# block 1

Block 1, where the registers sit:
Other sequential cells in the stronger grey, the rest of the logic in the fainter grey.
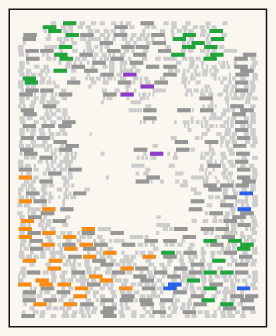

`config.mk`:
```
export PLATFORM = sky130hd
export DESIGN_NAME = imem_stage
export DESIGN_NICKNAME = d
export VERILOG_FILES = /design/src/rtl/imem_stage.sv
export SDC_FILE = /design/constraint.sdc
export NUM_CORES = 1
export LEC_CHECK = 0
export CELL_PAD_IN_SITES_DETAIL_PLACEMENT = 1
export CELL_PAD_IN_SITES_GLOBAL_PLACEMENT = 2
export CORE_ASPECT_RATIO = 1.25
export CORE_MARGIN = 5
export CORE_UTILIZATION = 27
export CTS_CLUSTER_SIZE = 20
export DETAILED_ROUTE_END_ITERATION = 6
export GPL_ROUTABILITY_DRIVEN = 0
export MAX_ROUTING_LAYER = met4
export PLACE_DENSITY = 0.82
export SLEW_MARGIN = 20
export SYNTH_ARGS = -nofsm -noshare
export SYNTH_HDL_FRONTEND = slang
export SYNTH_SLANG_ARGS = --single-unit
```
`constraint.sdc`:
```
create_clock -name i_clk -period 3.9 [get_ports i_clk]
set_input_delay 0.585 -clock i_clk [delete_from_list [all_inputs] [get_ports i_clk]]
set_output_delay 0.585 -clock i_clk [all_outputs]
set_load 0.02 [all_outputs]
```
`src/rtl/imem_stage.sv`:
```
// imem_stage: RV32I memory-access stage; drives a req/ack data bus, aligns load data, registers MEM/WB.
// Optional MISALIGN_TRAP_EN: misaligned accesses become bubbles with a one-cycle o_imem_misaligned flag.
`ifndef WIDTH
`define WIDTH 32
`endif
`ifndef RF_ADD_SIZE
`define RF_ADD_SIZE 5
`endif
module imem_stage #(
    parameter int WIDTH       = `WIDTH,
    parameter int RF_ADD_SIZE = `RF_ADD_SIZE
) (
    input  logic                   i_clk,
    input  logic                   i_rstn,
    input  logic                   i_imem_valid,
    input  logic [WIDTH-1:0]       i_imem_alu_out,
    input  logic [WIDTH-1:0]       i_imem_store_data,
    input  logic                   i_imem_mem_re,
    input  logic                   i_imem_mem_we,
    input  logic [2:0]             i_imem_funct3,
    input  logic                   i_imem_rf_we_ctrl,
    input  logic [2:0]             i_imem_rf_wb_src_ctrl,
    input  logic [WIDTH-1:0]       i_imem_sx_data,
    input  logic [WIDTH-1:0]       i_imem_pc_plus_4,
    input  logic [WIDTH-1:0]       i_imem_bu_next_dest_jb,
    input  logic [RF_ADD_SIZE-1:0] i_imem_dst,
    output logic                   o_imem_stall,
    output logic                   o_dmem_req,
    output logic                   o_dmem_we,
    output logic [WIDTH-1:0]       o_dmem_addr,
    output logic [WIDTH-1:0]       o_dmem_wdata,
    output logic [3:0]             o_dmem_be,
    input  logic                   i_dmem_ack,
    input  logic [WIDTH-1:0]       i_dmem_rdata,
    output logic [WIDTH-1:0]       o_iwb_alu_out,
    output logic [WIDTH-1:0]       o_iwb_r_mem,
    output logic [WIDTH-1:0]       o_iwb_sx_data,
    output logic [WIDTH-1:0]       o_iwb_pc_plus_4,
    output logic [WIDTH-1:0]       o_iwb_bu_next_dest_jb,
    output logic                   o_iwb_rf_we_ctrl,
    output logic [2:0]             o_iwb_rf_wb_src_ctrl,
    output logic [RF_ADD_SIZE-1:0] o_iwb_dst,
    output logic                   o_imem_misaligned
);
    typedef enum logic {IDLE = 1'b0, BUSY = 1'b1} state_t;
    state_t state_q, state_d;
    logic [WIDTH-1:0] addr_q, addr_d, wdata_q, wdata_d;
    logic [3:0] be_q, be_d;
    logic we_q, we_d;
    logic [2:0] f3_q, f3_d;
    logic [1:0] off_q, off_d, off;
    logic [WIDTH-1:0] alu_q, alu_d, rmem_q, rmem_d, sx_q, sx_d, pc4_q, pc4_d, jb_q, jb_d;
    logic rfwe_q, rfwe_d;
    logic [2:0] src_q, src_d;
    logic [RF_ADD_SIZE-1:0] dst_q, dst_d;
    logic memop, is_word, is_half, mis, go, trap, stall, bubble;
    logic [7:0] ld_b;
    logic [15:0] ld_h;
    logic [WIDTH-1:0] ld_ext;
    assign memop   = i_imem_valid & (i_imem_mem_re | i_imem_mem_we);
    assign is_word = i_imem_funct3[1];
    assign is_half = i_imem_funct3[1:0] == 2'b01;
    assign mis     = is_word ? |i_imem_alu_out[1:0] : is_half & i_imem_alu_out[0];
    assign off     = mis ? 2'b00 : i_imem_alu_out[1:0];
`ifdef MISALIGN_TRAP_EN
    logic mis_q;
    assign go   = memop & ~mis;
    assign trap = memop & mis;
    assign o_imem_misaligned = mis_q;
`else
    assign go   = memop;
    assign trap = 1'b0;
    assign o_imem_misaligned = 1'b0;
`endif
    // Latched offset already has misaligned low bits forced to zero
    assign ld_b   = i_dmem_rdata[{off_q, 3'b000} +: 8];
    assign ld_h   = i_dmem_rdata[{off_q[1], 4'b0000} +: 16];
    assign ld_ext = f3_q[1] ? i_dmem_rdata
                  : f3_q[0] ? {{(WIDTH-16){~f3_q[2] & ld_h[15]}}, ld_h}
                  : {{(WIDTH-8){~f3_q[2] & ld_b[7]}}, ld_b};
    always_comb begin
        state_d = state_q;
        addr_d  = addr_q;
        wdata_d = wdata_q;
        be_d    = be_q;
        we_d    = we_q;
        f3_d    = f3_q;
        off_d   = off_q;
        stall   = 1'b0;
        if (state_q == IDLE) begin
            stall = go;
            if (go) begin
                state_d = BUSY;
                addr_d  = {i_imem_alu_out[WIDTH-1:2], 2'b00};
                wdata_d = is_word ? i_imem_store_data
                        : is_half ? {(WIDTH/16){i_imem_store_data[15:0]}}
                        : {(WIDTH/8){i_imem_store_data[7:0]}};
                be_d    = is_word ? 4'b1111 : is_half ? 4'b0011 << {off[1], 1'b0} : 4'b0001 << off;
                we_d    = i_imem_mem_we;
                f3_d    = i_imem_funct3;
                off_d   = off;
            end
        end else begin
            stall = ~i_dmem_ack;
            if (i_dmem_ack) state_d = IDLE;
        end
        bubble = stall | (state_q == IDLE & trap);
        alu_d  = bubble ? '0 : i_imem_alu_out;
        sx_d   = bubble ? '0 : i_imem_sx_data;
        pc4_d  = bubble ? '0 : i_imem_pc_plus_4;
        jb_d   = bubble ? '0 : i_imem_bu_next_dest_jb;
        src_d  = bubble ? '0 : i_imem_rf_wb_src_ctrl;
        dst_d  = bubble ? '0 : i_imem_dst;
        rfwe_d = ~bubble & i_imem_rf_we_ctrl & i_imem_valid;
        rmem_d = (state_q == BUSY & ~stall & ~we_q) ? ld_ext : '0;
    end
    always_ff @(posedge i_clk or negedge i_rstn) begin
        if (!i_rstn) begin
            state_q <= IDLE;
            addr_q  <= '0;
            wdata_q <= '0;
            be_q    <= '0;
            we_q    <= 1'b0;
            f3_q    <= '0;
            off_q   <= '0;
            alu_q   <= '0;
            rmem_q  <= '0;
            sx_q    <= '0;
            pc4_q   <= '0;
            jb_q    <= '0;
            rfwe_q  <= 1'b0;
            src_q   <= '0;
            dst_q   <= '0;
`ifdef MISALIGN_TRAP_EN
            mis_q   <= 1'b0;
`endif
        end else begin
            state_q <= state_d;
            addr_q  <= addr_d;
            wdata_q <= wdata_d;
            be_q    <= be_d;
            we_q    <= we_d;
            f3_q    <= f3_d;
            off_q   <= off_d;
            alu_q   <= alu_d;
            rmem_q  <= rmem_d;
            sx_q    <= sx_d;
            pc4_q   <= pc4_d;
            jb_q    <= jb_d;
            rfwe_q  <= rfwe_d;
            src_q   <= src_d;
            dst_q   <= dst_d;
`ifdef MISALIGN_TRAP_EN
            mis_q   <= state_q == IDLE & trap;
`endif
        end
    end
    // Stall is gated by reset so upstream is released the moment reset asserts
    assign o_imem_stall          = i_rstn & stall;
    assign o_dmem_req            = state_q == BUSY;
    assign o_dmem_we             = we_q;
    assign o_dmem_addr           = addr_q;
    assign o_dmem_wdata          = wdata_q;
    assign o_dmem_be             = be_q;
    assign o_iwb_alu_out         = alu_q;
    assign o_iwb_r_mem           = rmem_q;
    assign o_iwb_sx_data         = sx_q;
    assign o_iwb_pc_plus_4       = pc4_q;
    assign o_iwb_bu_next_dest_jb = jb_q;
    assign o_iwb_rf_we_ctrl      = rfwe_q;
    assign o_iwb_rf_wb_src_ctrl  = src_q;
    assign o_iwb_dst             = dst_q;
endmodule

```
# block 2

--- config.mk ---
export PLATFORM = sky130hd
export DESIGN_NAME = cla_subtractor_pipe
export DESIGN_NICKNAME = d
export VERILOG_FILES = /design/src/rtl/cla_subtractor_pipe.sv
export SDC_FILE = /design/constraint.sdc
export NUM_CORES = 1
export LEC_CHECK = 0
export CAP_MARGIN = 20
export CORE_MARGIN = 2
export CORE_UTILIZATION = 57
export DETAILED_ROUTE_END_ITERATION = 10
export GPL_TIMING_DRIVEN = 0
export MAX_ROUTING_LAYER = met4
export PLACE_DENSITY_LB_ADDON = 0.15
export SETUP_SLACK_MARGIN = 0.3
export SLEW_MARGIN = 20
export SYNTH_ARGS = -nofsm -noshare
export SYNTH_HDL_FRONTEND = slang
export SYNTH_SLANG_ARGS = --single-unit
--- constraint.sdc ---
create_clock -name clock -period 3.3 [get_ports clock]
set_input_delay 0.66 -clock clock [delete_from_list [all_inputs] [get_ports clock]]
set_output_delay 0.66 -clock clock [all_outputs]
set_load 0.01 [all_outputs]
--- src/rtl/cla_subtractor_pipe.sv ---
// cla_subtractor_pipe: two-stage pipelined subtractor computing a - b - borrow_in
// as a + ~b + cin using GROUP-bit lookahead groups and a second-level lookahead
// across groups. Valid/ready handshake on both the input and the output side.
module cla_subtractor_pipe #(
  parameter int WIDTH = 8,
  parameter int GROUP = 2
) (
  input  logic             clock,
  input  logic             reset,
  input  logic             io_in_valid,
  output logic             io_in_ready,
  input  logic [WIDTH-1:0] io_a,
  input  logic [WIDTH-1:0] io_b,
  input  logic             io_borrow_in,
  output logic             io_out_valid,
  input  logic             io_out_ready,
  output logic [WIDTH-1:0] io_diff,
  output logic             io_borrow,
  output logic             io_overflow,
  output logic             io_zero
);

  localparam int NG = WIDTH / GROUP;

  // Stage 1 registers: operands, inverted subtrahend and per-bit p/g/x
  logic             s1_valid_q;
  logic [WIDTH-1:0] s1_a_q;
  logic [WIDTH-1:0] s1_nb_q;
  logic             s1_cin_q;
  logic [WIDTH-1:0] s1_p_q;
  logic [WIDTH-1:0] s1_g_q;
  logic [WIDTH-1:0] s1_x_q;

  // Stage 2 registers: result and flags
  logic             s2_valid_q;
  logic [WIDTH-1:0] s2_diff_q;
  logic             s2_borrow_q;
  logic             s2_overflow_q;
  logic             s2_zero_q;

  // Handshake control
  logic s2_load_ok;
  logic s1_adv;
  logic in_fire;

  // Stage 2 combinational datapath
  logic [NG-1:0]    grp_g;
  logic [NG-1:0]    grp_p;
  logic [NG:0]      grp_c;
  logic [WIDTH-1:0] bit_c;
  logic [WIDTH-1:0] diff_d;
  logic             borrow_d;
  logic             overflow_d;
  logic             zero_d;
  logic             acc;
  logic             prod;

  // Next-state values for the stage valid bits
  logic s1_valid_d;
  logic s2_valid_d;

  // Advance rules: stage 2 may load when empty or draining; the input side
  // sees ready whenever stage 1 is empty or is moving forward this cycle.
  always_comb begin
    s2_load_ok  = !s2_valid_q || io_out_ready;
    s1_adv      = s1_valid_q && s2_load_ok;
    io_in_ready = !s1_valid_q || s1_adv;
    in_fire     = io_in_valid && io_in_ready;
    s1_valid_d  = in_fire ? 1'b1 : (s1_adv ? 1'b0 : s1_valid_q);
    s2_valid_d  = s1_adv ? 1'b1 : (io_out_ready ? 1'b0 : s2_valid_q);
  end

  // Group generate/propagate, lookahead carries and result flags from stage 1
  always_comb begin
    grp_g = '0;
    grp_p = '0;
    grp_c = '0;
    bit_c = '0;
    acc   = 1'b0;
    prod  = 1'b1;

    for (int k = 0; k < NG; k++) begin
      acc  = 1'b0;
      prod = 1'b1;
      for (int j = GROUP - 1; j >= 0; j--) begin
        acc  = acc | (prod & s1_g_q[k*GROUP + j]);
        prod = prod & s1_p_q[k*GROUP + j];
      end
      grp_g[k] = acc;
      grp_p[k] = prod;
    end

    grp_c[0] = s1_cin_q;
    for (int k = 0; k < NG; k++) begin
      acc  = 1'b0;
      prod = 1'b1;
      for (int m = k; m >= 0; m--) begin
        acc  = acc | (prod & grp_g[m]);
        prod = prod & grp_p[m];
      end
      grp_c[k+1] = acc | (prod & s1_cin_q);
    end

    for (int k = 0; k < NG; k++) begin
      for (int j = 0; j < GROUP; j++) begin
        acc  = 1'b0;
        prod = 1'b1;
        for (int m = j - 1; m >= 0; m--) begin
          acc  = acc | (prod & s1_g_q[k*GROUP + m]);
          prod = prod & s1_p_q[k*GROUP + m];
        end
        bit_c[k*GROUP + j] = acc | (prod & grp_c[k]);
      end
    end

    diff_d     = s1_x_q ^ bit_c;
    borrow_d   = ~grp_c[NG];
    overflow_d = (s1_a_q[WIDTH-1] == s1_nb_q[WIDTH-1]) &&
                 (diff_d[WIDTH-1] != s1_a_q[WIDTH-1]);
    zero_d     = (diff_d == '0);
  end

  // Stage 1: capture operands and per-bit terms on an input transfer
  always_ff @(posedge clock or negedge reset) begin
    if (!reset) begin
      s1_valid_q <= 1'b0;
      s1_a_q     <= '0;
      s1_nb_q    <= '0;
      s1_cin_q   <= 1'b0;
      s1_p_q     <= '0;
      s1_g_q     <= '0;
      s1_x_q     <= '0;
    end else begin
      s1_valid_q <= s1_valid_d;
      if (in_fire) begin
        s1_a_q   <= io_a;
        s1_nb_q  <= ~io_b;
        s1_cin_q <= ~io_borrow_in;
        s1_p_q   <= io_a | ~io_b;
        s1_g_q   <= io_a & ~io_b;
        s1_x_q   <= io_a ^ ~io_b;
      end
    end
  end

  // Stage 2: register result and flags when stage 1 advances; hold on stall
  always_ff @(posedge clock or negedge reset) begin
    if (!reset) begin
      s2_valid_q    <= 1'b0;
      s2_diff_q     <= '0;
      s2_borrow_q   <= 1'b0;
      s2_overflow_q <= 1'b0;
      s2_zero_q     <= 1'b0;
    end else begin
      s2_valid_q <= s2_valid_d;
      if (s1_adv) begin
        s2_diff_q     <= diff_d;
        s2_borrow_q   <= borrow_d;
        s2_overflow_q <= overflow_d;
        s2_zero_q     <= zero_d;
      end
    end
  end

  assign io_out_valid = s2_valid_q;
  assign io_diff      = s2_diff_q;
  assign io_borrow    = s2_borrow_q;
  assign io_overflow  = s2_overflow_q;
  assign io_zero      = s2_zero_q;

endmodule
# block 3

===== src/rtl/hms_clock_counter.sv =====
`default_nettype none
`timescale 1ns/1ps
// +--------------------------------------------------------------------------+
// | Module      : hms_clock_counter                                          |
// | Description : BCD hours/minutes/seconds clock with manual set/clear and  |
// |               registered seven-segment drive for six HEX digits.         |
// | Revision    : 1.0 - initial release                                      |
// +--------------------------------------------------------------------------+
module hms_clock_counter #(
  parameter bit MODE12      = 1'b0,
  parameter bit SEG_ACT_LOW = 1'b1
) (
  input  logic       clk50m,
  input  logic       rstn,
  input  logic       i_tick,
  input  logic       i_run,
  input  logic       i_set_m,
  input  logic       i_set_h,
  input  logic       i_clr,
  output logic [7:0] o_sec,
  output logic [7:0] o_min,
  output logic [7:0] o_hour,
  output logic [6:0] o_hex0,
  output logic [6:0] o_hex1,
  output logic [6:0] o_hex2,
  output logic [6:0] o_hex3,
  output logic [6:0] o_hex4,
  output logic [6:0] o_hex5,
  output logic       o_day
);

  // Cleared time is 00:00:00 in 24-hour mode and 12:00:00 in 12-hour mode
  localparam logic [3:0] c_hour_t_clr = MODE12 ? 4'd1 : 4'd0;
  localparam logic [3:0] c_hour_u_clr = MODE12 ? 4'd2 : 4'd0;
  // Out-of-range digit code, decodes to all segments off
  localparam logic [3:0] c_blank_code = 4'd15;

  // BCD digit registers and their next-state values
  logic [3:0] sec_u_q, sec_t_q, min_u_q, min_t_q, hour_u_q, hour_t_q;
  logic [3:0] sec_u_d, sec_t_d, min_u_d, min_t_d, hour_u_d, hour_t_d;
  logic       day_q, day_d;

  // Edge-detector history; armed_q blocks events on the first edge after reset
  logic set_m_q, set_h_q, clr_q, armed_q;
  logic set_m_ev, set_h_ev, clr_ev, tick_ev;

  // Registered segment patterns
  logic [6:0] hex0_q, hex1_q, hex2_q, hex3_q, hex4_q, hex5_q;

  // Increment helpers
  logic [3:0] min_u_inc, min_t_inc, hour_u_inc, hour_t_inc;
  logic       min_at_max, hour_at_max;

  // Digit to segments {g,f,e,d,c,b,a}, codes 10..15 blank, output polarity applied
  function automatic logic [6:0] seg_decode(input logic [3:0] d);
    logic [6:0] s;
    case (d)
      4'd0:    s = 7'h3F;
      4'd1:    s = 7'h06;
      4'd2:    s = 7'h5B;
      4'd3:    s = 7'h4F;
      4'd4:    s = 7'h66;
      4'd5:    s = 7'h6D;
      4'd6:    s = 7'h7D;
      4'd7:    s = 7'h07;
      4'd8:    s = 7'h7F;
      4'd9:    s = 7'h6F;
      default: s = 7'h00;
    endcase
    return s ^ {7{SEG_ACT_LOW}};
  endfunction

  // Hour tens digit is suppressed in 12-hour mode when it is zero
  function automatic logic [6:0] hour_tens_seg(input logic [3:0] t);
    return (MODE12 && (t == 4'd0)) ? seg_decode(c_blank_code) : seg_decode(t);
  endfunction

  assign set_m_ev = armed_q & i_set_m & ~set_m_q;
  assign set_h_ev = armed_q & i_set_h & ~set_h_q;
  assign clr_ev   = armed_q & i_clr   & ~clr_q;
  assign tick_ev  = i_tick & i_run;

  // Edge-detect history loads the raw inputs every cycle, including the first after reset
  always_ff @(posedge clk50m or negedge rstn) begin
    if (!rstn) begin
      set_m_q <= 1'b0;
      set_h_q <= 1'b0;
      clr_q   <= 1'b0;
      armed_q <= 1'b0;
    end else begin
      set_m_q <= i_set_m;
      set_h_q <= i_set_h;
      clr_q   <= i_clr;
      armed_q <= 1'b1;
    end
  end

  // Minute and hour successor values, shared by tick carries and manual setting
  always_comb begin
    min_at_max  = (min_t_q == 4'd5) && (min_u_q == 4'd9);
    min_u_inc   = (min_u_q == 4'd9) ? 4'd0 : min_u_q + 4'd1;
    min_t_inc   = min_t_q;
    if (min_at_max) begin
      min_t_inc = 4'd0;
    end else if (min_u_q == 4'd9) begin
      min_t_inc = min_t_q + 4'd1;
    end
    hour_t_inc  = hour_t_q;
    hour_u_inc  = hour_u_q + 4'd1;
    if (MODE12) begin
      hour_at_max = (hour_t_q == 4'd1) && (hour_u_q == 4'd2);
    end else begin
      hour_at_max = (hour_t_q == 4'd2) && (hour_u_q == 4'd3);
    end
    if (hour_at_max) begin
      hour_t_inc = 4'd0;
      hour_u_inc = MODE12 ? 4'd1 : 4'd0;
    end else if (hour_u_q == 4'd9) begin
      hour_t_inc = hour_t_q + 4'd1;
      hour_u_inc = 4'd0;
    end
  end

  // Next time: clear beats set-hour beats set-minute beats tick; losers are dropped
  always_comb begin
    sec_u_d  = sec_u_q;
    sec_t_d  = sec_t_q;
    min_u_d  = min_u_q;
    min_t_d  = min_t_q;
    hour_u_d = hour_u_q;
    hour_t_d = hour_t_q;
    day_d    = 1'b0;
    if (clr_ev) begin
      sec_u_d  = 4'd0;
      sec_t_d  = 4'd0;
      min_u_d  = 4'd0;
      min_t_d  = 4'd0;
      hour_u_d = c_hour_u_clr;
      hour_t_d = c_hour_t_clr;
    end else if (set_h_ev) begin
      hour_u_d = hour_u_inc;
      hour_t_d = hour_t_inc;
    end else if (set_m_ev) begin
      min_u_d = min_u_inc;
      min_t_d = min_t_inc;
    end else if (tick_ev) begin
      if (sec_u_q != 4'd9) begin
        sec_u_d = sec_u_q + 4'd1;
      end else begin
        sec_u_d = 4'd0;
        if (sec_t_q != 4'd5) begin
          sec_t_d = sec_t_q + 4'd1;
        end else begin
          sec_t_d = 4'd0;
          min_u_d = min_u_inc;
          min_t_d = min_t_inc;
          if (min_at_max) begin
            hour_u_d = hour_u_inc;
            hour_t_d = hour_t_inc;
            day_d    = hour_at_max;
          end
        end
      end
    end
  end

  // Time digit registers and the day-rollover pulse
  always_ff @(posedge clk50m or negedge rstn) begin
    if (!rstn) begin
      sec_u_q  <= 4'd0;
      sec_t_q  <= 4'd0;
      min_u_q  <= 4'd0;
      min_t_q  <= 4'd0;
      hour_u_q <= c_hour_u_clr;
      hour_t_q <= c_hour_t_clr;
      day_q    <= 1'b0;
    end else begin
      sec_u_q  <= sec_u_d;
      sec_t_q  <= sec_t_d;
      min_u_q  <= min_u_d;
      min_t_q  <= min_t_d;
      hour_u_q <= hour_u_d;
      hour_t_q <= hour_t_d;
      day_q    <= day_d;
    end
  end

  // Segment patterns follow the digit registers with one cycle of latency
  always_ff @(posedge clk50m or negedge rstn) begin
    if (!rstn) begin
      hex0_q <= seg_decode(4'd0);
      hex1_q <= seg_decode(4'd0);
      hex2_q <= seg_decode(4'd0);
      hex3_q <= seg_decode(4'd0);
      hex4_q <= seg_decode(c_hour_u_clr);
      hex5_q <= hour_tens_seg(c_hour_t_clr);
    end else begin
      hex0_q <= seg_decode(sec_u_q);
      hex1_q <= seg_decode(sec_t_q);
      hex2_q <= seg_decode(min_u_q);
      hex3_q <= seg_decode(min_t_q);
      hex4_q <= seg_decode(hour_u_q);
      hex5_q <= hour_tens_seg(hour_t_q);
    end
  end

  assign o_sec  = {sec_t_q, sec_u_q};
  assign o_min  = {min_t_q, min_u_q};
  assign o_hour = {hour_t_q, hour_u_q};
  assign o_day  = day_q;
  assign o_hex0 = hex0_q;
  assign o_hex1 = hex1_q;
  assign o_hex2 = hex2_q;
  assign o_hex3 = hex3_q;
  assign o_hex4 = hex4_q;
  assign o_hex5 = hex5_q;

endmodule
`default_nettype wire


===== config.mk =====
export PLATFORM = sky130hd
export DESIGN_NAME = hms_clock_counter
export DESIGN_NICKNAME = d
export VERILOG_FILES = /design/src/rtl/hms_clock_counter.sv
export SDC_FILE = /design/constraint.sdc
export NUM_CORES = 1
export LEC_CHECK = 0
export CORE_MARGIN = 2
export CORE_UTILIZATION = 52
export CTS_CLUSTER_DIAMETER = 80
export DETAILED_ROUTE_END_ITERATION = 7
export PLACE_DENSITY = 0.88
export SYNTH_ARGS = -nofsm -noshare
export SYNTH_HDL_FRONTEND = slang
export SYNTH_SLANG_ARGS = --single-unit

===== constraint.sdc =====
create_clock -name clk50m -period 3.1 [get_ports clk50m]
set_input_delay 0.775 -clock clk50m [delete_from_list [all_inputs] [get_ports clk50m]]
set_output_delay 0.775 -clock clk50m [all_outputs]
set_load 0.02 [all_outputs]

Block 3, cell area per tile:
9 x 9 tiles, from black (low) to pale yellow (high), 0 to 100% covered.
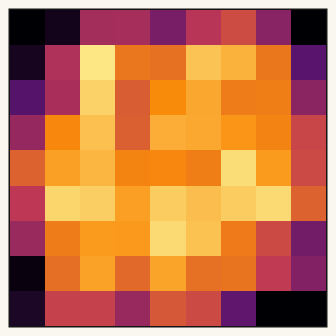
mean over tiles	59%
fullest tile	95%
nearly empty tiles	4.9%

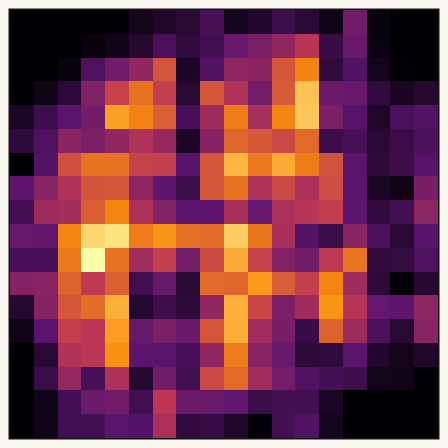
Block 3: signal metal coverage by tile
18 x 18 tiles, from black (low) to pale yellow (high), scaled to the fullest tile. Values are wire area over tile area, all layers added.
fullest tile	0.48
mean over tiles	0.16
nearly empty tiles	10%
tiles over half the peak	25%

==> results.cfg, block 3 <==
; physical design summary
[final_timing]
final-setup-viol-count = 0
slew_violations = 0
fin_ws_ns = 0.551

[job]
tool_warnings = 61

[critical_path]
worstSetupPathDepth = 6
slowest_delay_ns = 0.51
cp.required_ns = 3.35
cp_num_buf_inv = 1

[synthesis]
synth_area_per_cell_um2 = 9.80
yosys.stat.seqShare = 0.484
top_cell = dfrtp_1

[grt]
grt_pass1_vias = 2782

[run_status]
status = finished clean

[clock_network]
cts_resized = 0
cts_buffers = 9
clk_pin_slew_ns = 0.07

[power]
power_per_cell_area_nw_per_um2 = 1060
top_power_group = combinational logic

[min_path]
hold_path.class = input pin to asynchronous set/reset pin

[die]
core-area_um2 = 6830
die_y_um = 88.2

[final_layout]
lay_top_count = clkdlybuf4s50_1

[place]
port-buffer-count = 73
block 3: layer usage:
| layer | vias up | global-route usage | share of wire |
|---|---|---|---|
| met2 | 92 | 0.340 | 0.49 |
| met5 | - | 0 | 0 |
| li1 | 1430 | - | - |
| met1 | 1378 | 0.252 | 0.43 |
| met4 | 0 | 0.118 | 0.021 |
| met3 | 14 | 0.0302 | 0.054 |
block 3: layout make-up:
cell class / instances / area (um^2) / area share
Clock buffer: 12 / 165 / 0.0349
Timing Repair Buffer: 77 / 756 / 0.160
Inverter: 25 / 93.8 / 0.0198
Sequential cell: 71 / 1780 / 0.377
Tap cell: 96 / 120 / 0.0254
Multi-Input combinational cell: 267 / 1750 / 0.369
Clock inverter: 3 / 65.1 / 0.0137
block 3: state kept, by name (all words and copies together) (netlist names), 4 cells and up:
signal,flops
o_hex0,7
o_hex1,7
sec_t_q,4
o_hex2,7
o_hex4,7
hour_t_q,4
hour_u_q,4
o_hex5,7
sec_u_q,4
o_hex3,7
min_u_q,4
min_t_q,4
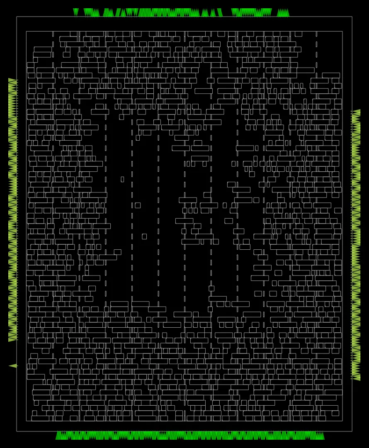
Block 1: placed standard cells
Seq area share: 0.405
Tapcells: 423

About 'where the registers sit' of block 1:
netlist name	colour	placed flops	where
o_iwb_sx_data	green	32	all over the die
o_iwb_dst	blue	5	lower right
o_dmem_addr	orange	30	lower left
o_dmem_be	purple	4	top centre

==> results.cfg, block 1 <==
; physical design summary
[synthesis]
yosys.stat.seqShare = 0.653
ys.flops = 242

[final_timing]
hold-worst-slack_ns = 0.503
finalCritPeriodShare = 0.832
slew_headroom = 0.418

[final_layout]
lay_top_count = clkdlybuf4s50_1
drive_gt1_frac = 0.0997

[die]
io_pins = 451
die_y_um = 217

[min_path]
whs_path_depth = 1

[clock_network]
post-cts-setup-buffer-count = 0

[critical_path]
reg2reg_depth = 5
slowest_delay_ns = 0.65

[power]
sequentialPowerShare = 0.400
seq_power_mw = 2.97
total_power_mw = 7.42
p_clk_mw = 2.48

[run_status]
status = finished clean
block 1: critical path: cells and delay by family (launching register included):
| family | cells | cell delay (ns) |
|---|---|---|
| buffers and inverters | 3 | 1.15 |
| flip-flops | 1 | 0.32 |
| multiplexers | 1 | 0.47 |
| AND/OR/NAND/NOR | 1 | 0.15 |
block 1: logic make-up (layout without fill, tap and decap cells):
logic type               Yosys count  count (layout)  share of synthesized area
flip-flops                       242             242                      0.653
adder cells (fa/ha/maj)            1               1                    0.00108
AND-OR/OR-AND                    100             100                     0.0724
buffers and inverters             59             514                     0.0335
other                              1               3                   0.000405
AND/OR/NAND/NOR                  220             220                      0.143
XOR/XNOR                           1               1                   0.000945
multiplexers                      82              82                     0.0957
block 1: state kept, by name (all words and copies together), names as in the netlist:
signal,cells
o_dmem_wdata,32
o_iwb_alu_out,32
o_iwb_bu_next_dest_jb,32
o_iwb_pc_plus_4,32
o_iwb_r_mem,32
o_iwb_sx_data,32
o_dmem_addr,30
o_iwb_dst,5
o_dmem_be,4
f3_q,3
o_iwb_rf_wb_src_ctrl,3
off_q,2
o_dmem_req,1
o_dmem_we,1
o_iwb_rf_we_ctrl,1
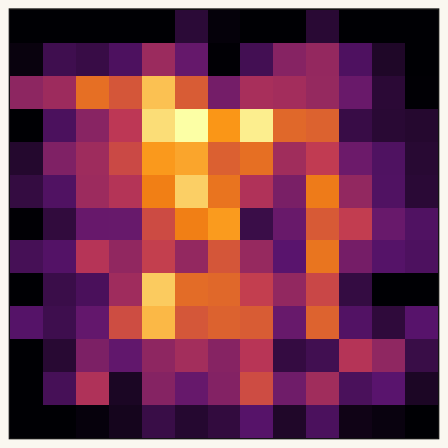
Block 2: signal metal coverage by tile
13 x 13 tiles, from black (low) to pale yellow (high), scaled to the fullest tile. Values are wire area over tile area, all layers added.
densest ninth of the die	centre
mean over tiles	0.16
fullest tile	0.49
tiles over half the peak	24%

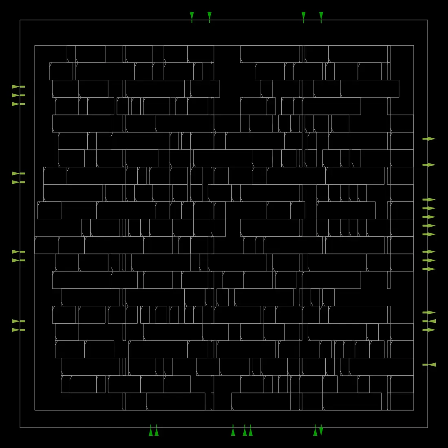
Block 2: placed standard cells
Seq area share: 0.398
flop count: 40
Util after Layout: 0.742
Tapcells: 46

==> results.cfg, block 2 <==
; physical design summary
[run_status]
status = finished clean

[final_timing]
clock.fmax_mhz = 401
slew_headroom = 0.615

[clock_network]
cts_tree = done
cts.sinks = 40
holdBufCountCts = 0
clk_pin_slew_ns = 0.11

[critical_path]
r2r-start = s1_p_q[0]
slowest_delay_ns = 0.54
path_class = input pin to primary output

[detailed_routing]
via_per_inst = 5.48
drt-wirelength-per-cell_um = 14.5

[synthesis]
ys.flops = 40
ys_chip_area_um2 = 2040
netlist_instances = 189
top_cell = dfrtp_1

[grt]
use_met3 = 0.0440
overflow = 0

[final_layout]
layout.nonclk_buf_frac = 0.160
syn_to_final_growth_pct = 23.3

[power]
ir_drop_uv = 267
[block 2: registers in the layout, indices dropped and copies added, names as in the netlist]
name,count
s1_a_q,1
io_overflow,1
io_borrow,1
io_out_valid,1
s1_nb_q,1
s1_valid_q,1
io_diff,8
s1_p_q,8
s1_x_q,8
s1_g_q,8
s1_cin_q,1
io_zero,1
[block 2: power by group through the flow]
| stage | Sequential (mW) | Combinational, mW | Clock [mW] |
|---|---|---|---|
| CTS | 0.662 | 0.414 | 0.284 |
| detailed placement | 0.673 | 0.413 | 0 |
| finish | 0.662 | 0.410 | 0.277 |
| global route | 0.674 | 0.454 | 0.298 |
| floorplan | 0.677 | 0.207 | 0 |
| global placement | 0.663 | 0.393 | 0 |
[block 2: path summary, 6_finish.rpt]
path | slack (ns) | cells after the start | endpoint
worst min-delay path | 0.24 | 1 | s1_valid_q
max in group asynchronous | 2.59 | 2 | s1_x_q[6]
worst min register to register | 0.48 | 1 | io_borrow
worst max-delay path | 0.81 | 4 | io_in_ready
worst max register to register | 1.46 | 5 | io_zero
min in group clock | 0.48 | 1 | io_borrow
[block 2: critical path, delay by kind of cell]
family	cells	cell delay, ns
buf+inv	2	1.01
simple gates	2	0.16

# block 4

Block 4, where the registers sit:
Other sequential cells in the stronger grey, the rest of the logic in the fainter grey.
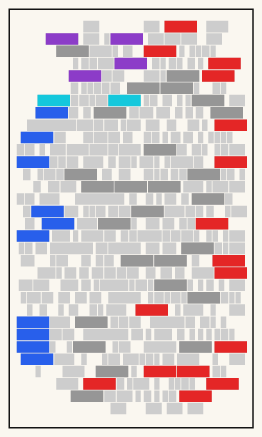

### config.mk
export PLATFORM = sky130hd
export DESIGN_NAME = bcd_digit_scanner
export DESIGN_NICKNAME = d
export VERILOG_FILES = /design/src/rtl/bcd_display_pkg.sv /design/src/rtl/slot_timer.sv /design/src/rtl/bcd_digit_scanner.sv
export SDC_FILE = /design/constraint.sdc
export NUM_CORES = 1
export LEC_CHECK = 0
export CAP_MARGIN = 40
export CORE_ASPECT_RATIO = 1.75
export CORE_UTILIZATION = 58
export CTS_BUF_LIST = sky130_fd_sc_hd__clkbuf_8
export CTS_CLUSTER_DIAMETER = 40
export DETAILED_ROUTE_END_ITERATION = 6
export PLACE_DENSITY = 0.88
export SYNTH_ARGS = -nofsm -noshare
export SYNTH_HDL_FRONTEND = slang
export SYNTH_HIERARCHICAL = 1
export SYNTH_SLANG_ARGS = --single-unit
### constraint.sdc
create_clock -name clk -period 2.3 [get_ports clk]
set_input_delay 0.69 -clock clk [delete_from_list [all_inputs] [get_ports clk]]
set_output_delay 0.69 -clock clk [all_outputs]
set_load 0.05 [all_outputs]
### src/rtl/bcd_display_pkg.sv
// rtl/bcd_display_pkg.sv - shared types and helpers for the BCD digit scanner
package bcd_display_pkg;

    localparam int BCD_W = 4;

    typedef enum logic [1:0] {
        IDLE,
        SCAN,
        GAP
    } scan_state_t;

    // Widest supported display is 8 digits; callers slice the low bits they need.
    function automatic logic [7:0] onehot(input int idx);
        return 8'b1 << idx;
    endfunction

endpackage

### src/rtl/slot_timer.sv
// rtl/slot_timer.sv - per-digit slot counter producing gap_start and slot_end pulses
module slot_timer #(
    parameter int PRESCALE = 1000,
    parameter int GUARD    = 1
) (
    input  logic clk,
    input  logic rst_n,
    input  logic run,
    output logic gap_start,
    output logic slot_end
);

    localparam int CNT_W     = $clog2(PRESCALE);
    localparam bit HAS_GUARD = (GUARD > 0);

    logic [CNT_W-1:0] count;

    always_ff @(posedge clk) begin
        if (!rst_n || !run) begin
            count <= '0;
        end else if (slot_end) begin
            count <= '0;
        end else begin
            count <= count + 1'b1;
        end
    end

    assign slot_end  = run && (count == CNT_W'(PRESCALE - 1));
    assign gap_start = HAS_GUARD && run && (count == CNT_W'(PRESCALE - GUARD - 1));

endmodule

### src/rtl/bcd_digit_scanner.sv
// rtl/bcd_digit_scanner.sv - multiplexed BCD digit scanner; BCD_SCANNER_LZB_EN enables leading-zero blanking
module bcd_digit_scanner
    import bcd_display_pkg::*;
#(
    parameter int NUM_DIGITS = 4,
    parameter int PRESCALE   = 1000,
    parameter int GUARD      = 1
) (
    input  logic                          clk,
    input  logic                          rst_n,
    input  logic                          load_valid,
    output logic                          load_ready,
    input  logic [BCD_W*NUM_DIGITS-1:0]   load_data,
    output logic [BCD_W-1:0]              bcd_out,
    output logic [NUM_DIGITS-1:0]         digit_en,
    output logic                          blank
);

    localparam int IDX_W = $clog2(NUM_DIGITS);
    localparam int WORD_W = BCD_W * NUM_DIGITS;

    scan_state_t state, next_state;

    logic [WORD_W-1:0] active, active_next;
    logic [WORD_W-1:0] shadow, shadow_next;
    logic              pending, pending_next;
    logic              start, start_next;
    logic [IDX_W-1:0]  idx, idx_next;

    logic gap_start, slot_end, wrap, accept;

    logic [BCD_W-1:0]      bcd_d;
    logic [NUM_DIGITS-1:0] digit_en_d;
    logic                  blank_d;
    logic                  ready_d;
    logic [BCD_W-1:0]      digit_sel;
    logic                  lead_zero;
    logic [7:0]            oh;

    slot_timer #(
        .PRESCALE (PRESCALE),
        .GUARD    (GUARD)
    ) u_slot_timer (
        .clk       (clk),
        .rst_n     (rst_n),
        .run       (state != IDLE),
        .gap_start (gap_start),
        .slot_end  (slot_end)
    );

    assign accept = load_valid && load_ready;
    assign wrap   = slot_end && (idx == IDX_W'(NUM_DIGITS - 1));

    always_ff @(posedge clk) begin
        if (!rst_n) begin
            state <= IDLE;
        end else begin
            state <= next_state;
        end
    end

    always_comb begin
        next_state = state;
        case (state)
            IDLE: if (start) next_state = SCAN;
            SCAN: if (gap_start) next_state = GAP;
            GAP:  if (slot_end) next_state = SCAN;
            default: next_state = IDLE;
        endcase
    end

    // From IDLE a load goes straight to the active buffer; while scanning it waits in the shadow.
    always_comb begin
        start_next   = (state == IDLE) && accept;
        shadow_next  = ((state != IDLE) && accept) ? load_data : shadow;
        pending_next = (pending && !wrap) || ((state != IDLE) && accept);
        if (start_next) begin
            active_next = load_data;
        end else if (wrap && pending) begin
            active_next = shadow;
        end else begin
            active_next = active;
        end
        if (start || wrap) begin
            idx_next = '0;
        end else if (slot_end) begin
            idx_next = idx + 1'b1;
        end else begin
            idx_next = idx;
        end
    end

    always_ff @(posedge clk) begin
        if (!rst_n) begin
            active  <= '0;
            shadow  <= '0;
            pending <= 1'b0;
            start   <= 1'b0;
            idx     <= '0;
        end else begin
            active  <= active_next;
            shadow  <= shadow_next;
            pending <= pending_next;
            start   <= start_next;
            idx     <= idx_next;
        end
    end

    always_comb begin
        digit_sel = '0;
        for (int i = 0; i < NUM_DIGITS; i++) begin
            if (idx_next == IDX_W'(i)) digit_sel = active_next[i*BCD_W +: BCD_W];
        end
`ifdef BCD_SCANNER_LZB_EN
        lead_zero = (idx_next != '0);
        for (int i = 0; i < NUM_DIGITS; i++) begin
            if ((IDX_W'(i) >= idx_next) && (active_next[i*BCD_W +: BCD_W] != '0)) lead_zero = 1'b0;
        end
`else
        lead_zero = 1'b0;
`endif
        oh = onehot(int'(idx_next));
    end

    always_comb begin
        bcd_d      = bcd_out;
        digit_en_d = '0;
        blank_d    = 1'b1;
        ready_d    = !pending_next && !start_next;
        case (next_state)
            SCAN: begin
                bcd_d = digit_sel;
                if (!lead_zero) begin
                    digit_en_d = oh[NUM_DIGITS-1:0];
                    blank_d    = 1'b0;
                end
            end
            GAP:     bcd_d = bcd_out;
            default: bcd_d = '0;
        endcase
    end

    always_ff @(posedge clk) begin
        if (!rst_n) begin
            bcd_out    <= '0;
            digit_en   <= '0;
            blank      <= 1'b1;
            load_ready <= 1'b1;
        end else begin
            bcd_out    <= bcd_d;
            digit_en   <= digit_en_d;
            blank      <= blank_d;
            load_ready <= ready_d;
        end
    end

endmodule

# block 5

<file path="src/rtl/ubit_store.sv">
// Per-line instruction/data used-bit store with a flush sequencer that walks every entry to zero.
// Optional per-entry parity checking is enabled by defining UBIT_PARITY_EN.
module ubit_store #(
    parameter int unsigned ADDR_W = 8
) (
    input  logic              CLK,
    input  logic              RESET_n,
    input  logic [ADDR_W-1:0] LA,
    input  logic              LOOKUP,
    input  logic              NUBI_n,
    input  logic              NUBD_n,
    input  logic              WCA_n,
    input  logic              FLUSH,
    output logic              OUBI,
    output logic              OUBD,
    output logic              BUSY,
    output logic              PERR
);

    localparam int unsigned DEPTH = 1 << ADDR_W;
`ifdef UBIT_PARITY_EN
    localparam int unsigned EW = 3;
`else
    localparam int unsigned EW = 2;
`endif

    typedef enum logic {IDLE, CLEAR} state_t;

    state_t            state;
    logic [ADDR_W:0]   cnt;
    logic [ADDR_W-1:0] la_q;
    logic [EW-1:0]     mem [DEPTH];

    logic [1:0]        new_bits;
    logic [EW-1:0]     wr_word;
    logic [EW-1:0]     rd_word;
    logic              wr_en;
    logic              rd_en;
    logic              bypass;
    logic              par_err;

    always_comb begin
        new_bits = {~NUBI_n, ~NUBD_n};
        wr_en    = (state == IDLE) && !FLUSH && !WCA_n;
        rd_en    = (state == IDLE) && !FLUSH && LOOKUP;
        bypass   = wr_en && (LA == la_q);
        rd_word  = mem[LA];
`ifdef UBIT_PARITY_EN
        wr_word  = {^new_bits, new_bits};
        par_err  = rd_en && !bypass && (rd_word[2] != (rd_word[1] ^ rd_word[0]));
`else
        wr_word  = new_bits;
        par_err  = 1'b0;
`endif
    end

    // Array has no reset; its contents are defined only by the clear walk.
    always_ff @(posedge CLK) begin
        if (state == CLEAR)
            mem[cnt[ADDR_W-1:0]] <= '0;
        else if (wr_en)
            mem[la_q] <= wr_word;
    end

    always_ff @(posedge CLK or negedge RESET_n) begin
        if (!RESET_n) begin
            state <= CLEAR;
            cnt   <= '0;
            la_q  <= '0;
            OUBI  <= 1'b0;
            OUBD  <= 1'b0;
            BUSY  <= 1'b1;
            PERR  <= 1'b0;
        end else begin
            PERR <= 1'b0;
            case (state)
                IDLE: begin
                    if (FLUSH) begin
                        state <= CLEAR;
                        cnt   <= '0;
                        BUSY  <= 1'b1;
                        OUBI  <= 1'b0;
                        OUBD  <= 1'b0;
                    end else if (rd_en) begin
                        la_q         <= LA;
                        {OUBI, OUBD} <= bypass ? new_bits : rd_word[1:0];
                        PERR         <= par_err;
                    end
                end
                CLEAR: begin
                    cnt <= cnt + 1'b1;
                    if (cnt == {1'b0, {ADDR_W{1'b1}}}) begin
                        state <= IDLE;
                        BUSY  <= 1'b0;
                    end
                end
                default: begin
                    state <= CLEAR;
                    cnt   <= '0;
                    BUSY  <= 1'b1;
                end
            endcase
        end
    end

endmodule

</file>
<file path="config.mk">
export PLATFORM = sky130hd
export DESIGN_NAME = ubit_store
export DESIGN_NICKNAME = d
export VERILOG_FILES = /design/src/rtl/ubit_store.sv
export SDC_FILE = /design/constraint.sdc
export NUM_CORES = 1
export LEC_CHECK = 0
export CAP_MARGIN = 10
export CORE_MARGIN = 3
export CORE_UTILIZATION = 50
export DETAILED_ROUTE_END_ITERATION = 10
export PLACE_DENSITY = 0.72
export SLEW_MARGIN = 25
export SYNTH_ARGS = -nofsm -noshare
export SYNTH_HDL_FRONTEND = slang
export SYNTH_SLANG_ARGS = --single-unit
export TNS_END_PERCENT = 20
</file>
<file path="constraint.sdc">
create_clock -name CLK -period 11 [get_ports CLK]
set_clock_uncertainty 0.1 [all_clocks]
set_input_delay 3.3 -clock CLK [delete_from_list [all_inputs] [get_ports CLK]]
set_output_delay 3.3 -clock CLK [all_outputs]
set_load 0.005 [all_outputs]
</file>
# block 6

==> src/rtl/cpu_pkg.sv <==
// Shared definitions for the pipelined 16-bit CPU: widths, opcodes, bubble encoding
// and the fetch-stage state encoding.
package cpu_pkg;

  localparam int ADDR_W  = 16;
  localparam int INSTR_W = 16;

  localparam logic [3:0] OPC_B   = 4'hC;
  localparam logic [3:0] OPC_BR  = 4'hD;
  localparam logic [3:0] OPC_PCS = 4'hE;
  localparam logic [3:0] OPC_HLT = 4'hF;

  localparam logic [15:0] NOP_INSTR = 16'h0000;

  typedef enum logic [1:0] {
    FETCH_S  = 2'd0,
    WAIT_S   = 2'd1,
    HALTED_S = 2'd2
  } fetchState_e;

  function automatic logic isOpcode(input logic [15:0] instr, input logic [3:0] opc);
    return instr[15:12] == opc;
  endfunction

endpackage

==> src/rtl/ifid_reg.sv <==
// IF/ID pipeline register: bubble load clears it synchronously, wen loads a fetched word,
// neither holds the current contents.
module ifid_reg #(
  parameter int ADDR_W  = 16,
  parameter int INSTR_W = 16
) (
  input  logic               clk,
  input  logic               rst_n,
  input  logic               wen,
  input  logic               bubble,
  input  logic [INSTR_W-1:0] nextInstr,
  input  logic [ADDR_W-1:0]  nextPcPlus2,
  output logic [INSTR_W-1:0] instr,
  output logic [ADDR_W-1:0]  pcPlus2,
  output logic               valid
);

  always_ff @(posedge clk or negedge rst_n) begin
    if (!rst_n) begin
      instr   <= '0;
      pcPlus2 <= '0;
      valid   <= 1'b0;
    end else if (bubble) begin
      instr   <= '0;
      pcPlus2 <= '0;
      valid   <= 1'b0;
    end else if (wen) begin
      instr   <= nextInstr;
      pcPlus2 <= nextPcPlus2;
      valid   <= 1'b1;
    end
  end

endmodule

==> src/rtl/fetch_stage.sv <==
// Instruction-fetch stage: owns the PC, issues imem requests, tolerates multi-cycle
// memory, honours stall/flush and stops fetching on HLT.
module fetch_stage
  import cpu_pkg::*;
#(
  parameter int          ADDR_W   = 16,
  parameter int          INSTR_W  = 16,
  parameter logic [15:0] RESET_PC = 16'h0000,
  parameter logic [3:0]  HALT_OPC = 4'hF
) (
  input  logic               clk,
  input  logic               rst_n,
  input  logic               stall,
  input  logic               flush,
  input  logic [ADDR_W-1:0]  branch_target,
  input  logic [INSTR_W-1:0] imem_data,
  input  logic               imem_valid,
  output logic [ADDR_W-1:0]  imem_addr,
  output logic               imem_req,
  output logic [ADDR_W-1:0]  pc,
  output logic [INSTR_W-1:0] ifid_instr,
  output logic [ADDR_W-1:0]  ifid_pc_plus2,
  output logic               ifid_valid,
  output logic               fetch_halted
);

  fetchState_e       state;
  logic              redirectPend;
  logic [ADDR_W-1:0] redirectTgt;
  logic [ADDR_W-1:0] pcPlus2;
  logic              haltWord;
  logic              accept;
  logic              holdIfid;
  logic              ifidBubble;

  assign pcPlus2  = pc + ADDR_W'(2);
  assign haltWord = isOpcode(imem_data, HALT_OPC);

  // A word is taken only when it belongs to the current pc and nothing overrides it;
  // data arriving for a redirected-away fetch is never accepted.
  assign accept = imem_valid && !flush && !stall &&
                  ((state == FETCH_S) || (state == WAIT_S && !redirectPend));
  assign holdIfid   = stall && !flush && (state != HALTED_S);
  assign ifidBubble = !accept && !holdIfid;

  assign imem_addr    = pc;
  assign imem_req     = (state != HALTED_S);
  assign fetch_halted = (state == HALTED_S);

  always_ff @(posedge clk or negedge rst_n) begin
    if (!rst_n) begin
      pc           <= RESET_PC;
      state        <= FETCH_S;
      redirectPend <= 1'b0;
      redirectTgt  <= '0;
    end else begin
      case (state)
        FETCH_S: begin
          if (flush) begin
            pc <= branch_target;
          end else if (!imem_valid) begin
            state <= WAIT_S;
          end else if (!stall) begin
            if (haltWord) state <= HALTED_S;
            else          pc    <= pcPlus2;
          end
        end
        WAIT_S: begin
          // pc must stay stable while the memory is busy, so a redirect is parked
          // until the outstanding fetch returns.
          if (flush) begin
            if (imem_valid) begin
              pc           <= branch_target;
              redirectPend <= 1'b0;
              state        <= FETCH_S;
            end else begin
              redirectPend <= 1'b1;
              redirectTgt  <= branch_target;
            end
          end else if (imem_valid) begin
            state <= FETCH_S;
            if (redirectPend) begin
              pc           <= redirectTgt;
              redirectPend <= 1'b0;
            end else if (!stall) begin
              if (haltWord) state <= HALTED_S;
              else          pc    <= pcPlus2;
            end
          end
        end
        HALTED_S: begin
          if (flush) begin
            pc    <= branch_target;
            state <= FETCH_S;
          end
        end
        default: state <= FETCH_S;
      endcase
    end
  end

  ifid_reg #(
    .ADDR_W (ADDR_W),
    .INSTR_W(INSTR_W)
  ) u_ifid (
    .clk        (clk),
    .rst_n      (rst_n),
    .wen        (accept),
    .bubble     (ifidBubble),
    .nextInstr  (imem_data),
    .nextPcPlus2(pcPlus2),
    .instr      (ifid_instr),
    .pcPlus2    (ifid_pc_plus2),
    .valid      (ifid_valid)
  );

endmodule

==> config.mk <==
export PLATFORM = sky130hd
export DESIGN_NAME = fetch_stage
export DESIGN_NICKNAME = d
export VERILOG_FILES = /design/src/rtl/cpu_pkg.sv /design/src/rtl/ifid_reg.sv /design/src/rtl/fetch_stage.sv
export SDC_FILE = /design/constraint.sdc
export NUM_CORES = 1
export LEC_CHECK = 0
export ABC_AREA = 0
export CAP_MARGIN = 20
export CORE_MARGIN = 5
export CORE_UTILIZATION = 48
export DETAILED_ROUTE_END_ITERATION = 6
export GPL_TIMING_DRIVEN = 0
export PLACE_DENSITY = 0.77
export SYNTH_ARGS = -nofsm -noshare
export SYNTH_HDL_FRONTEND = slang
export SYNTH_HIERARCHICAL = 1
export SYNTH_SLANG_ARGS = --single-unit
==> constraint.sdc <==
create_clock -name clk -period 2.55 [get_ports clk]
set_clock_uncertainty 0.1 [all_clocks]
set_input_delay 0.3825 -clock clk [delete_from_list [all_inputs] [get_ports clk]]
set_output_delay 0.3825 -clock clk [all_outputs]
set_load 0.02 [all_outputs]
# block 7

$ cat src/rtl/pipe_stage_reg_pkg.sv
// Shared types and constants for the elastic pipeline-stage register.
// State encoding, MIPS register-field positions and the slot-width helper.
package pipe_pkg;

    typedef enum logic [1:0] {
        EMPTY = 2'd0,
        BUSY  = 2'd1,
        FULL  = 2'd2
    } pipe_state_e;

    localparam int RS_HI = 25;
    localparam int RS_LO = 21;
    localparam int RT_HI = 20;
    localparam int RT_LO = 16;
    localparam int RD_HI = 15;
    localparam int RD_LO = 11;

    // One slot holds {ctrl, instr, ops}.
    function automatic int slot_w(input int ctrl_w, input int data_w, input int num_ops);
        return ctrl_w + 32 + num_ops * data_w;
    endfunction

endpackage

$ cat src/rtl/pipe_stage_reg_slot.sv
// Width-parametrised storage slot: synchronous load/clear, async active-high reset.
// Clear wins over load so a flush always leaves the slot zeroed.
module pipe_slot #(
    parameter int W = 8
) (
    input  logic         clock,
    input  logic         reset,
    input  logic         load,
    input  logic         clear,
    input  logic [W-1:0] d,
    output logic [W-1:0] q
);

    logic [W-1:0] data_q;
    logic [W-1:0] data_d;

    always_comb begin
        data_d = data_q;
        if (clear) begin
            data_d = '0;
        end else if (load) begin
            data_d = d;
        end
    end

    always_ff @(posedge clock or posedge reset) begin
        if (reset) begin
            data_q <= '0;
        end else begin
            data_q <= data_d;
        end
    end

    assign q = data_q;

endmodule

$ cat src/rtl/pipe_stage_reg.sv
// Elastic pipeline-stage register with a one-entry skid slot and flush.
// Optional saturating stall counter enabled by defining PIPE_STALL_CNT_EN.
//
// Handshake: a transfer happens on a rising edge where valid && ready. in_ready
// is decoded from the registered state only, so out_ready never reaches it.
module pipe_stage_reg
    import pipe_pkg::*;
#(
    parameter int CTRL_W  = 9,
    parameter int DATA_W  = 32,
    parameter int NUM_OPS = 3,
    parameter int CNT_W   = 16
) (
    input  logic                      clock,
    input  logic                      reset,
    input  logic                      flush,
    input  logic                      in_valid,
    output logic                      in_ready,
    input  logic [CTRL_W-1:0]         in_ctrl,
    input  logic [31:0]               in_instr,
    input  logic [NUM_OPS*DATA_W-1:0] in_ops,
    output logic                      out_valid,
    input  logic                      out_ready,
    output logic [CTRL_W-1:0]         out_ctrl,
    output logic [31:0]               out_instr,
    output logic [NUM_OPS*DATA_W-1:0] out_ops,
    output logic [4:0]                out_rs,
    output logic [4:0]                out_rt,
    output logic [4:0]                out_rd,
`ifdef PIPE_STALL_CNT_EN
    output logic [CNT_W-1:0]          stall_cnt,
`endif
    output logic [1:0]                dbg_state
);

    localparam int OPS_W  = NUM_OPS * DATA_W;
    localparam int SLOT_W = slot_w(CTRL_W, DATA_W, NUM_OPS);

    pipe_state_e state_q;
    pipe_state_e state_d;

    logic              main_load;
    logic              main_clr;
    logic              skid_load;
    logic              skid_clr;
    logic [SLOT_W-1:0] in_bundle;
    logic [SLOT_W-1:0] main_din;
    logic [SLOT_W-1:0] main_q;
    logic [SLOT_W-1:0] skid_q;
    logic              accept;
    logic              pop;

    assign in_bundle = {in_ctrl, in_instr, in_ops};
    assign in_ready  = (state_q != FULL);
    assign out_valid = (state_q != EMPTY);
    assign accept    = in_valid && in_ready;
    assign pop       = out_valid && out_ready;
    assign dbg_state = state_q;

    always_ff @(posedge clock or posedge reset) begin
        if (reset) begin
            state_q <= EMPTY;
        end else begin
            state_q <= state_d;
        end
    end

    always_comb begin
        state_d   = state_q;
        main_load = 1'b0;
        main_clr  = 1'b0;
        skid_load = 1'b0;
        skid_clr  = 1'b0;
        main_din  = in_bundle;
        if (flush) begin
            // A same-cycle pop has already been seen downstream; the accept is dropped.
            state_d  = EMPTY;
            main_clr = 1'b1;
            skid_clr = 1'b1;
        end else begin
            case (state_q)
                EMPTY: begin
                    if (accept) begin
                        main_load = 1'b1;
                        state_d   = BUSY;
                    end
                end
                BUSY: begin
                    if (accept && pop) begin
                        main_load = 1'b1;
                    end else if (accept) begin
                        skid_load = 1'b1;
                        state_d   = FULL;
                    end else if (pop) begin
                        main_clr  = 1'b1;
                        state_d   = EMPTY;
                    end
                end
                FULL: begin
                    if (pop) begin
                        main_din  = skid_q;
                        main_load = 1'b1;
                        skid_clr  = 1'b1;
                        state_d   = BUSY;
                    end
                end
                default: begin
                    state_d  = EMPTY;
                    main_clr = 1'b1;
                    skid_clr = 1'b1;
                end
            endcase
        end
    end

    pipe_slot #(.W(SLOT_W)) u_main (
        .clock (clock),
        .reset (reset),
        .load  (main_load),
        .clear (main_clr),
        .d     (main_din),
        .q     (main_q)
    );

    pipe_slot #(.W(SLOT_W)) u_skid (
        .clock (clock),
        .reset (reset),
        .load  (skid_load),
        .clear (skid_clr),
        .d     (in_bundle),
        .q     (skid_q)
    );

    assign out_ctrl  = main_q[SLOT_W-1 -: CTRL_W];
    assign out_instr = main_q[OPS_W +: 32];
    assign out_ops   = main_q[OPS_W-1:0];
    assign out_rs    = out_instr[RS_HI:RS_LO];
    assign out_rt    = out_instr[RT_HI:RT_LO];
    assign out_rd    = out_instr[RD_HI:RD_LO];

`ifdef PIPE_STALL_CNT_EN
    logic [CNT_W-1:0] stall_cnt_q;
    logic [CNT_W-1:0] stall_cnt_d;

    // Saturating; deliberately ignores flush so stall history survives a kill.
    always_comb begin
        stall_cnt_d = stall_cnt_q;
        if (out_valid && !out_ready && (stall_cnt_q != {CNT_W{1'b1}})) begin
            stall_cnt_d = stall_cnt_q + 1'b1;
        end
    end

    always_ff @(posedge clock or posedge reset) begin
        if (reset) begin
            stall_cnt_q <= '0;
        end else begin
            stall_cnt_q <= stall_cnt_d;
        end
    end

    assign stall_cnt = stall_cnt_q;
`else
    localparam int unused_cnt_w = CNT_W;
`endif

endmodule

$ cat config.mk
export PLATFORM = sky130hd
export DESIGN_NAME = pipe_stage_reg
export DESIGN_NICKNAME = d
export VERILOG_FILES = /design/src/rtl/pipe_stage_reg_pkg.sv /design/src/rtl/pipe_stage_reg_slot.sv /design/src/rtl/pipe_stage_reg.sv
export SDC_FILE = /design/constraint.sdc
export NUM_CORES = 1
export LEC_CHECK = 0
export CAP_MARGIN = 20
export CELL_PAD_IN_SITES_DETAIL_PLACEMENT = 0
export CELL_PAD_IN_SITES_GLOBAL_PLACEMENT = 1
export CORE_ASPECT_RATIO = 0.7
export CORE_UTILIZATION = 41
export CTS_CLUSTER_DIAMETER = 100
export DETAILED_ROUTE_END_ITERATION = 6
export HOLD_SLACK_MARGIN = 0.12
export PLACE_DENSITY_LB_ADDON = 0.1
export SYNTH_ARGS = -nofsm -noshare
export SYNTH_HDL_FRONTEND = slang
export SYNTH_SLANG_ARGS = --single-unit
$ cat constraint.sdc
create_clock -name clock -period 21.6 [get_ports clock]
set_input_delay 4.32 -clock clock [delete_from_list [all_inputs] [get_ports clock]]
set_output_delay 4.32 -clock clock [all_outputs]
set_load 0.02 [all_outputs]
Block 6, where the registers sit:
Other sequential cells in the stronger grey, the rest of the logic in the fainter grey.
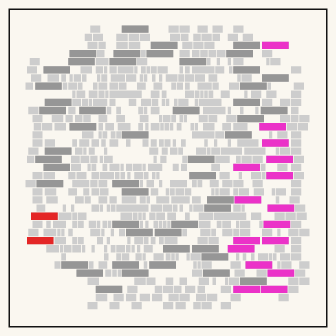
netlist name	colour	placed flops
state	red	2
u_ifid/instr	magenta	16
not coloured	50

==> results.cfg, block 6 <==
; physical design summary
[critical_path]
worstSetupPathDepth = 9
r2r_slack_ns = 0.10
cp_num_buf_inv = 5
critPathCapture = u_ifid/pcPlus2[7]

[die]
die_w_um = 106
die_y_um = 106

[clock_network]
cts_buffers = 9
cts.sinks = 68

[final_timing]
final-setup-viol-count = 0
slew_violations = 0
grt_setup_unrepaired = no

[power]
power_per_cell_area_nw_per_um2 = 1110
seq_power_mw = 1.75

[min_path]
hold_path.class = input pin to asynchronous set/reset pin

[place]
dp.cells = 671
hpwl_mm = 9.96

[grt]
grt_pass1_vias = 4116

[final_layout]
antennaDiodeCount = 0
syn_to_final_growth_pct = 32.3

[detailed_routing]
drc = 0

[run_status]
status = finished clean

[synthesis]
area_leaders = dfrtp_1 39%, mux2i_1 7.7%, nor2_1 5.2%
-- block 6: flip-flops by register name, summed over array words and instances (netlist names) --
register        count
imem_addr          16
redirectTgt        16
u_ifid/instr       16
u_ifid/pcPlus2     16
state               2
redirectPend        1
u_ifid/valid        1
-- block 6: per-layer routing --
layer	global-route usage	up-vias	part of all wire
met3	0.0502	35	0.088
li1	-	1873	-
met4	0.0879	0	0.025
met2	0.384	239	0.47
met5	0	-	0
met1	0.305	1938	0.42
-- block 6: cells by family (layout without fill, tap and decap cells) --
group / Yosys count / in the layout / share of synthesized area
and+or+nand+nor: 158 / 158 / 0.195
xor gates and xnor gates: 17 / 17 / 0.0339
adders and majority gates: 5 / 5 / 0.0142
buffers and inverters: 60 / 179 / 0.0845
DFF: 68 / 68 / 0.387
AOI/OAI and AO/OA: 99 / 99 / 0.167
muxes: 50 / 50 / 0.118
-- block 6: final cells by class --
class / instances / area [um^2]
Tap cell: 111 / 139
Buffer: 45 / 323
Inverter: 15 / 56.3
Timing Repair Buffer: 103 / 1030
Clock buffer: 9 / 124
Clock inverter: 7 / 124
Fill cell: 746 / 3250
Sequential cell: 68 / 1700
Multi-Input combinational cell: 329 / 2320
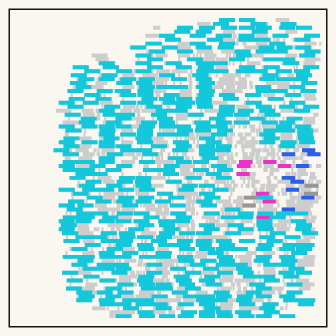
Block 5: where the registers sit
Other sequential cells in the stronger grey, the rest of the logic in the fainter grey.
netlist name	colour	placed flops	where
cnt	blue	9	middle right
la_q	magenta	8	middle right
mem	cyan	512	all over the die

==> results.cfg, block 5 <==
; physical design summary
[run_status]
status = finished clean

[critical_path]
reg2reg_depth = 5
r2r-start = state
r2r_end = mem[208][0]
crit_path_cell_trace = clkdlybuf4s50_1 -> or3_1 -> or3_1 -> o31ai_2 -> nand3_1 -> nor2_1
cp_num_buf_inv = 1

[power]
p_clk_frac = 0.382
leakagePower_nw = 8.35
total_power_mw = 4.63

[die]
die_w_um = 218
die_area_um2 = 47400
die_y_um = 218
num_rows = 76

[synthesis]
yosys.stat.seqShare = 0.710
synthArstFlopShare = 0.0394
syn_area_um2 = 22400
simple_gate_share = 0.0866
synth-edff-count = 512
ys_chip_area_um2 = 22400
logic_family = multiplexers

[final_layout]
fillers = 3276
lay_top_cells = 512 x edfxtp_1, 270 x nor2_1, 116 x mux4_2, 67 x nand2_1, 51 x clkbuf_16
regArea_um2 = 15900
post-route-util = 0.565

[min_path]
hp-start = cnt[8]

[grt]
grt_first_pass_wirelength_mm = 76.6

[final_timing]
grt_setup_unrepaired = no
fin_crit_ns = 6.36

[clock_network]
root_buffer = clkbuf_16
clkLatencyLatePin_ns = 0.57
cts_resized = 0

[detailed_routing]
via_per_inst = 6.18
ant_nets = 0

[place]
port-buffer-count = 17
placed_area_um2 = 22900
-- block 5: worst register-to-register path, stage by stage, from the launching register on --
cell	delay (ns)
dfstp_2	0.44
or3_1	0.67
or3_1	0.43
o31ai_2	0.17
nand3_1	0.91
nor2_1	0.50
-- block 5: logic make-up after synthesis --
group           after synthesis
mux                         158
xor+xnor                      8
buf+inv                      98
flops                       533
compound gates              116
simple gates                446
other cells                   1
fa+ha+maj                     2
-- block 5: cell type report --
type | count | share of cell area
clock buffer | 62 | 0.0550
multi-input combinational | 731 | 0.241
timing repair buffer | 38 | 0.0148
inverter | 9 | 0.00137
tap | 585 | 0.0297
sequential | 533 | 0.645
clock inverter | 32 | 0.0135
-- block 5: power by group through the flow --
stage | Clock, mW | Sequential, mW | Combinational [mW]
6_report | 1.77 | 2.30 | 0.563
5_1_grt | 1.88 | 2.30 | 0.600
4_1_cts | 1.79 | 2.29 | 0.560
3_5_place_dp | 0 | 2.34 | 0.559
3_3_place_gp | 0 | 2.33 | 0.550
2_1_floorplan | 0 | 2.32 | 0.353
-- block 5: registers in the layout, summed over array words and instances, names as in the netlist --
signal / flops
BUSY: 1
OUBI: 1
OUBD: 1
cnt: 9
mem: 512
la_q: 8
state: 1
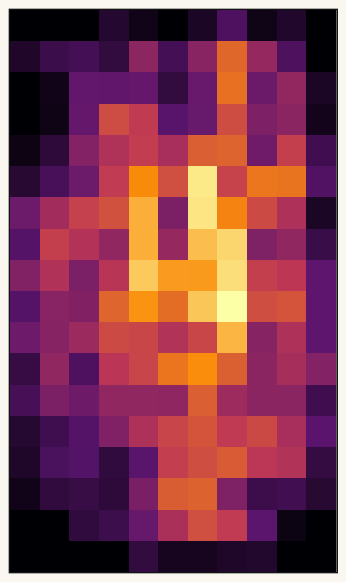
Block 4: signal metal coverage by tile
11 x 18 tiles, from black (low) to pale yellow (high), scaled to the fullest tile. Values are wire area over tile area, all layers added.
densest ninth of the die	centre
emptiest ninth of the die	lower left
fullest tile	0.62

## Picture notes: 'where the registers sit' of block 4
netlist name	colour	placed flops
shadow	red	16
u_slot_timer/count	blue	10
idx	cyan	2
digit_en	purple	4

==> results.cfg, block 4 <==
; physical design summary
[synthesis]
area_leaders = dfxtp_1 43%, nand2_1 8.5%, a21oi_1 7.8%
top_cell_area_share = 0.432
ys_chip_area_um2 = 2690
synth.yosys.warnings = 6
yosys.stat.seqShare = 0.432
netlist_instances = 318
largest_area_cell = dfxtp_1
yosys_cells = 318

[power]
pg_comb_mw = 0.321
p_clk_frac = 0.422

[clock_network]
cts_resized = 1
cts.sinks = 58

[die]
die_w_um = 53.5

[grt]
grt_max_degree = 17
grtUsageTotal = 0.297

[final_layout]
multiInputCombCellCount = 236
seq_cells = 58
seq_share = 0.346
reg_top3 = active (16), shadow (16), u_slot_timer/count (10)
final_cells = 418

[critical_path]
crit_fanout = 2
arrival_ns = 1.53
path_class = flop to primary output
cp_slowest_cell = clkdlybuf4s50_1
path_delay_family = buffers and inverters

[detailed_routing]
highest_layer = met4

[place]
pre_cts_ws_ns = -0.0406

[run_status]
status = finished clean

[final_timing]
slew_violations = 0
skew_ns = 0.00885
fin_crit_ns = 2.22
block 4: cell families (layout without fill, tap and decap cells):
group                      Yosys count  after routing  synth area share
muxes                                1              1           0.00372
and+or+nand+nor                    150            150             0.293
DFF                                 58             58             0.432
buffers and inverters               24             73            0.0507
adders and majority gates            3              3            0.0140
xor gates and xnor gates             3              3           0.00977
AOI/OAI and AO/OA                   79             79             0.197
block 4: Yosys cell counts (2+ instances only):
| cell | n |
|---|---|
| a31oi_1 | 5 |
| nand2_1 | 61 |
| a21oi_2 | 3 |
| a21o_1 | 3 |
| dfxtp_1 | 58 |
| xor2_1 | 2 |
| inv_1 | 6 |
| nand4bb_1 | 2 |
| clkbuf_1 | 4 |
| and3_1 | 6 |
| o311ai_1 | 2 |
| nand3_1 | 4 |
| or3_1 | 2 |
| buf_2 | 7 |
| buf_4 | 3 |
| a21oi_1 | 42 |
| nand3b_1 | 4 |
| buf_6 | 2 |
| o31ai_1 | 2 |
| and2_1 | 20 |
| nor3_1 | 4 |
| o21ai_0 | 5 |
| a221oi_1 | 2 |
| a211oi_1 | 5 |
| nor2_1 | 28 |
| nand2b_1 | 5 |
| ha_1 | 3 |
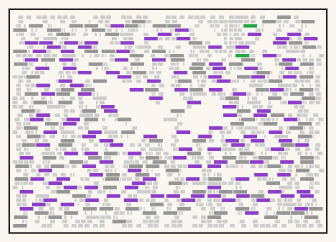
Block 7: where the registers sit
Other sequential cells in the stronger grey, the rest of the logic in the fainter grey.
netlist name	colour	placed flops
u_skid.q	purple	137
dbg_state	green	2
not coloured	137

==> results.cfg, block 7 <==
; physical design summary
[synthesis]
area_leaders = dfrtp_1 60%, mux2i_1 12%, a22o_1 10%
synthArstFlopShare = 1.00
ys.flop_type = dfrtp_1
ys.flops = 276
syn_area_um2 = 11500

[clock_network]
clockBufferDepth = 3
post-cts-setup-buffer-count = 0
cts_resized = 0
cts_tree = done

[critical_path]
crit_path_cell_trace = clkdlybuf4s50_1 -> or2_1 -> nor3_4 -> buf_4 -> buf_4 -> a22o_1
cpMostUsedCell = buf_4

[power]
comb_power_share = 0.157
seq_power_mw = 0.563
sw_frac_of_total = 0.266

[final_timing]
skew_ns = 0.00471
fin_ws_ns = 14.91
clock.fmax_mhz = 149

[final_layout]
clkCellAreaFrac = 0.0565
syn_to_final_growth_pct = 33.1
regArea_um2 = 6910

[grt]
use_met3 = 0.0492

[min_path]
hold_path.class = flop to flop

[die]
taps = 364

[run_status]
status = finished clean
## block 7: through the flow
stage / area, um^2 / hold WS (ns) / std cells / power, mW / utilization
4_1_cts: 15300 / 0.484 / 1570 / 1.24 / 0.563
3_5_place_dp: 14400 / 0.470 / 1522 / 0.767 / 0.531
3_3_place_gp: 14400 / 0.463 / 1522 / 0.766 / 0.531
6_report: 15300 / 0.481 / 1571 / 1.22 / 0.563
5_1_grt: 15300 / 0.506 / 1570 / 1.27 / 0.563
2_1_floorplan: 11500 / 0.466 / 940 / 0.669 / -
## block 7: cells by family after synthesis
| kind of cell | after synthesis |
|---|---|
| mux | 137 |
| buf+inv | 93 |
| xor+xnor | 1 |
| flops | 276 |
| compound gates | 281 |
| simple gates | 152 |
## block 7: final timing paths
path                                    from  cells past startpoint  slack, ns       endpoint
min in group asynchronous              reset                      2       4.42   u_main.q[19]
max in group asynchronous              reset                      3      15.58  u_main.q[134]
worst min register to register  u_main.q[93]                      2       0.48   u_main.q[93]
worst max-delay path                   flush                      6      14.91    u_skid.q[5]
worst min-delay path            u_main.q[93]                      2       0.48   u_main.q[93]
worst max register to register  dbg_state[1]                      5      18.79    u_skid.q[5]

# block 8

Block 8, I/O nets highlighted:
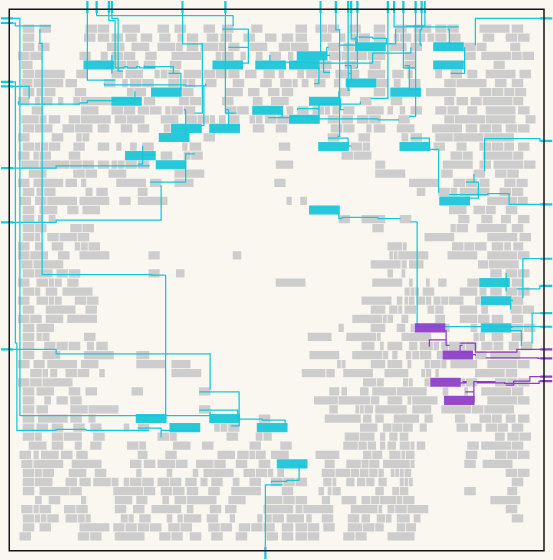

===== config.mk =====
export PLATFORM = sky130hd
export DESIGN_NAME = fmul_arb
export DESIGN_NICKNAME = d
export VERILOG_FILES = /design/src/rtl/fmul_arb_pkg.sv /design/src/rtl/fmul_arb_rr_pick.sv /design/src/rtl/fmul_arb.sv
export SDC_FILE = /design/constraint.sdc
export NUM_CORES = 1
export LEC_CHECK = 0
export ABC_AREA = 0
export CAP_MARGIN = 20
export CORE_AREA = 2 2 158 160
export DETAILED_ROUTE_END_ITERATION = 12
export DIE_AREA = 0 0 160 162
export PLACE_DENSITY = 0.7
export SYNTH_ARGS = -nofsm -noshare
export SYNTH_HDL_FRONTEND = slang
export SYNTH_SLANG_ARGS = --single-unit

===== constraint.sdc =====
create_clock -name clk -period 4 [get_ports clk]
set_input_delay 0.8 -clock clk [delete_from_list [all_inputs] [get_ports clk]]
set_output_delay 0.8 -clock clk [all_outputs]
set_load 0.005 [all_outputs]

===== src/rtl/fmul_arb_pkg.sv =====
// Shared types and constants for the fmul round-robin arbiter.
package fmul_arb_pkg;

    typedef enum logic [1:0] {
        IDLE,
        ISSUE,
        WAIT,
        RESP
    } state_t;

    // Cycles from the ISSUE edge until fmul raises valid.
    localparam int FMUL_LAT = 2;

    localparam logic [31:0] QNAN = 32'h7FC0_0000;

endpackage


===== src/rtl/fmul_arb_rr_pick.sv =====
// Combinational round-robin picker: first set request after ptr, wrapping.
module rr_pick #(
    parameter int NREQ = 4,
    parameter int PW   = 2
) (
    input  logic [NREQ-1:0] req,
    input  logic [PW-1:0]   ptr,
    output logic [NREQ-1:0] grant,
    output logic            found
);

    logic [PW-1:0] idx;

    always_comb begin
        grant = '0;
        found = 1'b0;
        idx   = '0;
        for (int i = 1; i <= NREQ; i++) begin
            idx = PW'((int'(ptr) + i) % NREQ);
            if (!found && req[idx]) begin
                grant[idx] = 1'b1;
                found      = 1'b1;
            end
        end
    end

endmodule


===== src/rtl/fmul_arb.sv =====
// Shares one external fmul among NREQ requesters; one operation in flight,
// operands held on the fmul inputs from accept until the result is captured.
//
//   state | meaning
//   IDLE  | waiting for any req_valid; round-robin accept happens here
//   ISSUE | one-cycle fmul_ready start pulse, watchdog loaded
//   WAIT  | waiting for fmul_valid or watchdog expiry
//   RESP  | result presented to owner until its resp_ready
module fmul_arb
    import fmul_arb_pkg::*;
#(
    parameter int NREQ = 4,
    parameter int WDOG = 6
) (
    input  logic                 clk,
    input  logic                 rst,
    input  logic [NREQ-1:0]      req_valid,
    output logic [NREQ-1:0]      req_ready,
    input  logic [32*NREQ-1:0]   req_x1,
    input  logic [32*NREQ-1:0]   req_x2,
    output logic [NREQ-1:0]      resp_valid,
    input  logic [NREQ-1:0]      resp_ready,
    output logic [31:0]          resp_y,
    output logic [31:0]          fmul_x1,
    output logic [31:0]          fmul_x2,
    output logic                 fmul_ready,
    input  logic                 fmul_valid,
    input  logic [31:0]          fmul_y,
    output logic                 busy,
    output logic                 err_timeout
);

    localparam int PW = (NREQ > 1) ? $clog2(NREQ) : 1;
    // Never let the watchdog expire before a nominal fmul response.
    localparam int WDOG_EFF = (WDOG > FMUL_LAT) ? WDOG : FMUL_LAT + 1;
    localparam int CW = $clog2(WDOG_EFF + 1);

    state_t            state;
    logic [PW-1:0]     rr_ptr;
    logic [PW-1:0]     owner;
    logic [PW-1:0]     win_idx;
    logic [NREQ-1:0]   grant;
    logic              found;
    logic [31:0]       op_x1;
    logic [31:0]       op_x2;
    logic [31:0]       sel_x1;
    logic [31:0]       sel_x2;
    logic [31:0]       result;
    logic [CW-1:0]     wdog_cnt;
    logic [NREQ-1:0]   owner_hot;

    rr_pick #(
        .NREQ (NREQ),
        .PW   (PW)
    ) u_pick (
        .req   (req_valid),
        .ptr   (rr_ptr),
        .grant (grant),
        .found (found)
    );

    always_comb begin
        win_idx = '0;
        sel_x1  = '0;
        sel_x2  = '0;
        for (int i = 0; i < NREQ; i++) begin
            if (grant[i]) begin
                win_idx = PW'(i);
                sel_x1  = req_x1[i*32 +: 32];
                sel_x2  = req_x2[i*32 +: 32];
            end
        end
    end

    assign owner_hot = {{(NREQ-1){1'b0}}, 1'b1} << owner;

    // The accept strobe must complete the transfer in the same cycle.
    assign req_ready = (state == IDLE) ? grant : '0;
    assign fmul_x1   = op_x1;
    assign fmul_x2   = op_x2;
    assign resp_y    = result;

    always_ff @(posedge clk or posedge rst) begin
        if (rst) begin
            state       <= IDLE;
            rr_ptr      <= PW'(NREQ - 1);
            owner       <= '0;
            op_x1       <= '0;
            op_x2       <= '0;
            result      <= '0;
            wdog_cnt    <= '0;
            fmul_ready  <= 1'b0;
            resp_valid  <= '0;
            busy        <= 1'b0;
            err_timeout <= 1'b0;
        end else begin
            case (state)
                IDLE: begin
                    if (found) begin
                        op_x1      <= sel_x1;
                        op_x2      <= sel_x2;
                        owner      <= win_idx;
                        rr_ptr     <= win_idx;
                        fmul_ready <= 1'b1;
                        busy       <= 1'b1;
                        state      <= ISSUE;
                    end
                end
                ISSUE: begin
                    fmul_ready <= 1'b0;
                    wdog_cnt   <= CW'(WDOG_EFF - 1);
                    state      <= WAIT;
                end
                WAIT: begin
                    if (fmul_valid) begin
                        result     <= fmul_y;
                        resp_valid <= owner_hot;
                        state      <= RESP;
                    end else if (wdog_cnt == CW'(1)) begin
                        err_timeout <= 1'b1;
                        result      <= QNAN;
                        resp_valid  <= owner_hot;
                        state       <= RESP;
                    end else begin
                        wdog_cnt <= wdog_cnt - CW'(1);
                    end
                end
                RESP: begin
                    if (resp_ready[owner]) begin
                        resp_valid <= '0;
                        busy       <= 1'b0;
                        state      <= IDLE;
                    end
                end
                default: state <= IDLE;
            endcase
        end
    end

endmodule


# block 9

## src/rtl/ifft_twiddle_sequencer.sv

```systemverilog
// rtl/ifft_twiddle_sequencer.sv - walks the twiddle ROM stage by stage for an IFFT butterfly
// Issues {stage, k} addresses with a valid/ready handshake that holds the ROM output while stalled.
module ifft_twiddle_sequencer #(
  parameter int GROUPS = 2
) (
  input  logic       clk,
  input  logic       rst_n,
  input  logic       start,
  input  logic [2:0] num_stages,
  input  logic       tw_ready,
  output logic [4:0] rom_addr,
  output logic       tw_valid,
  output logic [2:0] tw_stage,
  output logic [1:0] tw_k,
  output logic       busy,
  output logic       done
);

  localparam int GW = $clog2(GROUPS) + 1;
  localparam logic [GW-1:0] G_LAST = GW'(GROUPS - 1);

  typedef enum logic [1:0] {IDLE, ISSUE, DRAIN, FINISH} state_t;

  state_t        state_q, state_d;
  logic [2:0]    nstg_q, nstg_d;
  logic [2:0]    stage_q, stage_d;
  logic [GW-1:0] grp_q, grp_d;
  logic [1:0]    k_q, k_d;
  logic [4:0]    rom_addr_q, rom_addr_d;
  logic          tw_valid_q, tw_valid_d;
  logic [2:0]    tw_stage_q, tw_stage_d;
  logic [1:0]    tw_k_q, tw_k_d;
  logic          issue;
  logic          last;

  always_ff @(posedge clk or negedge rst_n) begin
    if (!rst_n) begin
      state_q    <= IDLE;
      nstg_q     <= '0;
      stage_q    <= '0;
      grp_q      <= '0;
      k_q        <= '0;
      rom_addr_q <= '0;
      tw_valid_q <= 1'b0;
      tw_stage_q <= '0;
      tw_k_q     <= '0;
    end else begin
      state_q    <= state_d;
      nstg_q     <= nstg_d;
      stage_q    <= stage_d;
      grp_q      <= grp_d;
      k_q        <= k_d;
      rom_addr_q <= rom_addr_d;
      tw_valid_q <= tw_valid_d;
      tw_stage_q <= tw_stage_d;
      tw_k_q     <= tw_k_d;
    end
  end

  always_comb begin
    state_d    = state_q;
    nstg_d     = nstg_q;
    stage_d    = stage_q;
    grp_d      = grp_q;
    k_d        = k_q;
    rom_addr_d = rom_addr_q;
    tw_valid_d = tw_valid_q;
    tw_stage_d = tw_stage_q;
    tw_k_d     = tw_k_q;

    // A new address may only replace the presented one once it is consumed or absent.
    issue = (state_q == ISSUE) && (!tw_valid_q || tw_ready);
    last  = (stage_q == nstg_q - 3'd1) && (grp_q == G_LAST) && (k_q == 2'd3);

    case (state_q)
      IDLE: begin
        if (start) begin
          nstg_d  = num_stages;
          stage_d = '0;
          grp_d   = '0;
          k_d     = '0;
          state_d = (num_stages != 3'd0) ? ISSUE : FINISH;
        end
      end
      ISSUE: begin
        if (issue) begin
          rom_addr_d = {stage_q, k_q};
          tw_stage_d = stage_q;
          tw_k_d     = k_q;
          tw_valid_d = 1'b1;
          k_d        = k_q + 2'd1;
          if (k_q == 2'd3) begin
            if (grp_q == G_LAST) begin
              grp_d   = '0;
              stage_d = stage_q + 3'd1;
            end else begin
              grp_d = grp_q + GW'(1);
            end
          end
          if (last) begin
            stage_d = '0;
            grp_d   = '0;
            k_d     = '0;
            state_d = DRAIN;
          end
        end else if (tw_valid_q && tw_ready) begin
          tw_valid_d = 1'b0;
        end
      end
      DRAIN: begin
        if (tw_valid_q && tw_ready) begin
          tw_valid_d = 1'b0;
          state_d    = FINISH;
        end
      end
      FINISH: begin
        state_d = IDLE;
      end
      default: begin
        state_d = IDLE;
      end
    endcase
  end

  assign rom_addr = rom_addr_q;
  assign tw_valid = tw_valid_q;
  assign tw_stage = tw_stage_q;
  assign tw_k     = tw_k_q;
  assign busy     = (state_q != IDLE);
  assign done     = (state_q == FINISH);

endmodule
```

## config.mk

```make
export PLATFORM = sky130hd
export DESIGN_NAME = ifft_twiddle_sequencer
export DESIGN_NICKNAME = d
export VERILOG_FILES = /design/src/rtl/ifft_twiddle_sequencer.sv
export SDC_FILE = /design/constraint.sdc
export NUM_CORES = 1
export LEC_CHECK = 0
export CORE_ASPECT_RATIO = 1.2
export CORE_MARGIN = 2
export CORE_UTILIZATION = 45
export CTS_CLUSTER_SIZE = 14
export DETAILED_ROUTE_END_ITERATION = 8
export PLACE_DENSITY_LB_ADDON = 0.3
export SLEW_MARGIN = 25
export SYNTH_ARGS = -nofsm -noshare
export SYNTH_HDL_FRONTEND = slang
export SYNTH_SLANG_ARGS = --single-unit
```

## constraint.sdc

```tcl
create_clock -name clk -period 2.4 [get_ports clk]
set_clock_uncertainty 0.15 [all_clocks]
set_input_delay 0.36 -clock clk [delete_from_list [all_inputs] [get_ports clk]]
set_output_delay 0.36 -clock clk [all_outputs]
set_load 0.05 [all_outputs]
```

# block 10

--- src/rtl/issue_sched_if.sv ---
// issue_sched_if: handshake/bus bundle between decode, the dual-issue
// scheduler and the launch-select datapath.
//   master : decode/test side, drives the pair, unit readiness, writeback, flush
//   slave  : issue_sched, returns in_ready, launch_flag, buf_state
interface issue_sched_if #(
    parameter int ADDR_W = 5
);
    logic              in_valid;
    logic              in_ready;
    logic              in1_v,    in2_v;
    logic [1:0]        in1_type, in2_type;
    logic [ADDR_W-1:0] in1_rs,   in1_rt,   in1_rd;
    logic [ADDR_W-1:0] in2_rs,   in2_rt,   in2_rd;
    logic              in1_rs_v, in1_rt_v, in1_rd_v;
    logic              in2_rs_v, in2_rt_v, in2_rd_v;
    logic              in1_long, in2_long;
    logic              exc1_ready, exc2_ready;
    logic              wb_valid;
    logic [ADDR_W-1:0] wb_addr;
    logic              flush;
    logic [3:0]        launch_flag;
    logic [1:0]        buf_state;

    modport master (
        output in_valid, in1_v, in2_v, in1_type, in2_type,
               in1_rs, in1_rt, in1_rd, in2_rs, in2_rt, in2_rd,
               in1_rs_v, in1_rt_v, in1_rd_v, in2_rs_v, in2_rt_v, in2_rd_v,
               in1_long, in2_long, exc1_ready, exc2_ready,
               wb_valid, wb_addr, flush,
        input  in_ready, launch_flag, buf_state
    );

    modport slave (
        input  in_valid, in1_v, in2_v, in1_type, in2_type,
               in1_rs, in1_rt, in1_rd, in2_rs, in2_rt, in2_rd,
               in1_rs_v, in1_rt_v, in1_rd_v, in2_rs_v, in2_rt_v, in2_rd_v,
               in1_long, in2_long, exc1_ready, exc2_ready,
               wb_valid, wb_addr, flush,
        output in_ready, launch_flag, buf_state
    );
endinterface

--- src/rtl/issue_sched.sv ---
// issue_sched: dual-issue scheduler. Buffers one decoded pair, tracks
// in-flight long (writeback-only) results in a busy scoreboard and decides
// each cycle which buffered instruction launches on which unit
// (exc1 = arithmetic/branch, exc2 = address-gen/memory).
// Ports:
//   clk, rst_n    clock, asynchronous active-low reset
//   bus (slave)   pair input + in_ready, unit readiness, writeback,
//                 flush, launch_flag[3:0], buf_state[1:0]
// Build option: define ISSUE_DUAL_EN to allow both instructions of a pair
// to launch in the same cycle; otherwise at most one launches per cycle.
module issue_sched #(
    parameter int         REG_NUM     = 32,
    parameter int         ADDR_W      = 5,
    parameter logic [1:0] INSTTYPE_AG = 2'b01
) (
    input  logic         clk,
    input  logic         rst_n,
    issue_sched_if.slave bus
);

    typedef enum logic [1:0] {
        EMPTY  = 2'b00,
        BOTH   = 2'b01,
        SECOND = 2'b10
    } state_t;

    typedef struct packed {
        logic              v;
        logic [1:0]        typ;
        logic [ADDR_W-1:0] rs;
        logic [ADDR_W-1:0] rt;
        logic [ADDR_W-1:0] rd;
        logic              rs_v;
        logic              rt_v;
        logic              rd_v;
        logic              lng;
    } inst_t;

    state_t             state_q, state_d;
    inst_t              b1_q, b2_q;
    logic [REG_NUM-1:0] busy_q, busy_d;

    logic pend1, pend2, ag1, ag2, rdy1, rdy2, ok1, ok2;
    logic iss1, iss2, dual_ok, all_issue, accept;

    // RAW on either used source or WAW on the used destination.
    function automatic logic hazard(input inst_t i, input logic [REG_NUM-1:0] b);
        return (i.rs_v && b[i.rs]) || (i.rt_v && b[i.rt]) || (i.rd_v && b[i.rd]);
    endfunction

    always_comb begin
        pend1 = (state_q == BOTH) && b1_q.v;
        pend2 = ((state_q == BOTH) && b2_q.v) || (state_q == SECOND);
        ag1   = (b1_q.typ == INSTTYPE_AG);
        ag2   = (b2_q.typ == INSTTYPE_AG);
        rdy1  = ag1 ? bus.exc2_ready : bus.exc1_ready;
        rdy2  = ag2 ? bus.exc2_ready : bus.exc1_ready;
        ok1   = pend1 && rdy1 && !hazard(b1_q, busy_q) && !bus.flush;
        ok2   = pend2 && rdy2 && !hazard(b2_q, busy_q) && !bus.flush;
`ifdef ISSUE_DUAL_EN
        // inst2 must not see inst1's result in the same cycle, and the two
        // must use different units.
        dual_ok = (ag1 != ag2) && !(b1_q.rd_v &&
                  ((b2_q.rs_v && (b2_q.rs == b1_q.rd)) ||
                   (b2_q.rt_v && (b2_q.rt == b1_q.rd)) ||
                   (b2_q.rd_v && (b2_q.rd == b1_q.rd))));
`else
        dual_ok = 1'b0;
`endif
        iss1 = ok1;
        // In-order: inst2 goes only once inst1 is out (or leaves with it).
        iss2 = ok2 && ((state_q == SECOND) || !pend1 || (iss1 && dual_ok));

        all_issue = (state_q == EMPTY) ||
                    ((state_q == BOTH) && (!pend1 || iss1) && (!b2_q.v || iss2)) ||
                    ((state_q == SECOND) && iss2);

        bus.in_ready    = !bus.flush && all_issue;
        accept          = bus.in_valid && bus.in_ready;
        bus.launch_flag = {iss1 && !ag1, iss1 && ag1, iss2 && !ag2, iss2 && ag2};

        if (bus.flush)                            state_d = EMPTY;
        else if (accept)                          state_d = BOTH;
        else if (all_issue)                       state_d = EMPTY;
        else if ((state_q == BOTH) && iss1)       state_d = SECOND;
        else                                      state_d = state_q;

        // Clear first so a same-register set in the same cycle wins.
        busy_d = busy_q;
        if (bus.wb_valid)
            busy_d[bus.wb_addr] = 1'b0;
        if (iss1 && b1_q.lng && b1_q.rd_v)
            busy_d[b1_q.rd] = 1'b1;
        if (iss2 && b2_q.lng && b2_q.rd_v)
            busy_d[b2_q.rd] = 1'b1;
        busy_d[0] = 1'b0;
    end

    assign bus.buf_state = state_q;

    always_ff @(posedge clk or negedge rst_n) begin
        if (!rst_n) begin
            state_q <= EMPTY;
            b1_q    <= '0;
            b2_q    <= '0;
        end else begin
            state_q <= state_d;
            if (accept) begin
                b1_q <= '{v: bus.in1_v, typ: bus.in1_type, rs: bus.in1_rs,
                          rt: bus.in1_rt, rd: bus.in1_rd, rs_v: bus.in1_rs_v,
                          rt_v: bus.in1_rt_v, rd_v: bus.in1_rd_v, lng: bus.in1_long};
                b2_q <= '{v: bus.in2_v, typ: bus.in2_type, rs: bus.in2_rs,
                          rt: bus.in2_rt, rd: bus.in2_rd, rs_v: bus.in2_rs_v,
                          rt_v: bus.in2_rt_v, rd_v: bus.in2_rd_v, lng: bus.in2_long};
            end
        end
    end

    always_ff @(posedge clk or negedge rst_n) begin
        if (!rst_n) busy_q <= '0;
        else        busy_q <= busy_d;
    end

endmodule

--- src/flat_wrapper.sv ---
// flat-port wrapper written by rule: the top's interface ports become plain ports
module issue_sched_flat 
#(
    parameter int         REG_NUM     = 32,
    parameter int         ADDR_W      = 5,
    parameter logic [1:0] INSTTYPE_AG = 2'b01
)
  (clk, rst_n, bus_in_valid, bus_in1_v, bus_in2_v, bus_in1_type, bus_in2_type, bus_in1_rs, bus_in1_rt, bus_in1_rd, bus_in2_rs, bus_in2_rt, bus_in2_rd, bus_in1_rs_v, bus_in1_rt_v, bus_in1_rd_v, bus_in2_rs_v, bus_in2_rt_v, bus_in2_rd_v, bus_in1_long, bus_in2_long, bus_exc1_ready, bus_exc2_ready, bus_wb_valid, bus_wb_addr, bus_flush, bus_in_ready, bus_launch_flag, bus_buf_state);
  issue_sched_if #(.ADDR_W(ADDR_W)) bus_i ();
  input  logic clk;
  input  logic rst_n;
  input wire logic [$bits(bus_i.in_valid)-1:0] bus_in_valid;
  input wire logic [$bits(bus_i.in1_v)-1:0] bus_in1_v;
  input wire logic [$bits(bus_i.in2_v)-1:0] bus_in2_v;
  input wire logic [$bits(bus_i.in1_type)-1:0] bus_in1_type;
  input wire logic [$bits(bus_i.in2_type)-1:0] bus_in2_type;
  input wire logic [$bits(bus_i.in1_rs)-1:0] bus_in1_rs;
  input wire logic [$bits(bus_i.in1_rt)-1:0] bus_in1_rt;
  input wire logic [$bits(bus_i.in1_rd)-1:0] bus_in1_rd;
  input wire logic [$bits(bus_i.in2_rs)-1:0] bus_in2_rs;
  input wire logic [$bits(bus_i.in2_rt)-1:0] bus_in2_rt;
  input wire logic [$bits(bus_i.in2_rd)-1:0] bus_in2_rd;
  input wire logic [$bits(bus_i.in1_rs_v)-1:0] bus_in1_rs_v;
  input wire logic [$bits(bus_i.in1_rt_v)-1:0] bus_in1_rt_v;
  input wire logic [$bits(bus_i.in1_rd_v)-1:0] bus_in1_rd_v;
  input wire logic [$bits(bus_i.in2_rs_v)-1:0] bus_in2_rs_v;
  input wire logic [$bits(bus_i.in2_rt_v)-1:0] bus_in2_rt_v;
  input wire logic [$bits(bus_i.in2_rd_v)-1:0] bus_in2_rd_v;
  input wire logic [$bits(bus_i.in1_long)-1:0] bus_in1_long;
  input wire logic [$bits(bus_i.in2_long)-1:0] bus_in2_long;
  input wire logic [$bits(bus_i.exc1_ready)-1:0] bus_exc1_ready;
  input wire logic [$bits(bus_i.exc2_ready)-1:0] bus_exc2_ready;
  input wire logic [$bits(bus_i.wb_valid)-1:0] bus_wb_valid;
  input wire logic [$bits(bus_i.wb_addr)-1:0] bus_wb_addr;
  input wire logic [$bits(bus_i.flush)-1:0] bus_flush;
  output wire logic [$bits(bus_i.in_ready)-1:0] bus_in_ready;
  output wire logic [$bits(bus_i.launch_flag)-1:0] bus_launch_flag;
  output wire logic [$bits(bus_i.buf_state)-1:0] bus_buf_state;
  assign bus_i.in_valid = bus_in_valid;
  assign bus_i.in1_v = bus_in1_v;
  assign bus_i.in2_v = bus_in2_v;
  assign bus_i.in1_type = bus_in1_type;
  assign bus_i.in2_type = bus_in2_type;
  assign bus_i.in1_rs = bus_in1_rs;
  assign bus_i.in1_rt = bus_in1_rt;
  assign bus_i.in1_rd = bus_in1_rd;
  assign bus_i.in2_rs = bus_in2_rs;
  assign bus_i.in2_rt = bus_in2_rt;
  assign bus_i.in2_rd = bus_in2_rd;
  assign bus_i.in1_rs_v = bus_in1_rs_v;
  assign bus_i.in1_rt_v = bus_in1_rt_v;
  assign bus_i.in1_rd_v = bus_in1_rd_v;
  assign bus_i.in2_rs_v = bus_in2_rs_v;
  assign bus_i.in2_rt_v = bus_in2_rt_v;
  assign bus_i.in2_rd_v = bus_in2_rd_v;
  assign bus_i.in1_long = bus_in1_long;
  assign bus_i.in2_long = bus_in2_long;
  assign bus_i.exc1_ready = bus_exc1_ready;
  assign bus_i.exc2_ready = bus_exc2_ready;
  assign bus_i.wb_valid = bus_wb_valid;
  assign bus_i.wb_addr = bus_wb_addr;
  assign bus_i.flush = bus_flush;
  assign bus_in_ready = bus_i.in_ready;
  assign bus_launch_flag = bus_i.launch_flag;
  assign bus_buf_state = bus_i.buf_state;
  issue_sched #(.REG_NUM(REG_NUM), .ADDR_W(ADDR_W), .INSTTYPE_AG(INSTTYPE_AG)) u_core (.clk(clk), .rst_n(rst_n), .bus(bus_i));
endmodule
--- config.mk ---
export PLATFORM = sky130hd
export DESIGN_NAME = issue_sched_flat
export DESIGN_NICKNAME = d
export VERILOG_FILES = /design/src/rtl/issue_sched_if.sv /design/src/rtl/issue_sched.sv /design/src/flat_wrapper.sv
export SDC_FILE = /design/constraint.sdc
export NUM_CORES = 1
export LEC_CHECK = 0
export CORE_UTILIZATION = 40
export DETAILED_ROUTE_END_ITERATION = 7
export PLACE_DENSITY_LB_ADDON = 0.3
export SYNTH_ARGS = -nofsm -noshare
export SYNTH_HDL_FRONTEND = slang
export SYNTH_SLANG_ARGS = --single-unit
export TNS_END_PERCENT = 50
--- constraint.sdc ---
create_clock -name clk -period 8.7 [get_ports clk]
set_input_delay 2.61 -clock clk [delete_from_list [all_inputs] [get_ports clk]]
set_output_delay 2.61 -clock clk [all_outputs]
set_load 0.01 [all_outputs]
Block 10, I/O nets highlighted:
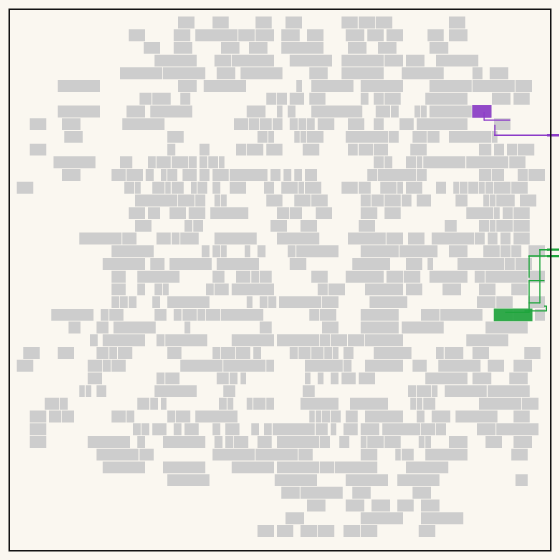
port	colour	bits	direction	end cells	buffers	wire
bus_in2_type	green	2	input	2	2	45.3 um
bus_in1_rt_v	purple	1	input	1	1	20.9 um

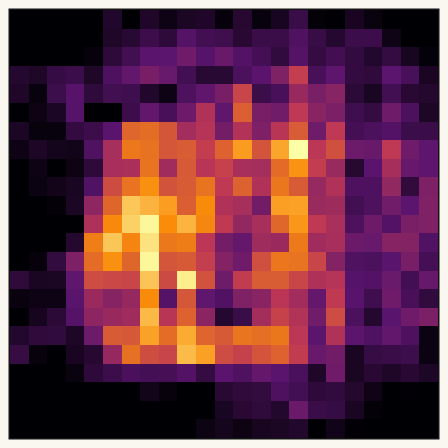
Block 10: signal metal coverage by tile
23 x 23 tiles, from black (low) to pale yellow (high), scaled to the fullest tile. Values are wire area over tile area, all layers added.
mean over tiles	0.19
tiles over half the peak	21%
emptiest ninth of the die	upper left
fullest tile	0.70

==> results.cfg, block 10 <==
; physical design summary
[run_status]
status = finished clean

[critical_path]
cp-start-kind = input pin

[grt]
grt.met2_usage = 0.377
antenna_found_initial = 0
grt_max_degree = 78

[final_layout]
regArea_um2 = 1930
comb_area_um2 = 3050

[power]
pg_comb_mw = 0.238
leakagePower_nw = 2.35
ir_drop_uv = 95.3
power_per_cell_area_nw_per_um2 = 188

[final_timing]
fin_ws_ns = 1.28
fin_crit_ns = 7.42

[synthesis]
top_cell_area_share = 0.374
netlist_instances = 478
synth-edff-count = 0

[detailed_routing]
via_per_inst = 6.20
ant_nets = 0

[clock_network]
cts_tree = done

[place]
dp.cells = 682
block 10: placed cells by master (no fill, tap or decap), drive strengths merged, types with 14 or more instances in the layout:
master         synthesis  routed
nor2b                 18      18
nand3                 15      15
clkdlybuf4s50          0      61
nor2                  28      28
mux2i                 53      53
dfrtp                 77      77
a21oi                 14      14
o221ai                23      23
o21ai                 33      33
mux2                  47      47
mux4                  21      21
block 10: cell families after synthesis:
| logic type | after synthesis | synth area share |
|---|---|---|
| compound gates | 113 | 0.153 |
| buf+inv | 39 | 0.0354 |
| flops | 77 | 0.374 |
| mux | 121 | 0.297 |
| simple gates | 128 | 0.141 |
block 10: synthesized netlist by cell type, types with 12 or more instances:
library cell,instances
o21ai_0,33
clkbuf_1,21
nand3b_1,12
nand3_1,15
o221ai_1,23
mux4_2,21
nor2_1,28
mux2i_1,53
nor2b_1,18
a21oi_1,13
mux2_1,44
dfrtp_1,77
nand2_1,13
block 10: sequential cells by signal (all words and copies together), names as in the netlist:
register,count
u_core.busy_q,31
u_core.bus.buf_state,2
u_core.b1_q,22
u_core.b2_q,22
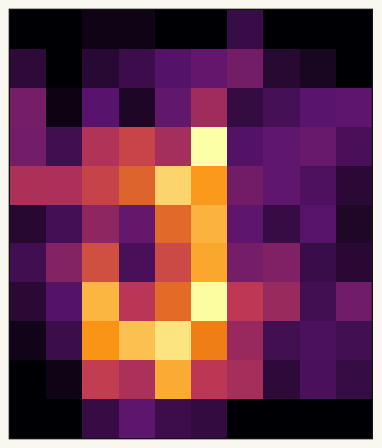
Block 9: signal metal coverage by tile
10 x 11 tiles, from black (low) to pale yellow (high), scaled to the fullest tile. Values are wire area over tile area, all layers added.
nearly empty tiles	14%
mean over tiles	0.11
densest ninth of the die	centre
tiles over half the peak	18%
fullest tile	0.37

==> results.cfg, block 9 <==
; physical design summary
[grt]
gr-usage-met1 = 0.202

[clock_network]
cts_resized = 0
cts_tree = done
clk_pin_slew_ns = 0.11

[run_status]
status = finished clean

[synthesis]
ys.flops = 18
yosys-top-cells-count = 18 x dfrtp_1, 9 x mux2_2, 8 x ha_1, 8 x nand2_1, 7 x o21ai_0
top_cell_area_share = 0.424
yosys.stat.seqShare = 0.424
fp_nets = 114
ys_sh_xor = 0.0388
ys_chip_area_um2 = 1060

[place]
port-buffer-count = 19
placed_area_um2 = 1260

[power]
power_per_cell_area_nw_per_um2 = 1500

[final_timing]
finalCritPeriodShare = 0.905
hold-worst-slack_ns = 0.227
final-setup-viol-count = 0
slew_violations = 0
tightest_slew_ns = 0.496

[die]
taps = 31

[critical_path]
crit_path_start = state_q[0]

[final_layout]
multiInputCombCellCount = 69
drive_gt1_frac = 0.162
clock_buffers = 4

[detailed_routing]
drtIter0Drc = 32
drt-wirelength-per-cell_um = 12.9
via_count = 777
block 9: placed cells by master, fill, tap and decap left out, drive strengths merged:
| cell type | count |
|---|---|
| dfrtp | 18 |
| clkdlybuf4s50 | 18 |
| mux2 | 9 |
| nand2 | 8 |
| ha | 8 |
| o21ai | 7 |
| inv | 6 |
| a21oi | 4 |
| nand3 | 4 |
| clkbuf | 4 |
| nand2b | 3 |
| nor2b | 3 |
| nor3 | 3 |
| mux2i | 2 |
| xnor2 | 2 |
| o211ai | 2 |
| buf | 2 |
| nand3b | 1 |
| xor3 | 1 |
| o41a | 1 |
| and2b | 1 |
| a31o | 1 |
| and3 | 1 |
| o41ai | 1 |
| a22o | 1 |
| o21a | 1 |
| a221o | 1 |
| o2bb2ai | 1 |
| nor2 | 1 |
| a221oi | 1 |
| o22a | 1 |
block 9: where the power goes:
| part | switching (mW) | total (mW) | internal [mW] |
|---|---|---|---|
| registers | 0.106 | 0.531 | 0.425 |
| logic | 0.711 | 1.22 | 0.509 |
| clock network | 0.0986 | 0.191 | 0.0924 |
| total | 0.916 | 1.94 | 1.03 |
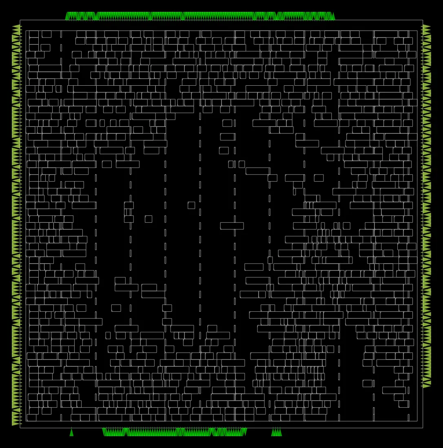
Block 8: placed standard cells
Seq area share: 0.243
flop count: 112

## Picture notes: 'I/O nets highlighted' of block 8
port	colour	bits	direction	end cells	buffers	wire
fmul_x2	cyan	32	output	32	32	1910 um
resp_valid	purple	4	output	4	4	118 um

==> results.cfg, block 8 <==
; physical design summary
[clock_network]
cts_buffers = 9
cts_tree = done

[run_status]
status = finished clean

[synthesis]
ys.flops = 112
syn_area_um2 = 6720
netlist_instances = 599
synthArstFlopShare = 1.00
simple_gate_share = 0.0458
ys_sh_xor = 0
fp_nets = 913
area_leaders = dfrtp_1 41%, a221oi_2 13%, mux2i_1 10%
top_cell = dfrtp_1

[die]
die_area_um2 = 25900
fp_util = 0.279

[critical_path]
cp-end-kind = primary output
crit_path_start = req_valid[2]

[detailed_routing]
routed_wl_mm = 27.7
highest_layer = met4

[final_timing]
tightest_slew_ns = 0.985
final-setup-viol-count = 0
skew_ns = 0.00866
fin_crit_ns = 3.90

[place]
placed_area_um2 = 11200
gp_congestion = 0.831
port-buffer-count = 405

[power]
total_power_mw = 9.54
p_int_mw = 5.44

[final_layout]
lay_top_count = clkdlybuf4s50_1
fin_area_um2 = 11600

[min_path]
hp-start = wdog_cnt[1]

[job]
tool_warnings = 38
cap_viol_max_count = 0

[grt]
antenna_found_initial = 2
grt_max_degree = 70
[block 8: metal layers]
metal	global-route usage	up-vias
li1	-	3156
met1	0.245	3289
met2	0.367	329
met3	0.0595	29
met4	0.0672	0
met5	0	-
[block 8: area by class of cell]
class	count	area, um^2
inverter	13	51.3
clock inverter	7	80.1
multi-input combinational	415	3600
antenna	2	5.00
clock buffer	9	225
sequential	112	2810
tap	324	405
fill	2303	12500
timing repair buffer	438	4390
[block 8: power groups by stage]
stage	registers, mW	clock network, mW	logic (mW)
finish	2.09	0.936	6.52
global route	2.17	1.01	7.05
CTS	2.09	0.976	6.54
detailed placement	2.10	0	6.51
global placement	2.09	0	6.45
floorplan	2.07	0	4.03
[block 8: what timing repair did]
action                                  in CTS  in global routing
hold buffers                                 0                  0
setup buffers                                0                  2
resized                                      3                  8
endpoints found under the setup margin       2                  3
pin swaps                                    0                  1
[block 8: worst max-delay path: stages]
cell             delay, ns
clkdlybuf4s50_1       0.47
buf_4                 0.14
or3b_1                0.35
a2111o_1              0.41
nand3_4               0.12
a22oi_1               0.10
a21oi_1               0.17
clkdlybuf4s50_1       0.53

==> notes/layouts.md <==
Pictures saved along the way, in no particular order.

Where the registers sit.
Other sequential cells in the stronger grey, the rest of the logic in the fainter grey.
(a)
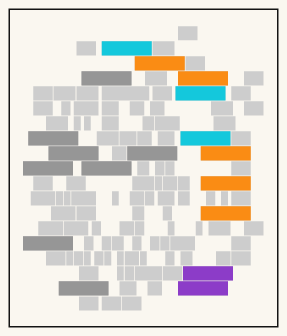
(b)
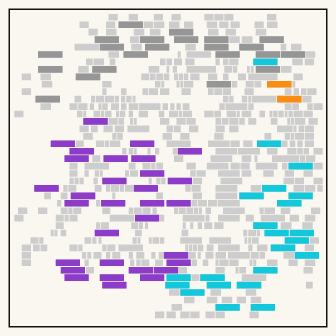
(c)
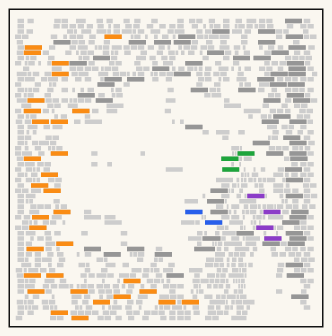
The one with the fewest cells is (a).
The one with the most sequential cells is (c).
| picture | from |
|---|---|
| (c) | block 8 |
| (b) | block 10 |
| (a) | block 9 |


# block 11

Block 11, placed standard cells:
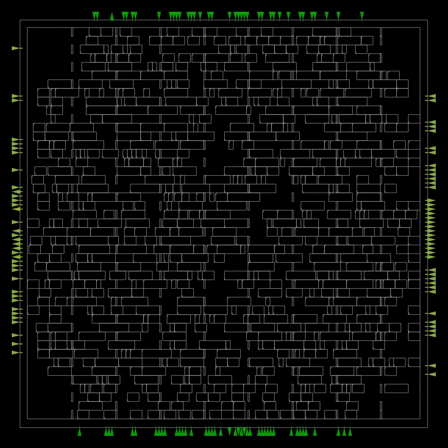

**src/rtl/led_scan_driver.sv**
```systemverilog
// 8x8 red/green LED matrix line scanner: snapshots both frames once per frame, then lights one line at a time.
// Optional inter-line blanking is compiled in when the SCAN_BLANK_EN macro is defined.
module led_scan_driver #(
    parameter int DWELL = 16,
    parameter int BLANK = 2
) (
    input  logic            clk,
    input  logic            reset,
    input  logic [7:0][7:0] red_array,
    input  logic [7:0][7:0] green_array,
    output logic [7:0]      line_n,
    output logic [7:0]      red_col,
    output logic [7:0]      green_col,
    output logic            frame_start
);

    localparam int DW = $clog2(DWELL + 1);

    if (DWELL < 1 || DWELL > 65535 || BLANK < 1 || BLANK > 65535) begin : g_bad_params
        $error("led_scan_driver: DWELL and BLANK must be in 1..65535");
    end

`ifdef SCAN_BLANK_EN
    localparam int BW = $clog2(BLANK + 1);
    typedef enum logic [1:0] {S_LOAD, S_SHOW, S_BLANK} state_t;
    logic [BW-1:0] blank_reg, blank_next;
`else
    typedef enum logic {S_LOAD, S_SHOW} state_t;
`endif

    state_t          state_reg, state_next;
    logic [2:0]      line_reg, line_next;
    logic [DW-1:0]   dwell_reg, dwell_next;
    logic            load_snap;
    logic [7:0][7:0] red_snap_reg, green_snap_reg;

    logic [7:0]      line_n_reg, line_n_next;
    logic [7:0]      red_col_reg, red_col_next;
    logic [7:0]      green_col_reg, green_col_next;
    logic            frame_start_reg, frame_start_next;

    always_comb begin
        state_next = state_reg;
        line_next  = line_reg;
        dwell_next = dwell_reg;
        load_snap  = 1'b0;
`ifdef SCAN_BLANK_EN
        blank_next = blank_reg;
`endif
        case (state_reg)
            S_LOAD: begin
                load_snap  = 1'b1;
                line_next  = 3'd0;
                dwell_next = '0;
                state_next = S_SHOW;
            end
            S_SHOW: begin
                if (dwell_reg == DW'(DWELL - 1)) begin
                    dwell_next = '0;
`ifdef SCAN_BLANK_EN
                    blank_next = '0;
                    state_next = S_BLANK;
`else
                    if (line_reg == 3'd7) begin
                        state_next = S_LOAD;
                    end else begin
                        line_next = line_reg + 3'd1;
                    end
`endif
                end else begin
                    dwell_next = dwell_reg + DW'(1);
                end
            end
`ifdef SCAN_BLANK_EN
            S_BLANK: begin
                if (blank_reg == BW'(BLANK - 1)) begin
                    blank_next = '0;
                    if (line_reg == 3'd7) begin
                        state_next = S_LOAD;
                    end else begin
                        line_next  = line_reg + 3'd1;
                        state_next = S_SHOW;
                    end
                end else begin
                    blank_next = blank_reg + BW'(1);
                end
            end
`endif
            default: state_next = S_LOAD;
        endcase
    end

    // Outputs are registered from the current state, so the pins trail the FSM by one cycle.
    always_comb begin
        line_n_next      = 8'hFF;
        red_col_next     = 8'h00;
        green_col_next   = 8'h00;
        frame_start_next = (state_reg == S_LOAD);
        if (state_reg == S_SHOW) begin
            line_n_next    = ~(8'h01 << line_reg);
            red_col_next   = red_snap_reg[line_reg];
            green_col_next = green_snap_reg[line_reg];
        end
    end

    always_ff @(posedge clk) begin
        if (reset) begin
            state_reg       <= S_LOAD;
            line_reg        <= 3'd0;
            dwell_reg       <= '0;
            line_n_reg      <= 8'hFF;
            red_col_reg     <= 8'h00;
            green_col_reg   <= 8'h00;
            frame_start_reg <= 1'b0;
`ifdef SCAN_BLANK_EN
            blank_reg       <= '0;
`endif
        end else begin
            state_reg       <= state_next;
            line_reg        <= line_next;
            dwell_reg       <= dwell_next;
            line_n_reg      <= line_n_next;
            red_col_reg     <= red_col_next;
            green_col_reg   <= green_col_next;
            frame_start_reg <= frame_start_next;
`ifdef SCAN_BLANK_EN
            blank_reg       <= blank_next;
`endif
        end
    end

    // Frame snapshot: inputs only matter on the LOAD edge, which keeps a frame tear-free.
    for (genvar gi = 0; gi < 8; gi++) begin : g_snap
        always_ff @(posedge clk) begin
            if (reset) begin
                red_snap_reg[gi]   <= 8'h00;
                green_snap_reg[gi] <= 8'h00;
            end else if (load_snap) begin
                red_snap_reg[gi]   <= red_array[gi];
                green_snap_reg[gi] <= green_array[gi];
            end
        end
    end

    assign line_n      = line_n_reg;
    assign red_col     = red_col_reg;
    assign green_col   = green_col_reg;
    assign frame_start = frame_start_reg;

endmodule

```
**config.mk**
```make
export PLATFORM = sky130hd
export DESIGN_NAME = led_scan_driver
export DESIGN_NICKNAME = d
export VERILOG_FILES = /design/src/rtl/led_scan_driver.sv
export SDC_FILE = /design/constraint.sdc
export NUM_CORES = 1
export LEC_CHECK = 0
export CAP_MARGIN = 40
export CELL_PAD_IN_SITES_DETAIL_PLACEMENT = 0
export CELL_PAD_IN_SITES_GLOBAL_PLACEMENT = 1
export CORE_MARGIN = 2
export CORE_UTILIZATION = 42
export CTS_CLUSTER_SIZE = 40
export DETAILED_ROUTE_END_ITERATION = 12
export PLACE_DENSITY_LB_ADDON = 0.1
export SLEW_MARGIN = 20
export SYNTH_ARGS = -nofsm -noshare
export SYNTH_HDL_FRONTEND = slang
export SYNTH_SLANG_ARGS = --single-unit
```
**constraint.sdc**
```tcl
create_clock -name clk -period 3 [get_ports clk]
set_input_delay 0.75 -clock clk [delete_from_list [all_inputs] [get_ports clk]]
set_output_delay 0.75 -clock clk [all_outputs]
set_load 0.01 [all_outputs]
```
# block 12

===== config.mk =====
export PLATFORM = sky130hd
export DESIGN_NAME = calc_feeder
export DESIGN_NICKNAME = d
export VERILOG_FILES = /design/src/rtl/calc_feeder_pkg.sv /design/src/rtl/calc_feeder_win_store.sv /design/src/rtl/calc_feeder.sv
export SDC_FILE = /design/constraint.sdc
export NUM_CORES = 1
export LEC_CHECK = 0
export ABC_AREA = 0
export CORE_ASPECT_RATIO = 0.7
export CORE_MARGIN = 2
export CORE_UTILIZATION = 37
export CTS_CLUSTER_SIZE = 25
export DETAILED_ROUTE_END_ITERATION = 8
export MAX_ROUTING_LAYER = met4
export PLACE_DENSITY_LB_ADDON = 0.1
export SYNTH_ARGS = -nofsm -noshare
export SYNTH_HDL_FRONTEND = slang
export SYNTH_SLANG_ARGS = --single-unit

===== constraint.sdc =====
create_clock -name clk -period 5.5 [get_ports clk]
set_input_delay 0.55 -clock clk [delete_from_list [all_inputs] [get_ports clk]]
set_output_delay 0.55 -clock clk [all_outputs]
set_load 0.02 [all_outputs]

===== src/rtl/calc_feeder_pkg.sv =====
// Shared widths, state encoding and a small arithmetic helper for the
// calc_feeder front-end sequencer.
package calc_feeder_pkg;

   localparam int PIX_W     = 3;
   localparam int FSUM_W    = 11;
   localparam int F2SUM_W   = 14;
   localparam int PLACE_W   = 6;
   localparam int PIX_CNT_W = 8;
   localparam int CAND_W    = 6;

   typedef enum logic [2:0] {
      ST_IDLE  = 3'd0,
      ST_LOAD  = 3'd1,
      ST_PAIR  = 3'd2,
      ST_GAP   = 3'd3,
      ST_FINAL = 3'd4
   } state_t;

   function automatic logic [2*PIX_W-1:0] pix_sq(input logic [PIX_W-1:0] p);
      return {{PIX_W{1'b0}}, p} * {{PIX_W{1'b0}}, p};
   endfunction

endpackage


===== src/rtl/calc_feeder_win_store.sv =====
// Single-port WIN x 3 window store: written while loading the reference
// window, read once per replayed pixel. Read data is registered and holds.
module calc_feeder_win_store
   import calc_feeder_pkg::*;
#(
   parameter int DEPTH = 256,
   parameter int AW    = (DEPTH > 1) ? $clog2(DEPTH) : 1
)
(
   input  logic             clk,
   input  logic             rst_n,
   input  logic             i_we,
   input  logic             i_re,
   input  logic [AW-1:0]    i_addr,
   input  logic [PIX_W-1:0] i_wdata,
   output logic [PIX_W-1:0] o_rdata
);

   logic [PIX_W-1:0] r_mem [DEPTH];
   logic [PIX_W-1:0] r_rdata;

   always_ff @(posedge clk) begin
      if (i_we) r_mem[i_addr] <= i_wdata;
   end

   // Only the output register is reset so fdata reads 0 out of reset.
   always_ff @(posedge clk or negedge rst_n) begin
      if (!rst_n)    r_rdata <= '0;
      else if (i_re) r_rdata <= r_mem[i_addr];
   end

   assign o_rdata = r_rdata;

endmodule


===== src/rtl/calc_feeder.sv =====
// Captures one reference window, then replays it once per candidate while
// pairing it with the candidate stream and generating correlation strobes.
//
// state    | meaning
// ---------+-----------------------------------------------------------
// ST_IDLE  | waiting for start; sums and startplace hold last run
// ST_LOAD  | f_ready=1, store f window, accumulate sum and sum of squares
// ST_PAIR  | g_ready=1, each accepted g is paired with the stored f[pix]
// ST_GAP   | one cycle between candidates, advance cand, rewind pix
// ST_FINAL | one cycle, last candidate finished
module calc_feeder
   import calc_feeder_pkg::*;
#(
   parameter int WIN   = 256,
   parameter int NCAND = 64
)
(
   input  logic               clk,
   input  logic               rst_n,
   input  logic               start,
   input  logic [PLACE_W-1:0] start_place_in,
   input  logic [PIX_W-1:0]   f_in,
   input  logic               f_valid,
   output logic               f_ready,
   input  logic [PIX_W-1:0]   g_in,
   input  logic               g_valid,
   output logic               g_ready,
   output logic               startsig,
   output logic               work,
   output logic               valid,
   output logic               change,
   output logic               finalstart,
   output logic [PIX_W-1:0]   fdata,
   output logic [PIX_W-1:0]   gdata,
   output logic [FSUM_W-1:0]  fsum,
   output logic [F2SUM_W-1:0] f2sum,
   output logic [PLACE_W-1:0] startplace,
   output logic               busy,
   output logic               done
);

   localparam int AW = (WIN > 1) ? $clog2(WIN) : 1;
   localparam logic [PIX_CNT_W-1:0] PIX_LAST  = PIX_CNT_W'(WIN - 1);
   localparam logic [CAND_W-1:0]    CAND_LAST = CAND_W'(NCAND - 1);

   state_t               r_state;
   state_t               w_state_nxt;
   logic [PIX_CNT_W-1:0] r_pix;
   logic [CAND_W-1:0]    r_cand;
   logic [FSUM_W-1:0]    r_fsum;
   logic [F2SUM_W-1:0]   r_f2sum;
   logic [PLACE_W-1:0]   r_place;
   logic [PIX_W-1:0]     r_gdata;
   logic                 r_valid;
   logic                 r_startsig;
   logic                 r_change;
   logic                 r_final;
   logic                 w_start_acc;
   logic                 w_f_acc;
   logic                 w_g_acc;
   logic                 w_pix_last;
   logic                 w_cand_last;
   logic [PIX_W-1:0]     w_fdata;

   assign w_f_acc     = f_ready & f_valid;
   assign w_g_acc     = g_ready & g_valid;
   assign w_pix_last  = (r_pix == PIX_LAST);
   assign w_cand_last = (r_cand == CAND_LAST);

   always_ff @(posedge clk or negedge rst_n) begin
      if (!rst_n) r_state <= ST_IDLE;
      else        r_state <= w_state_nxt;
   end

   always_comb begin
      w_state_nxt = r_state;
      w_start_acc = 1'b0;
      f_ready     = 1'b0;
      g_ready     = 1'b0;
      case (r_state)
         ST_IDLE: begin
            if (start) begin
               w_start_acc = 1'b1;
               w_state_nxt = ST_LOAD;
            end
         end
         ST_LOAD: begin
            f_ready = 1'b1;
            if (f_valid && w_pix_last) w_state_nxt = ST_PAIR;
         end
         ST_PAIR: begin
            g_ready = 1'b1;
            if (g_valid && w_pix_last) w_state_nxt = w_cand_last ? ST_FINAL : ST_GAP;
         end
         ST_GAP:   w_state_nxt = ST_PAIR;
         ST_FINAL: w_state_nxt = ST_IDLE;
         default:  w_state_nxt = ST_IDLE;
      endcase
   end

   // Strobes are registered one cycle after their state so that the last
   // pair's valid and the following change/finalstart land on consecutive cycles.
   always_ff @(posedge clk or negedge rst_n) begin
      if (!rst_n) begin
         r_pix      <= '0;
         r_cand     <= '0;
         r_fsum     <= '0;
         r_f2sum    <= '0;
         r_place    <= '0;
         r_gdata    <= '0;
         r_valid    <= 1'b0;
         r_startsig <= 1'b0;
         r_change   <= 1'b0;
         r_final    <= 1'b0;
      end else begin
         r_valid    <= w_g_acc;
         r_startsig <= w_g_acc && (r_cand == '0) && (r_pix == '0);
         r_change   <= (r_state == ST_GAP);
         r_final    <= (r_state == ST_FINAL);
         if (w_g_acc) r_gdata <= g_in;
         if (w_start_acc) begin
            r_fsum  <= '0;
            r_f2sum <= '0;
            r_pix   <= '0;
            r_cand  <= '0;
            r_place <= start_place_in;
         end
         if (w_f_acc) begin
            r_fsum  <= r_fsum + FSUM_W'(f_in);
            r_f2sum <= r_f2sum + F2SUM_W'(pix_sq(f_in));
         end
         if (w_f_acc || w_g_acc) r_pix <= w_pix_last ? '0 : r_pix + PIX_CNT_W'(1);
         if (r_state == ST_GAP) begin
            r_cand <= r_cand + CAND_W'(1);
            r_pix  <= '0;
         end
      end
   end

   calc_feeder_win_store #(
      .DEPTH (WIN),
      .AW    (AW)
   ) u_win_store (
      .clk     (clk),
      .rst_n   (rst_n),
      .i_we    (w_f_acc),
      .i_re    (w_g_acc),
      .i_addr  (r_pix[AW-1:0]),
      .i_wdata (f_in),
      .o_rdata (w_fdata)
   );

   assign startsig   = r_startsig;
   assign valid      = r_valid;
   assign change     = r_change;
   assign finalstart = r_final;
   assign done       = r_final;
   assign fdata      = w_fdata;
   assign gdata      = r_gdata;
   assign fsum       = r_fsum;
   assign f2sum      = r_f2sum;
   assign startplace = r_place;
   assign busy       = (r_state != ST_IDLE);
   // Held through the registered finalstart so the unit sees it inside work.
   assign work       = (r_state == ST_PAIR) || (r_state == ST_GAP) ||
                       (r_state == ST_FINAL) || r_final;

endmodule


Block 12, placed standard cells:
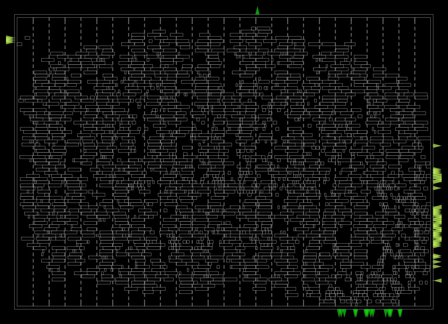
Tapcells: 1175
Util after Layout: 0.427
flop count: 826
Seq area share: 0.640
final-layout fill cell count: 7977

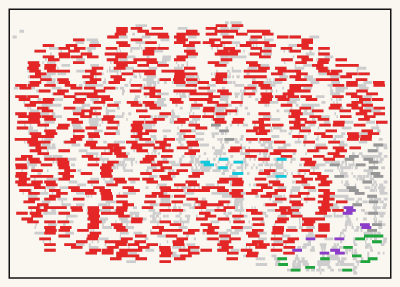
Block 12: where the registers sit
Other sequential cells in the stronger grey, the rest of the logic in the fainter grey.
netlist name	colour	placed flops	where
r_pix	cyan	8	centre
u_win_store.r_mem	red	768	all over the die
fsum	purple	11	lower right
f2sum	green	14	lower right

==> results.cfg, block 12 <==
; physical design summary
[clock_network]
post-cts-setup-buffer-count = 0

[power]
p_clk_frac = 0.340
sequentialPowerShare = 0.421
power_per_cell_area_nw_per_um2 = 453
pg_comb_mw = 4.13
seq_power_mw = 7.31

[detailed_routing]
wl_met1_mm = 45.6
firstDrtPassIters = 5

[synthesis]
mux_area_frac = 0.141
yosys.stat.seqShare = 0.732
synth.yosys.warnings = 0
synthAdderAreaFrac = 0.00733
ys_sh_xor = 0.00131

[run_status]
status = finished clean

[critical_path]
crit_fanout = 46
cp-end-kind = flop
crit_path_start = r_pix[0]
worstSetupPathDepth = 7

[final_layout]
clock_buffers = 110
layout.nonclk_buf_frac = 0.0299

[final_timing]
hold-worst-slack_ns = 0.0729
slew_headroom = 0.216
fin_ws_ns = 1.62
finalHoldViolations = 0
finalCritPeriodShare = 0.705

[grt]
grtUsageTotal = 0.212
grt_max_degree = 137
antenna_found_initial = 2
## block 12: placed cells by master (no fill, tap or decap), types with 16 or more instances in the layout
master,n
clkbuf_16,87
nand4_1,16
mux4_2,183
clkdlybuf4s50_1,58
a21oi_1,26
dfrtp_1,54
nand2_1,91
o21ai_0,35
nand3_1,42
mux2i_1,52
ha_1,18
a22oi_1,33
buf_4,62
clkbuf_1,16
nor2b_1,20
nor2_1,274
edfxtp_1,768
## block 12: Yosys cell counts, drive strengths merged (7+ instances only)
library cell / n / share of area
and2: 8 / 0.0015
nor2b: 23 / 0.0043
nand4: 16 / 0.0030
ha: 18 / 0.0067
mux2i: 52 / 0.016
edfxtp: 768 / 0.69
clkbuf: 66 / 0.0074
a221oi: 9 / 0.0024
inv: 9 / 0.0010
dfrtp: 58 / 0.043
nand2: 91 / 0.010
a31oi: 7 / 0.0013
a22oi: 33 / 0.0074
a21oi: 26 / 0.0039
mux4: 183 / 0.12
o211ai: 10 / 0.0022
nand3: 42 / 0.0063
buf: 53 / 0.0096
nor2: 275 / 0.031
o31ai: 11 / 0.0025
and3: 9 / 0.0017
a22o: 14 / 0.0037
o21ai: 37 / 0.0055
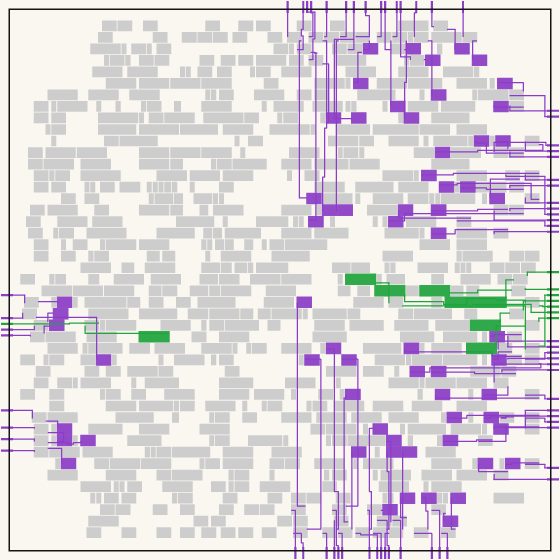
Block 11: I/O nets highlighted
port	colour	bits	direction	end cells	buffers	wire
red_array	purple	64	input	64	64	1710 um
red_col	green	8	output	8	8	219 um

Notes on 'placed standard cells' of block 11 above:
flop count: 162
Tapcells: 188
Util after Layout: 0.578

==> results.cfg, block 11 <==
; physical design summary
[place]
port-buffer-count = 154

[clock_network]
cts_buffers = 17
root_buffer = clkbuf_16
cts_tree = done
clk_pin_slew_ns = 0.06
htreeDepth = 4

[power]
p_clk_mw = 2.11
ir_drop_uv = 386
netSwitchingPower_mw = 1.04
pg_comb_mw = 0.481

[final_timing]
fin_crit_ns = 2.06
final-setup-viol-count = 0

[synthesis]
ys.flop_type = dfxtp_1
synthArstFlopShare = 0
synth_area_per_cell_um2 = 11.6

[critical_path]
arrival_ns = 1.31
crit_fanout = 1
r2r_slack_ns = 1.20

[detailed_routing]
routed-wl-met2_mm = 7.47
highest_layer = met4

[run_status]
status = finished clean

[die]
fp_util = 0.426
## block 11: layout make-up
class	instances	area [um^2]
Clock inverter	3	40.0
Multi-Input combinational cell	343	2920
Inverter	5	18.8
Sequential cell	162	3250
Tap cell	188	235
Timing Repair Buffer	162	1680
Clock buffer	28	548
Fill cell	1264	6350
## block 11: kinds of logic (layout without fill, tap and decap cells)
family                   count (synthesis)  count (layout)  share of synthesized area
buffers and inverters                   45             198                     0.0379
XOR/XNOR                                 3               3                    0.00410
adder cells (fa/ha/maj)                  8               8                     0.0156
multiplexers                           161             161                      0.318
AND-OR/OR-AND                           18              18                     0.0240
AND/OR/NAND/NOR                        153             153                     0.0938
flip-flops                             162             162                      0.506
## block 11: worst min-delay path by stage
stage	start	endpoint	slack (ns)	depth (start not counted)
after floorplan	dwell_reg[0]	dwell_reg[0]	0.42	1
after global placement	dwell_reg[0]	dwell_reg[0]	0.43	1
after detailed placement	dwell_reg[0]	dwell_reg[0]	0.45	1
after CTS	dwell_reg[0]	dwell_reg[0]	0.46	1
after global routing	dwell_reg[0]	dwell_reg[0]	0.49	1
final	dwell_reg[0]	dwell_reg[0]	0.45	1


==> screenshots <==
Signal metal coverage by tile.
image #1
36 x 26 tiles, from black (low) to pale yellow (high), scaled to the fullest tile. Values are wire area over tile area, all layers added.
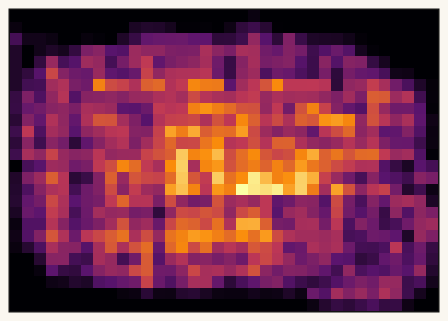
image #2
32 x 32 tiles, from black (low) to pale yellow (high), scaled to the fullest tile. Values are wire area over tile area, all layers added.
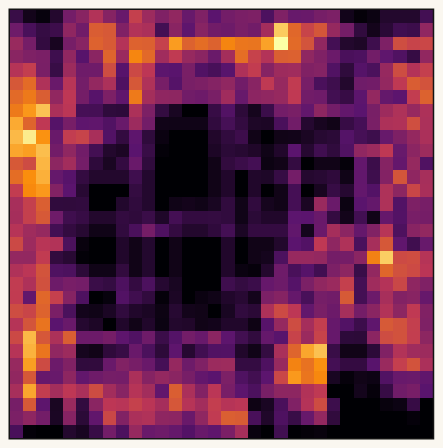
image #3
25 x 25 tiles, from black (low) to pale yellow (high), scaled to the fullest tile. Values are wire area over tile area, all layers added.
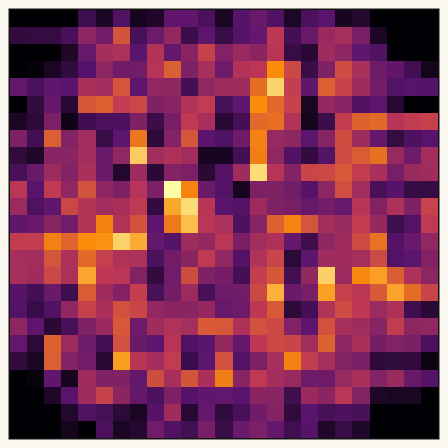
image #4
20 x 14 tiles, from black (low) to pale yellow (high), scaled to the fullest tile. Values are wire area over tile area, all layers added.
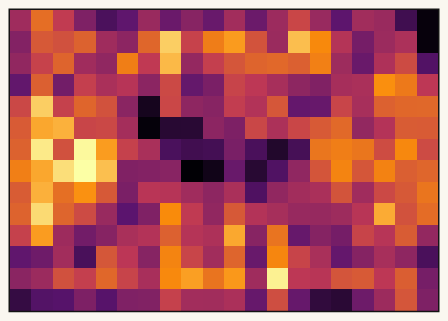
image #5
22 x 22 tiles, from black (low) to pale yellow (high), scaled to the fullest tile. Values are wire area over tile area, all layers added.
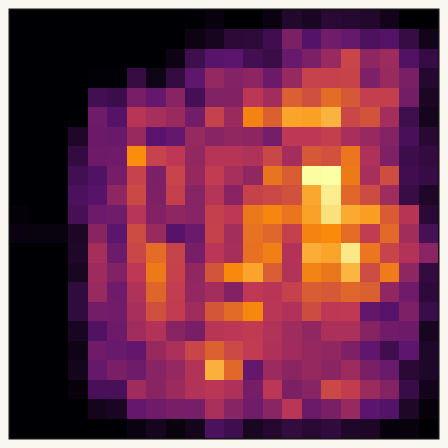
image #6
18 x 22 tiles, from black (low) to pale yellow (high), scaled to the fullest tile. Values are wire area over tile area, all layers added.
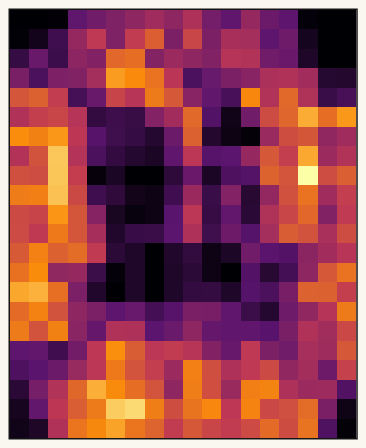
Image #5 is block 5.
Image #2 is block 8.
Image #6 is block 1.
Image #4 is block 7.
Image #1 is block 12.
Image #3 is block 11.


## Gallery

Met3 routing.
picture 1
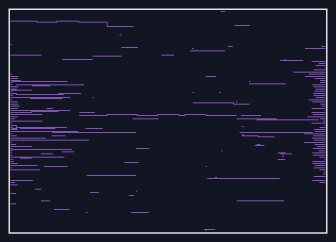
picture 2
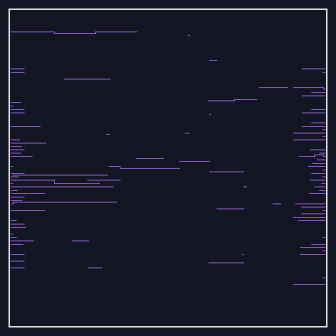
picture 3
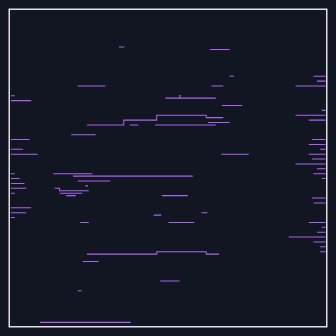
picture 4
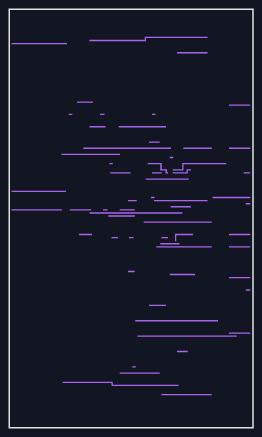
picture 5
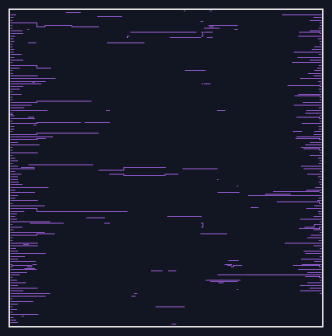
picture 6
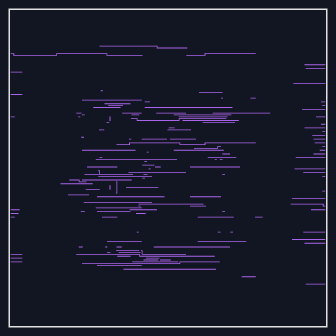
block 8 -> picture 5
block 3 -> picture 3
block 11 -> picture 2
block 7 -> picture 1
block 10 -> picture 6
block 4 -> picture 4

Key to picture 2:
longest straight run	41.6 um
main direction	horizontal
nets with wire on the layer	80
wire length on this layer	811 um

No activity file was given, so power comes from the tool's default toggle rates.
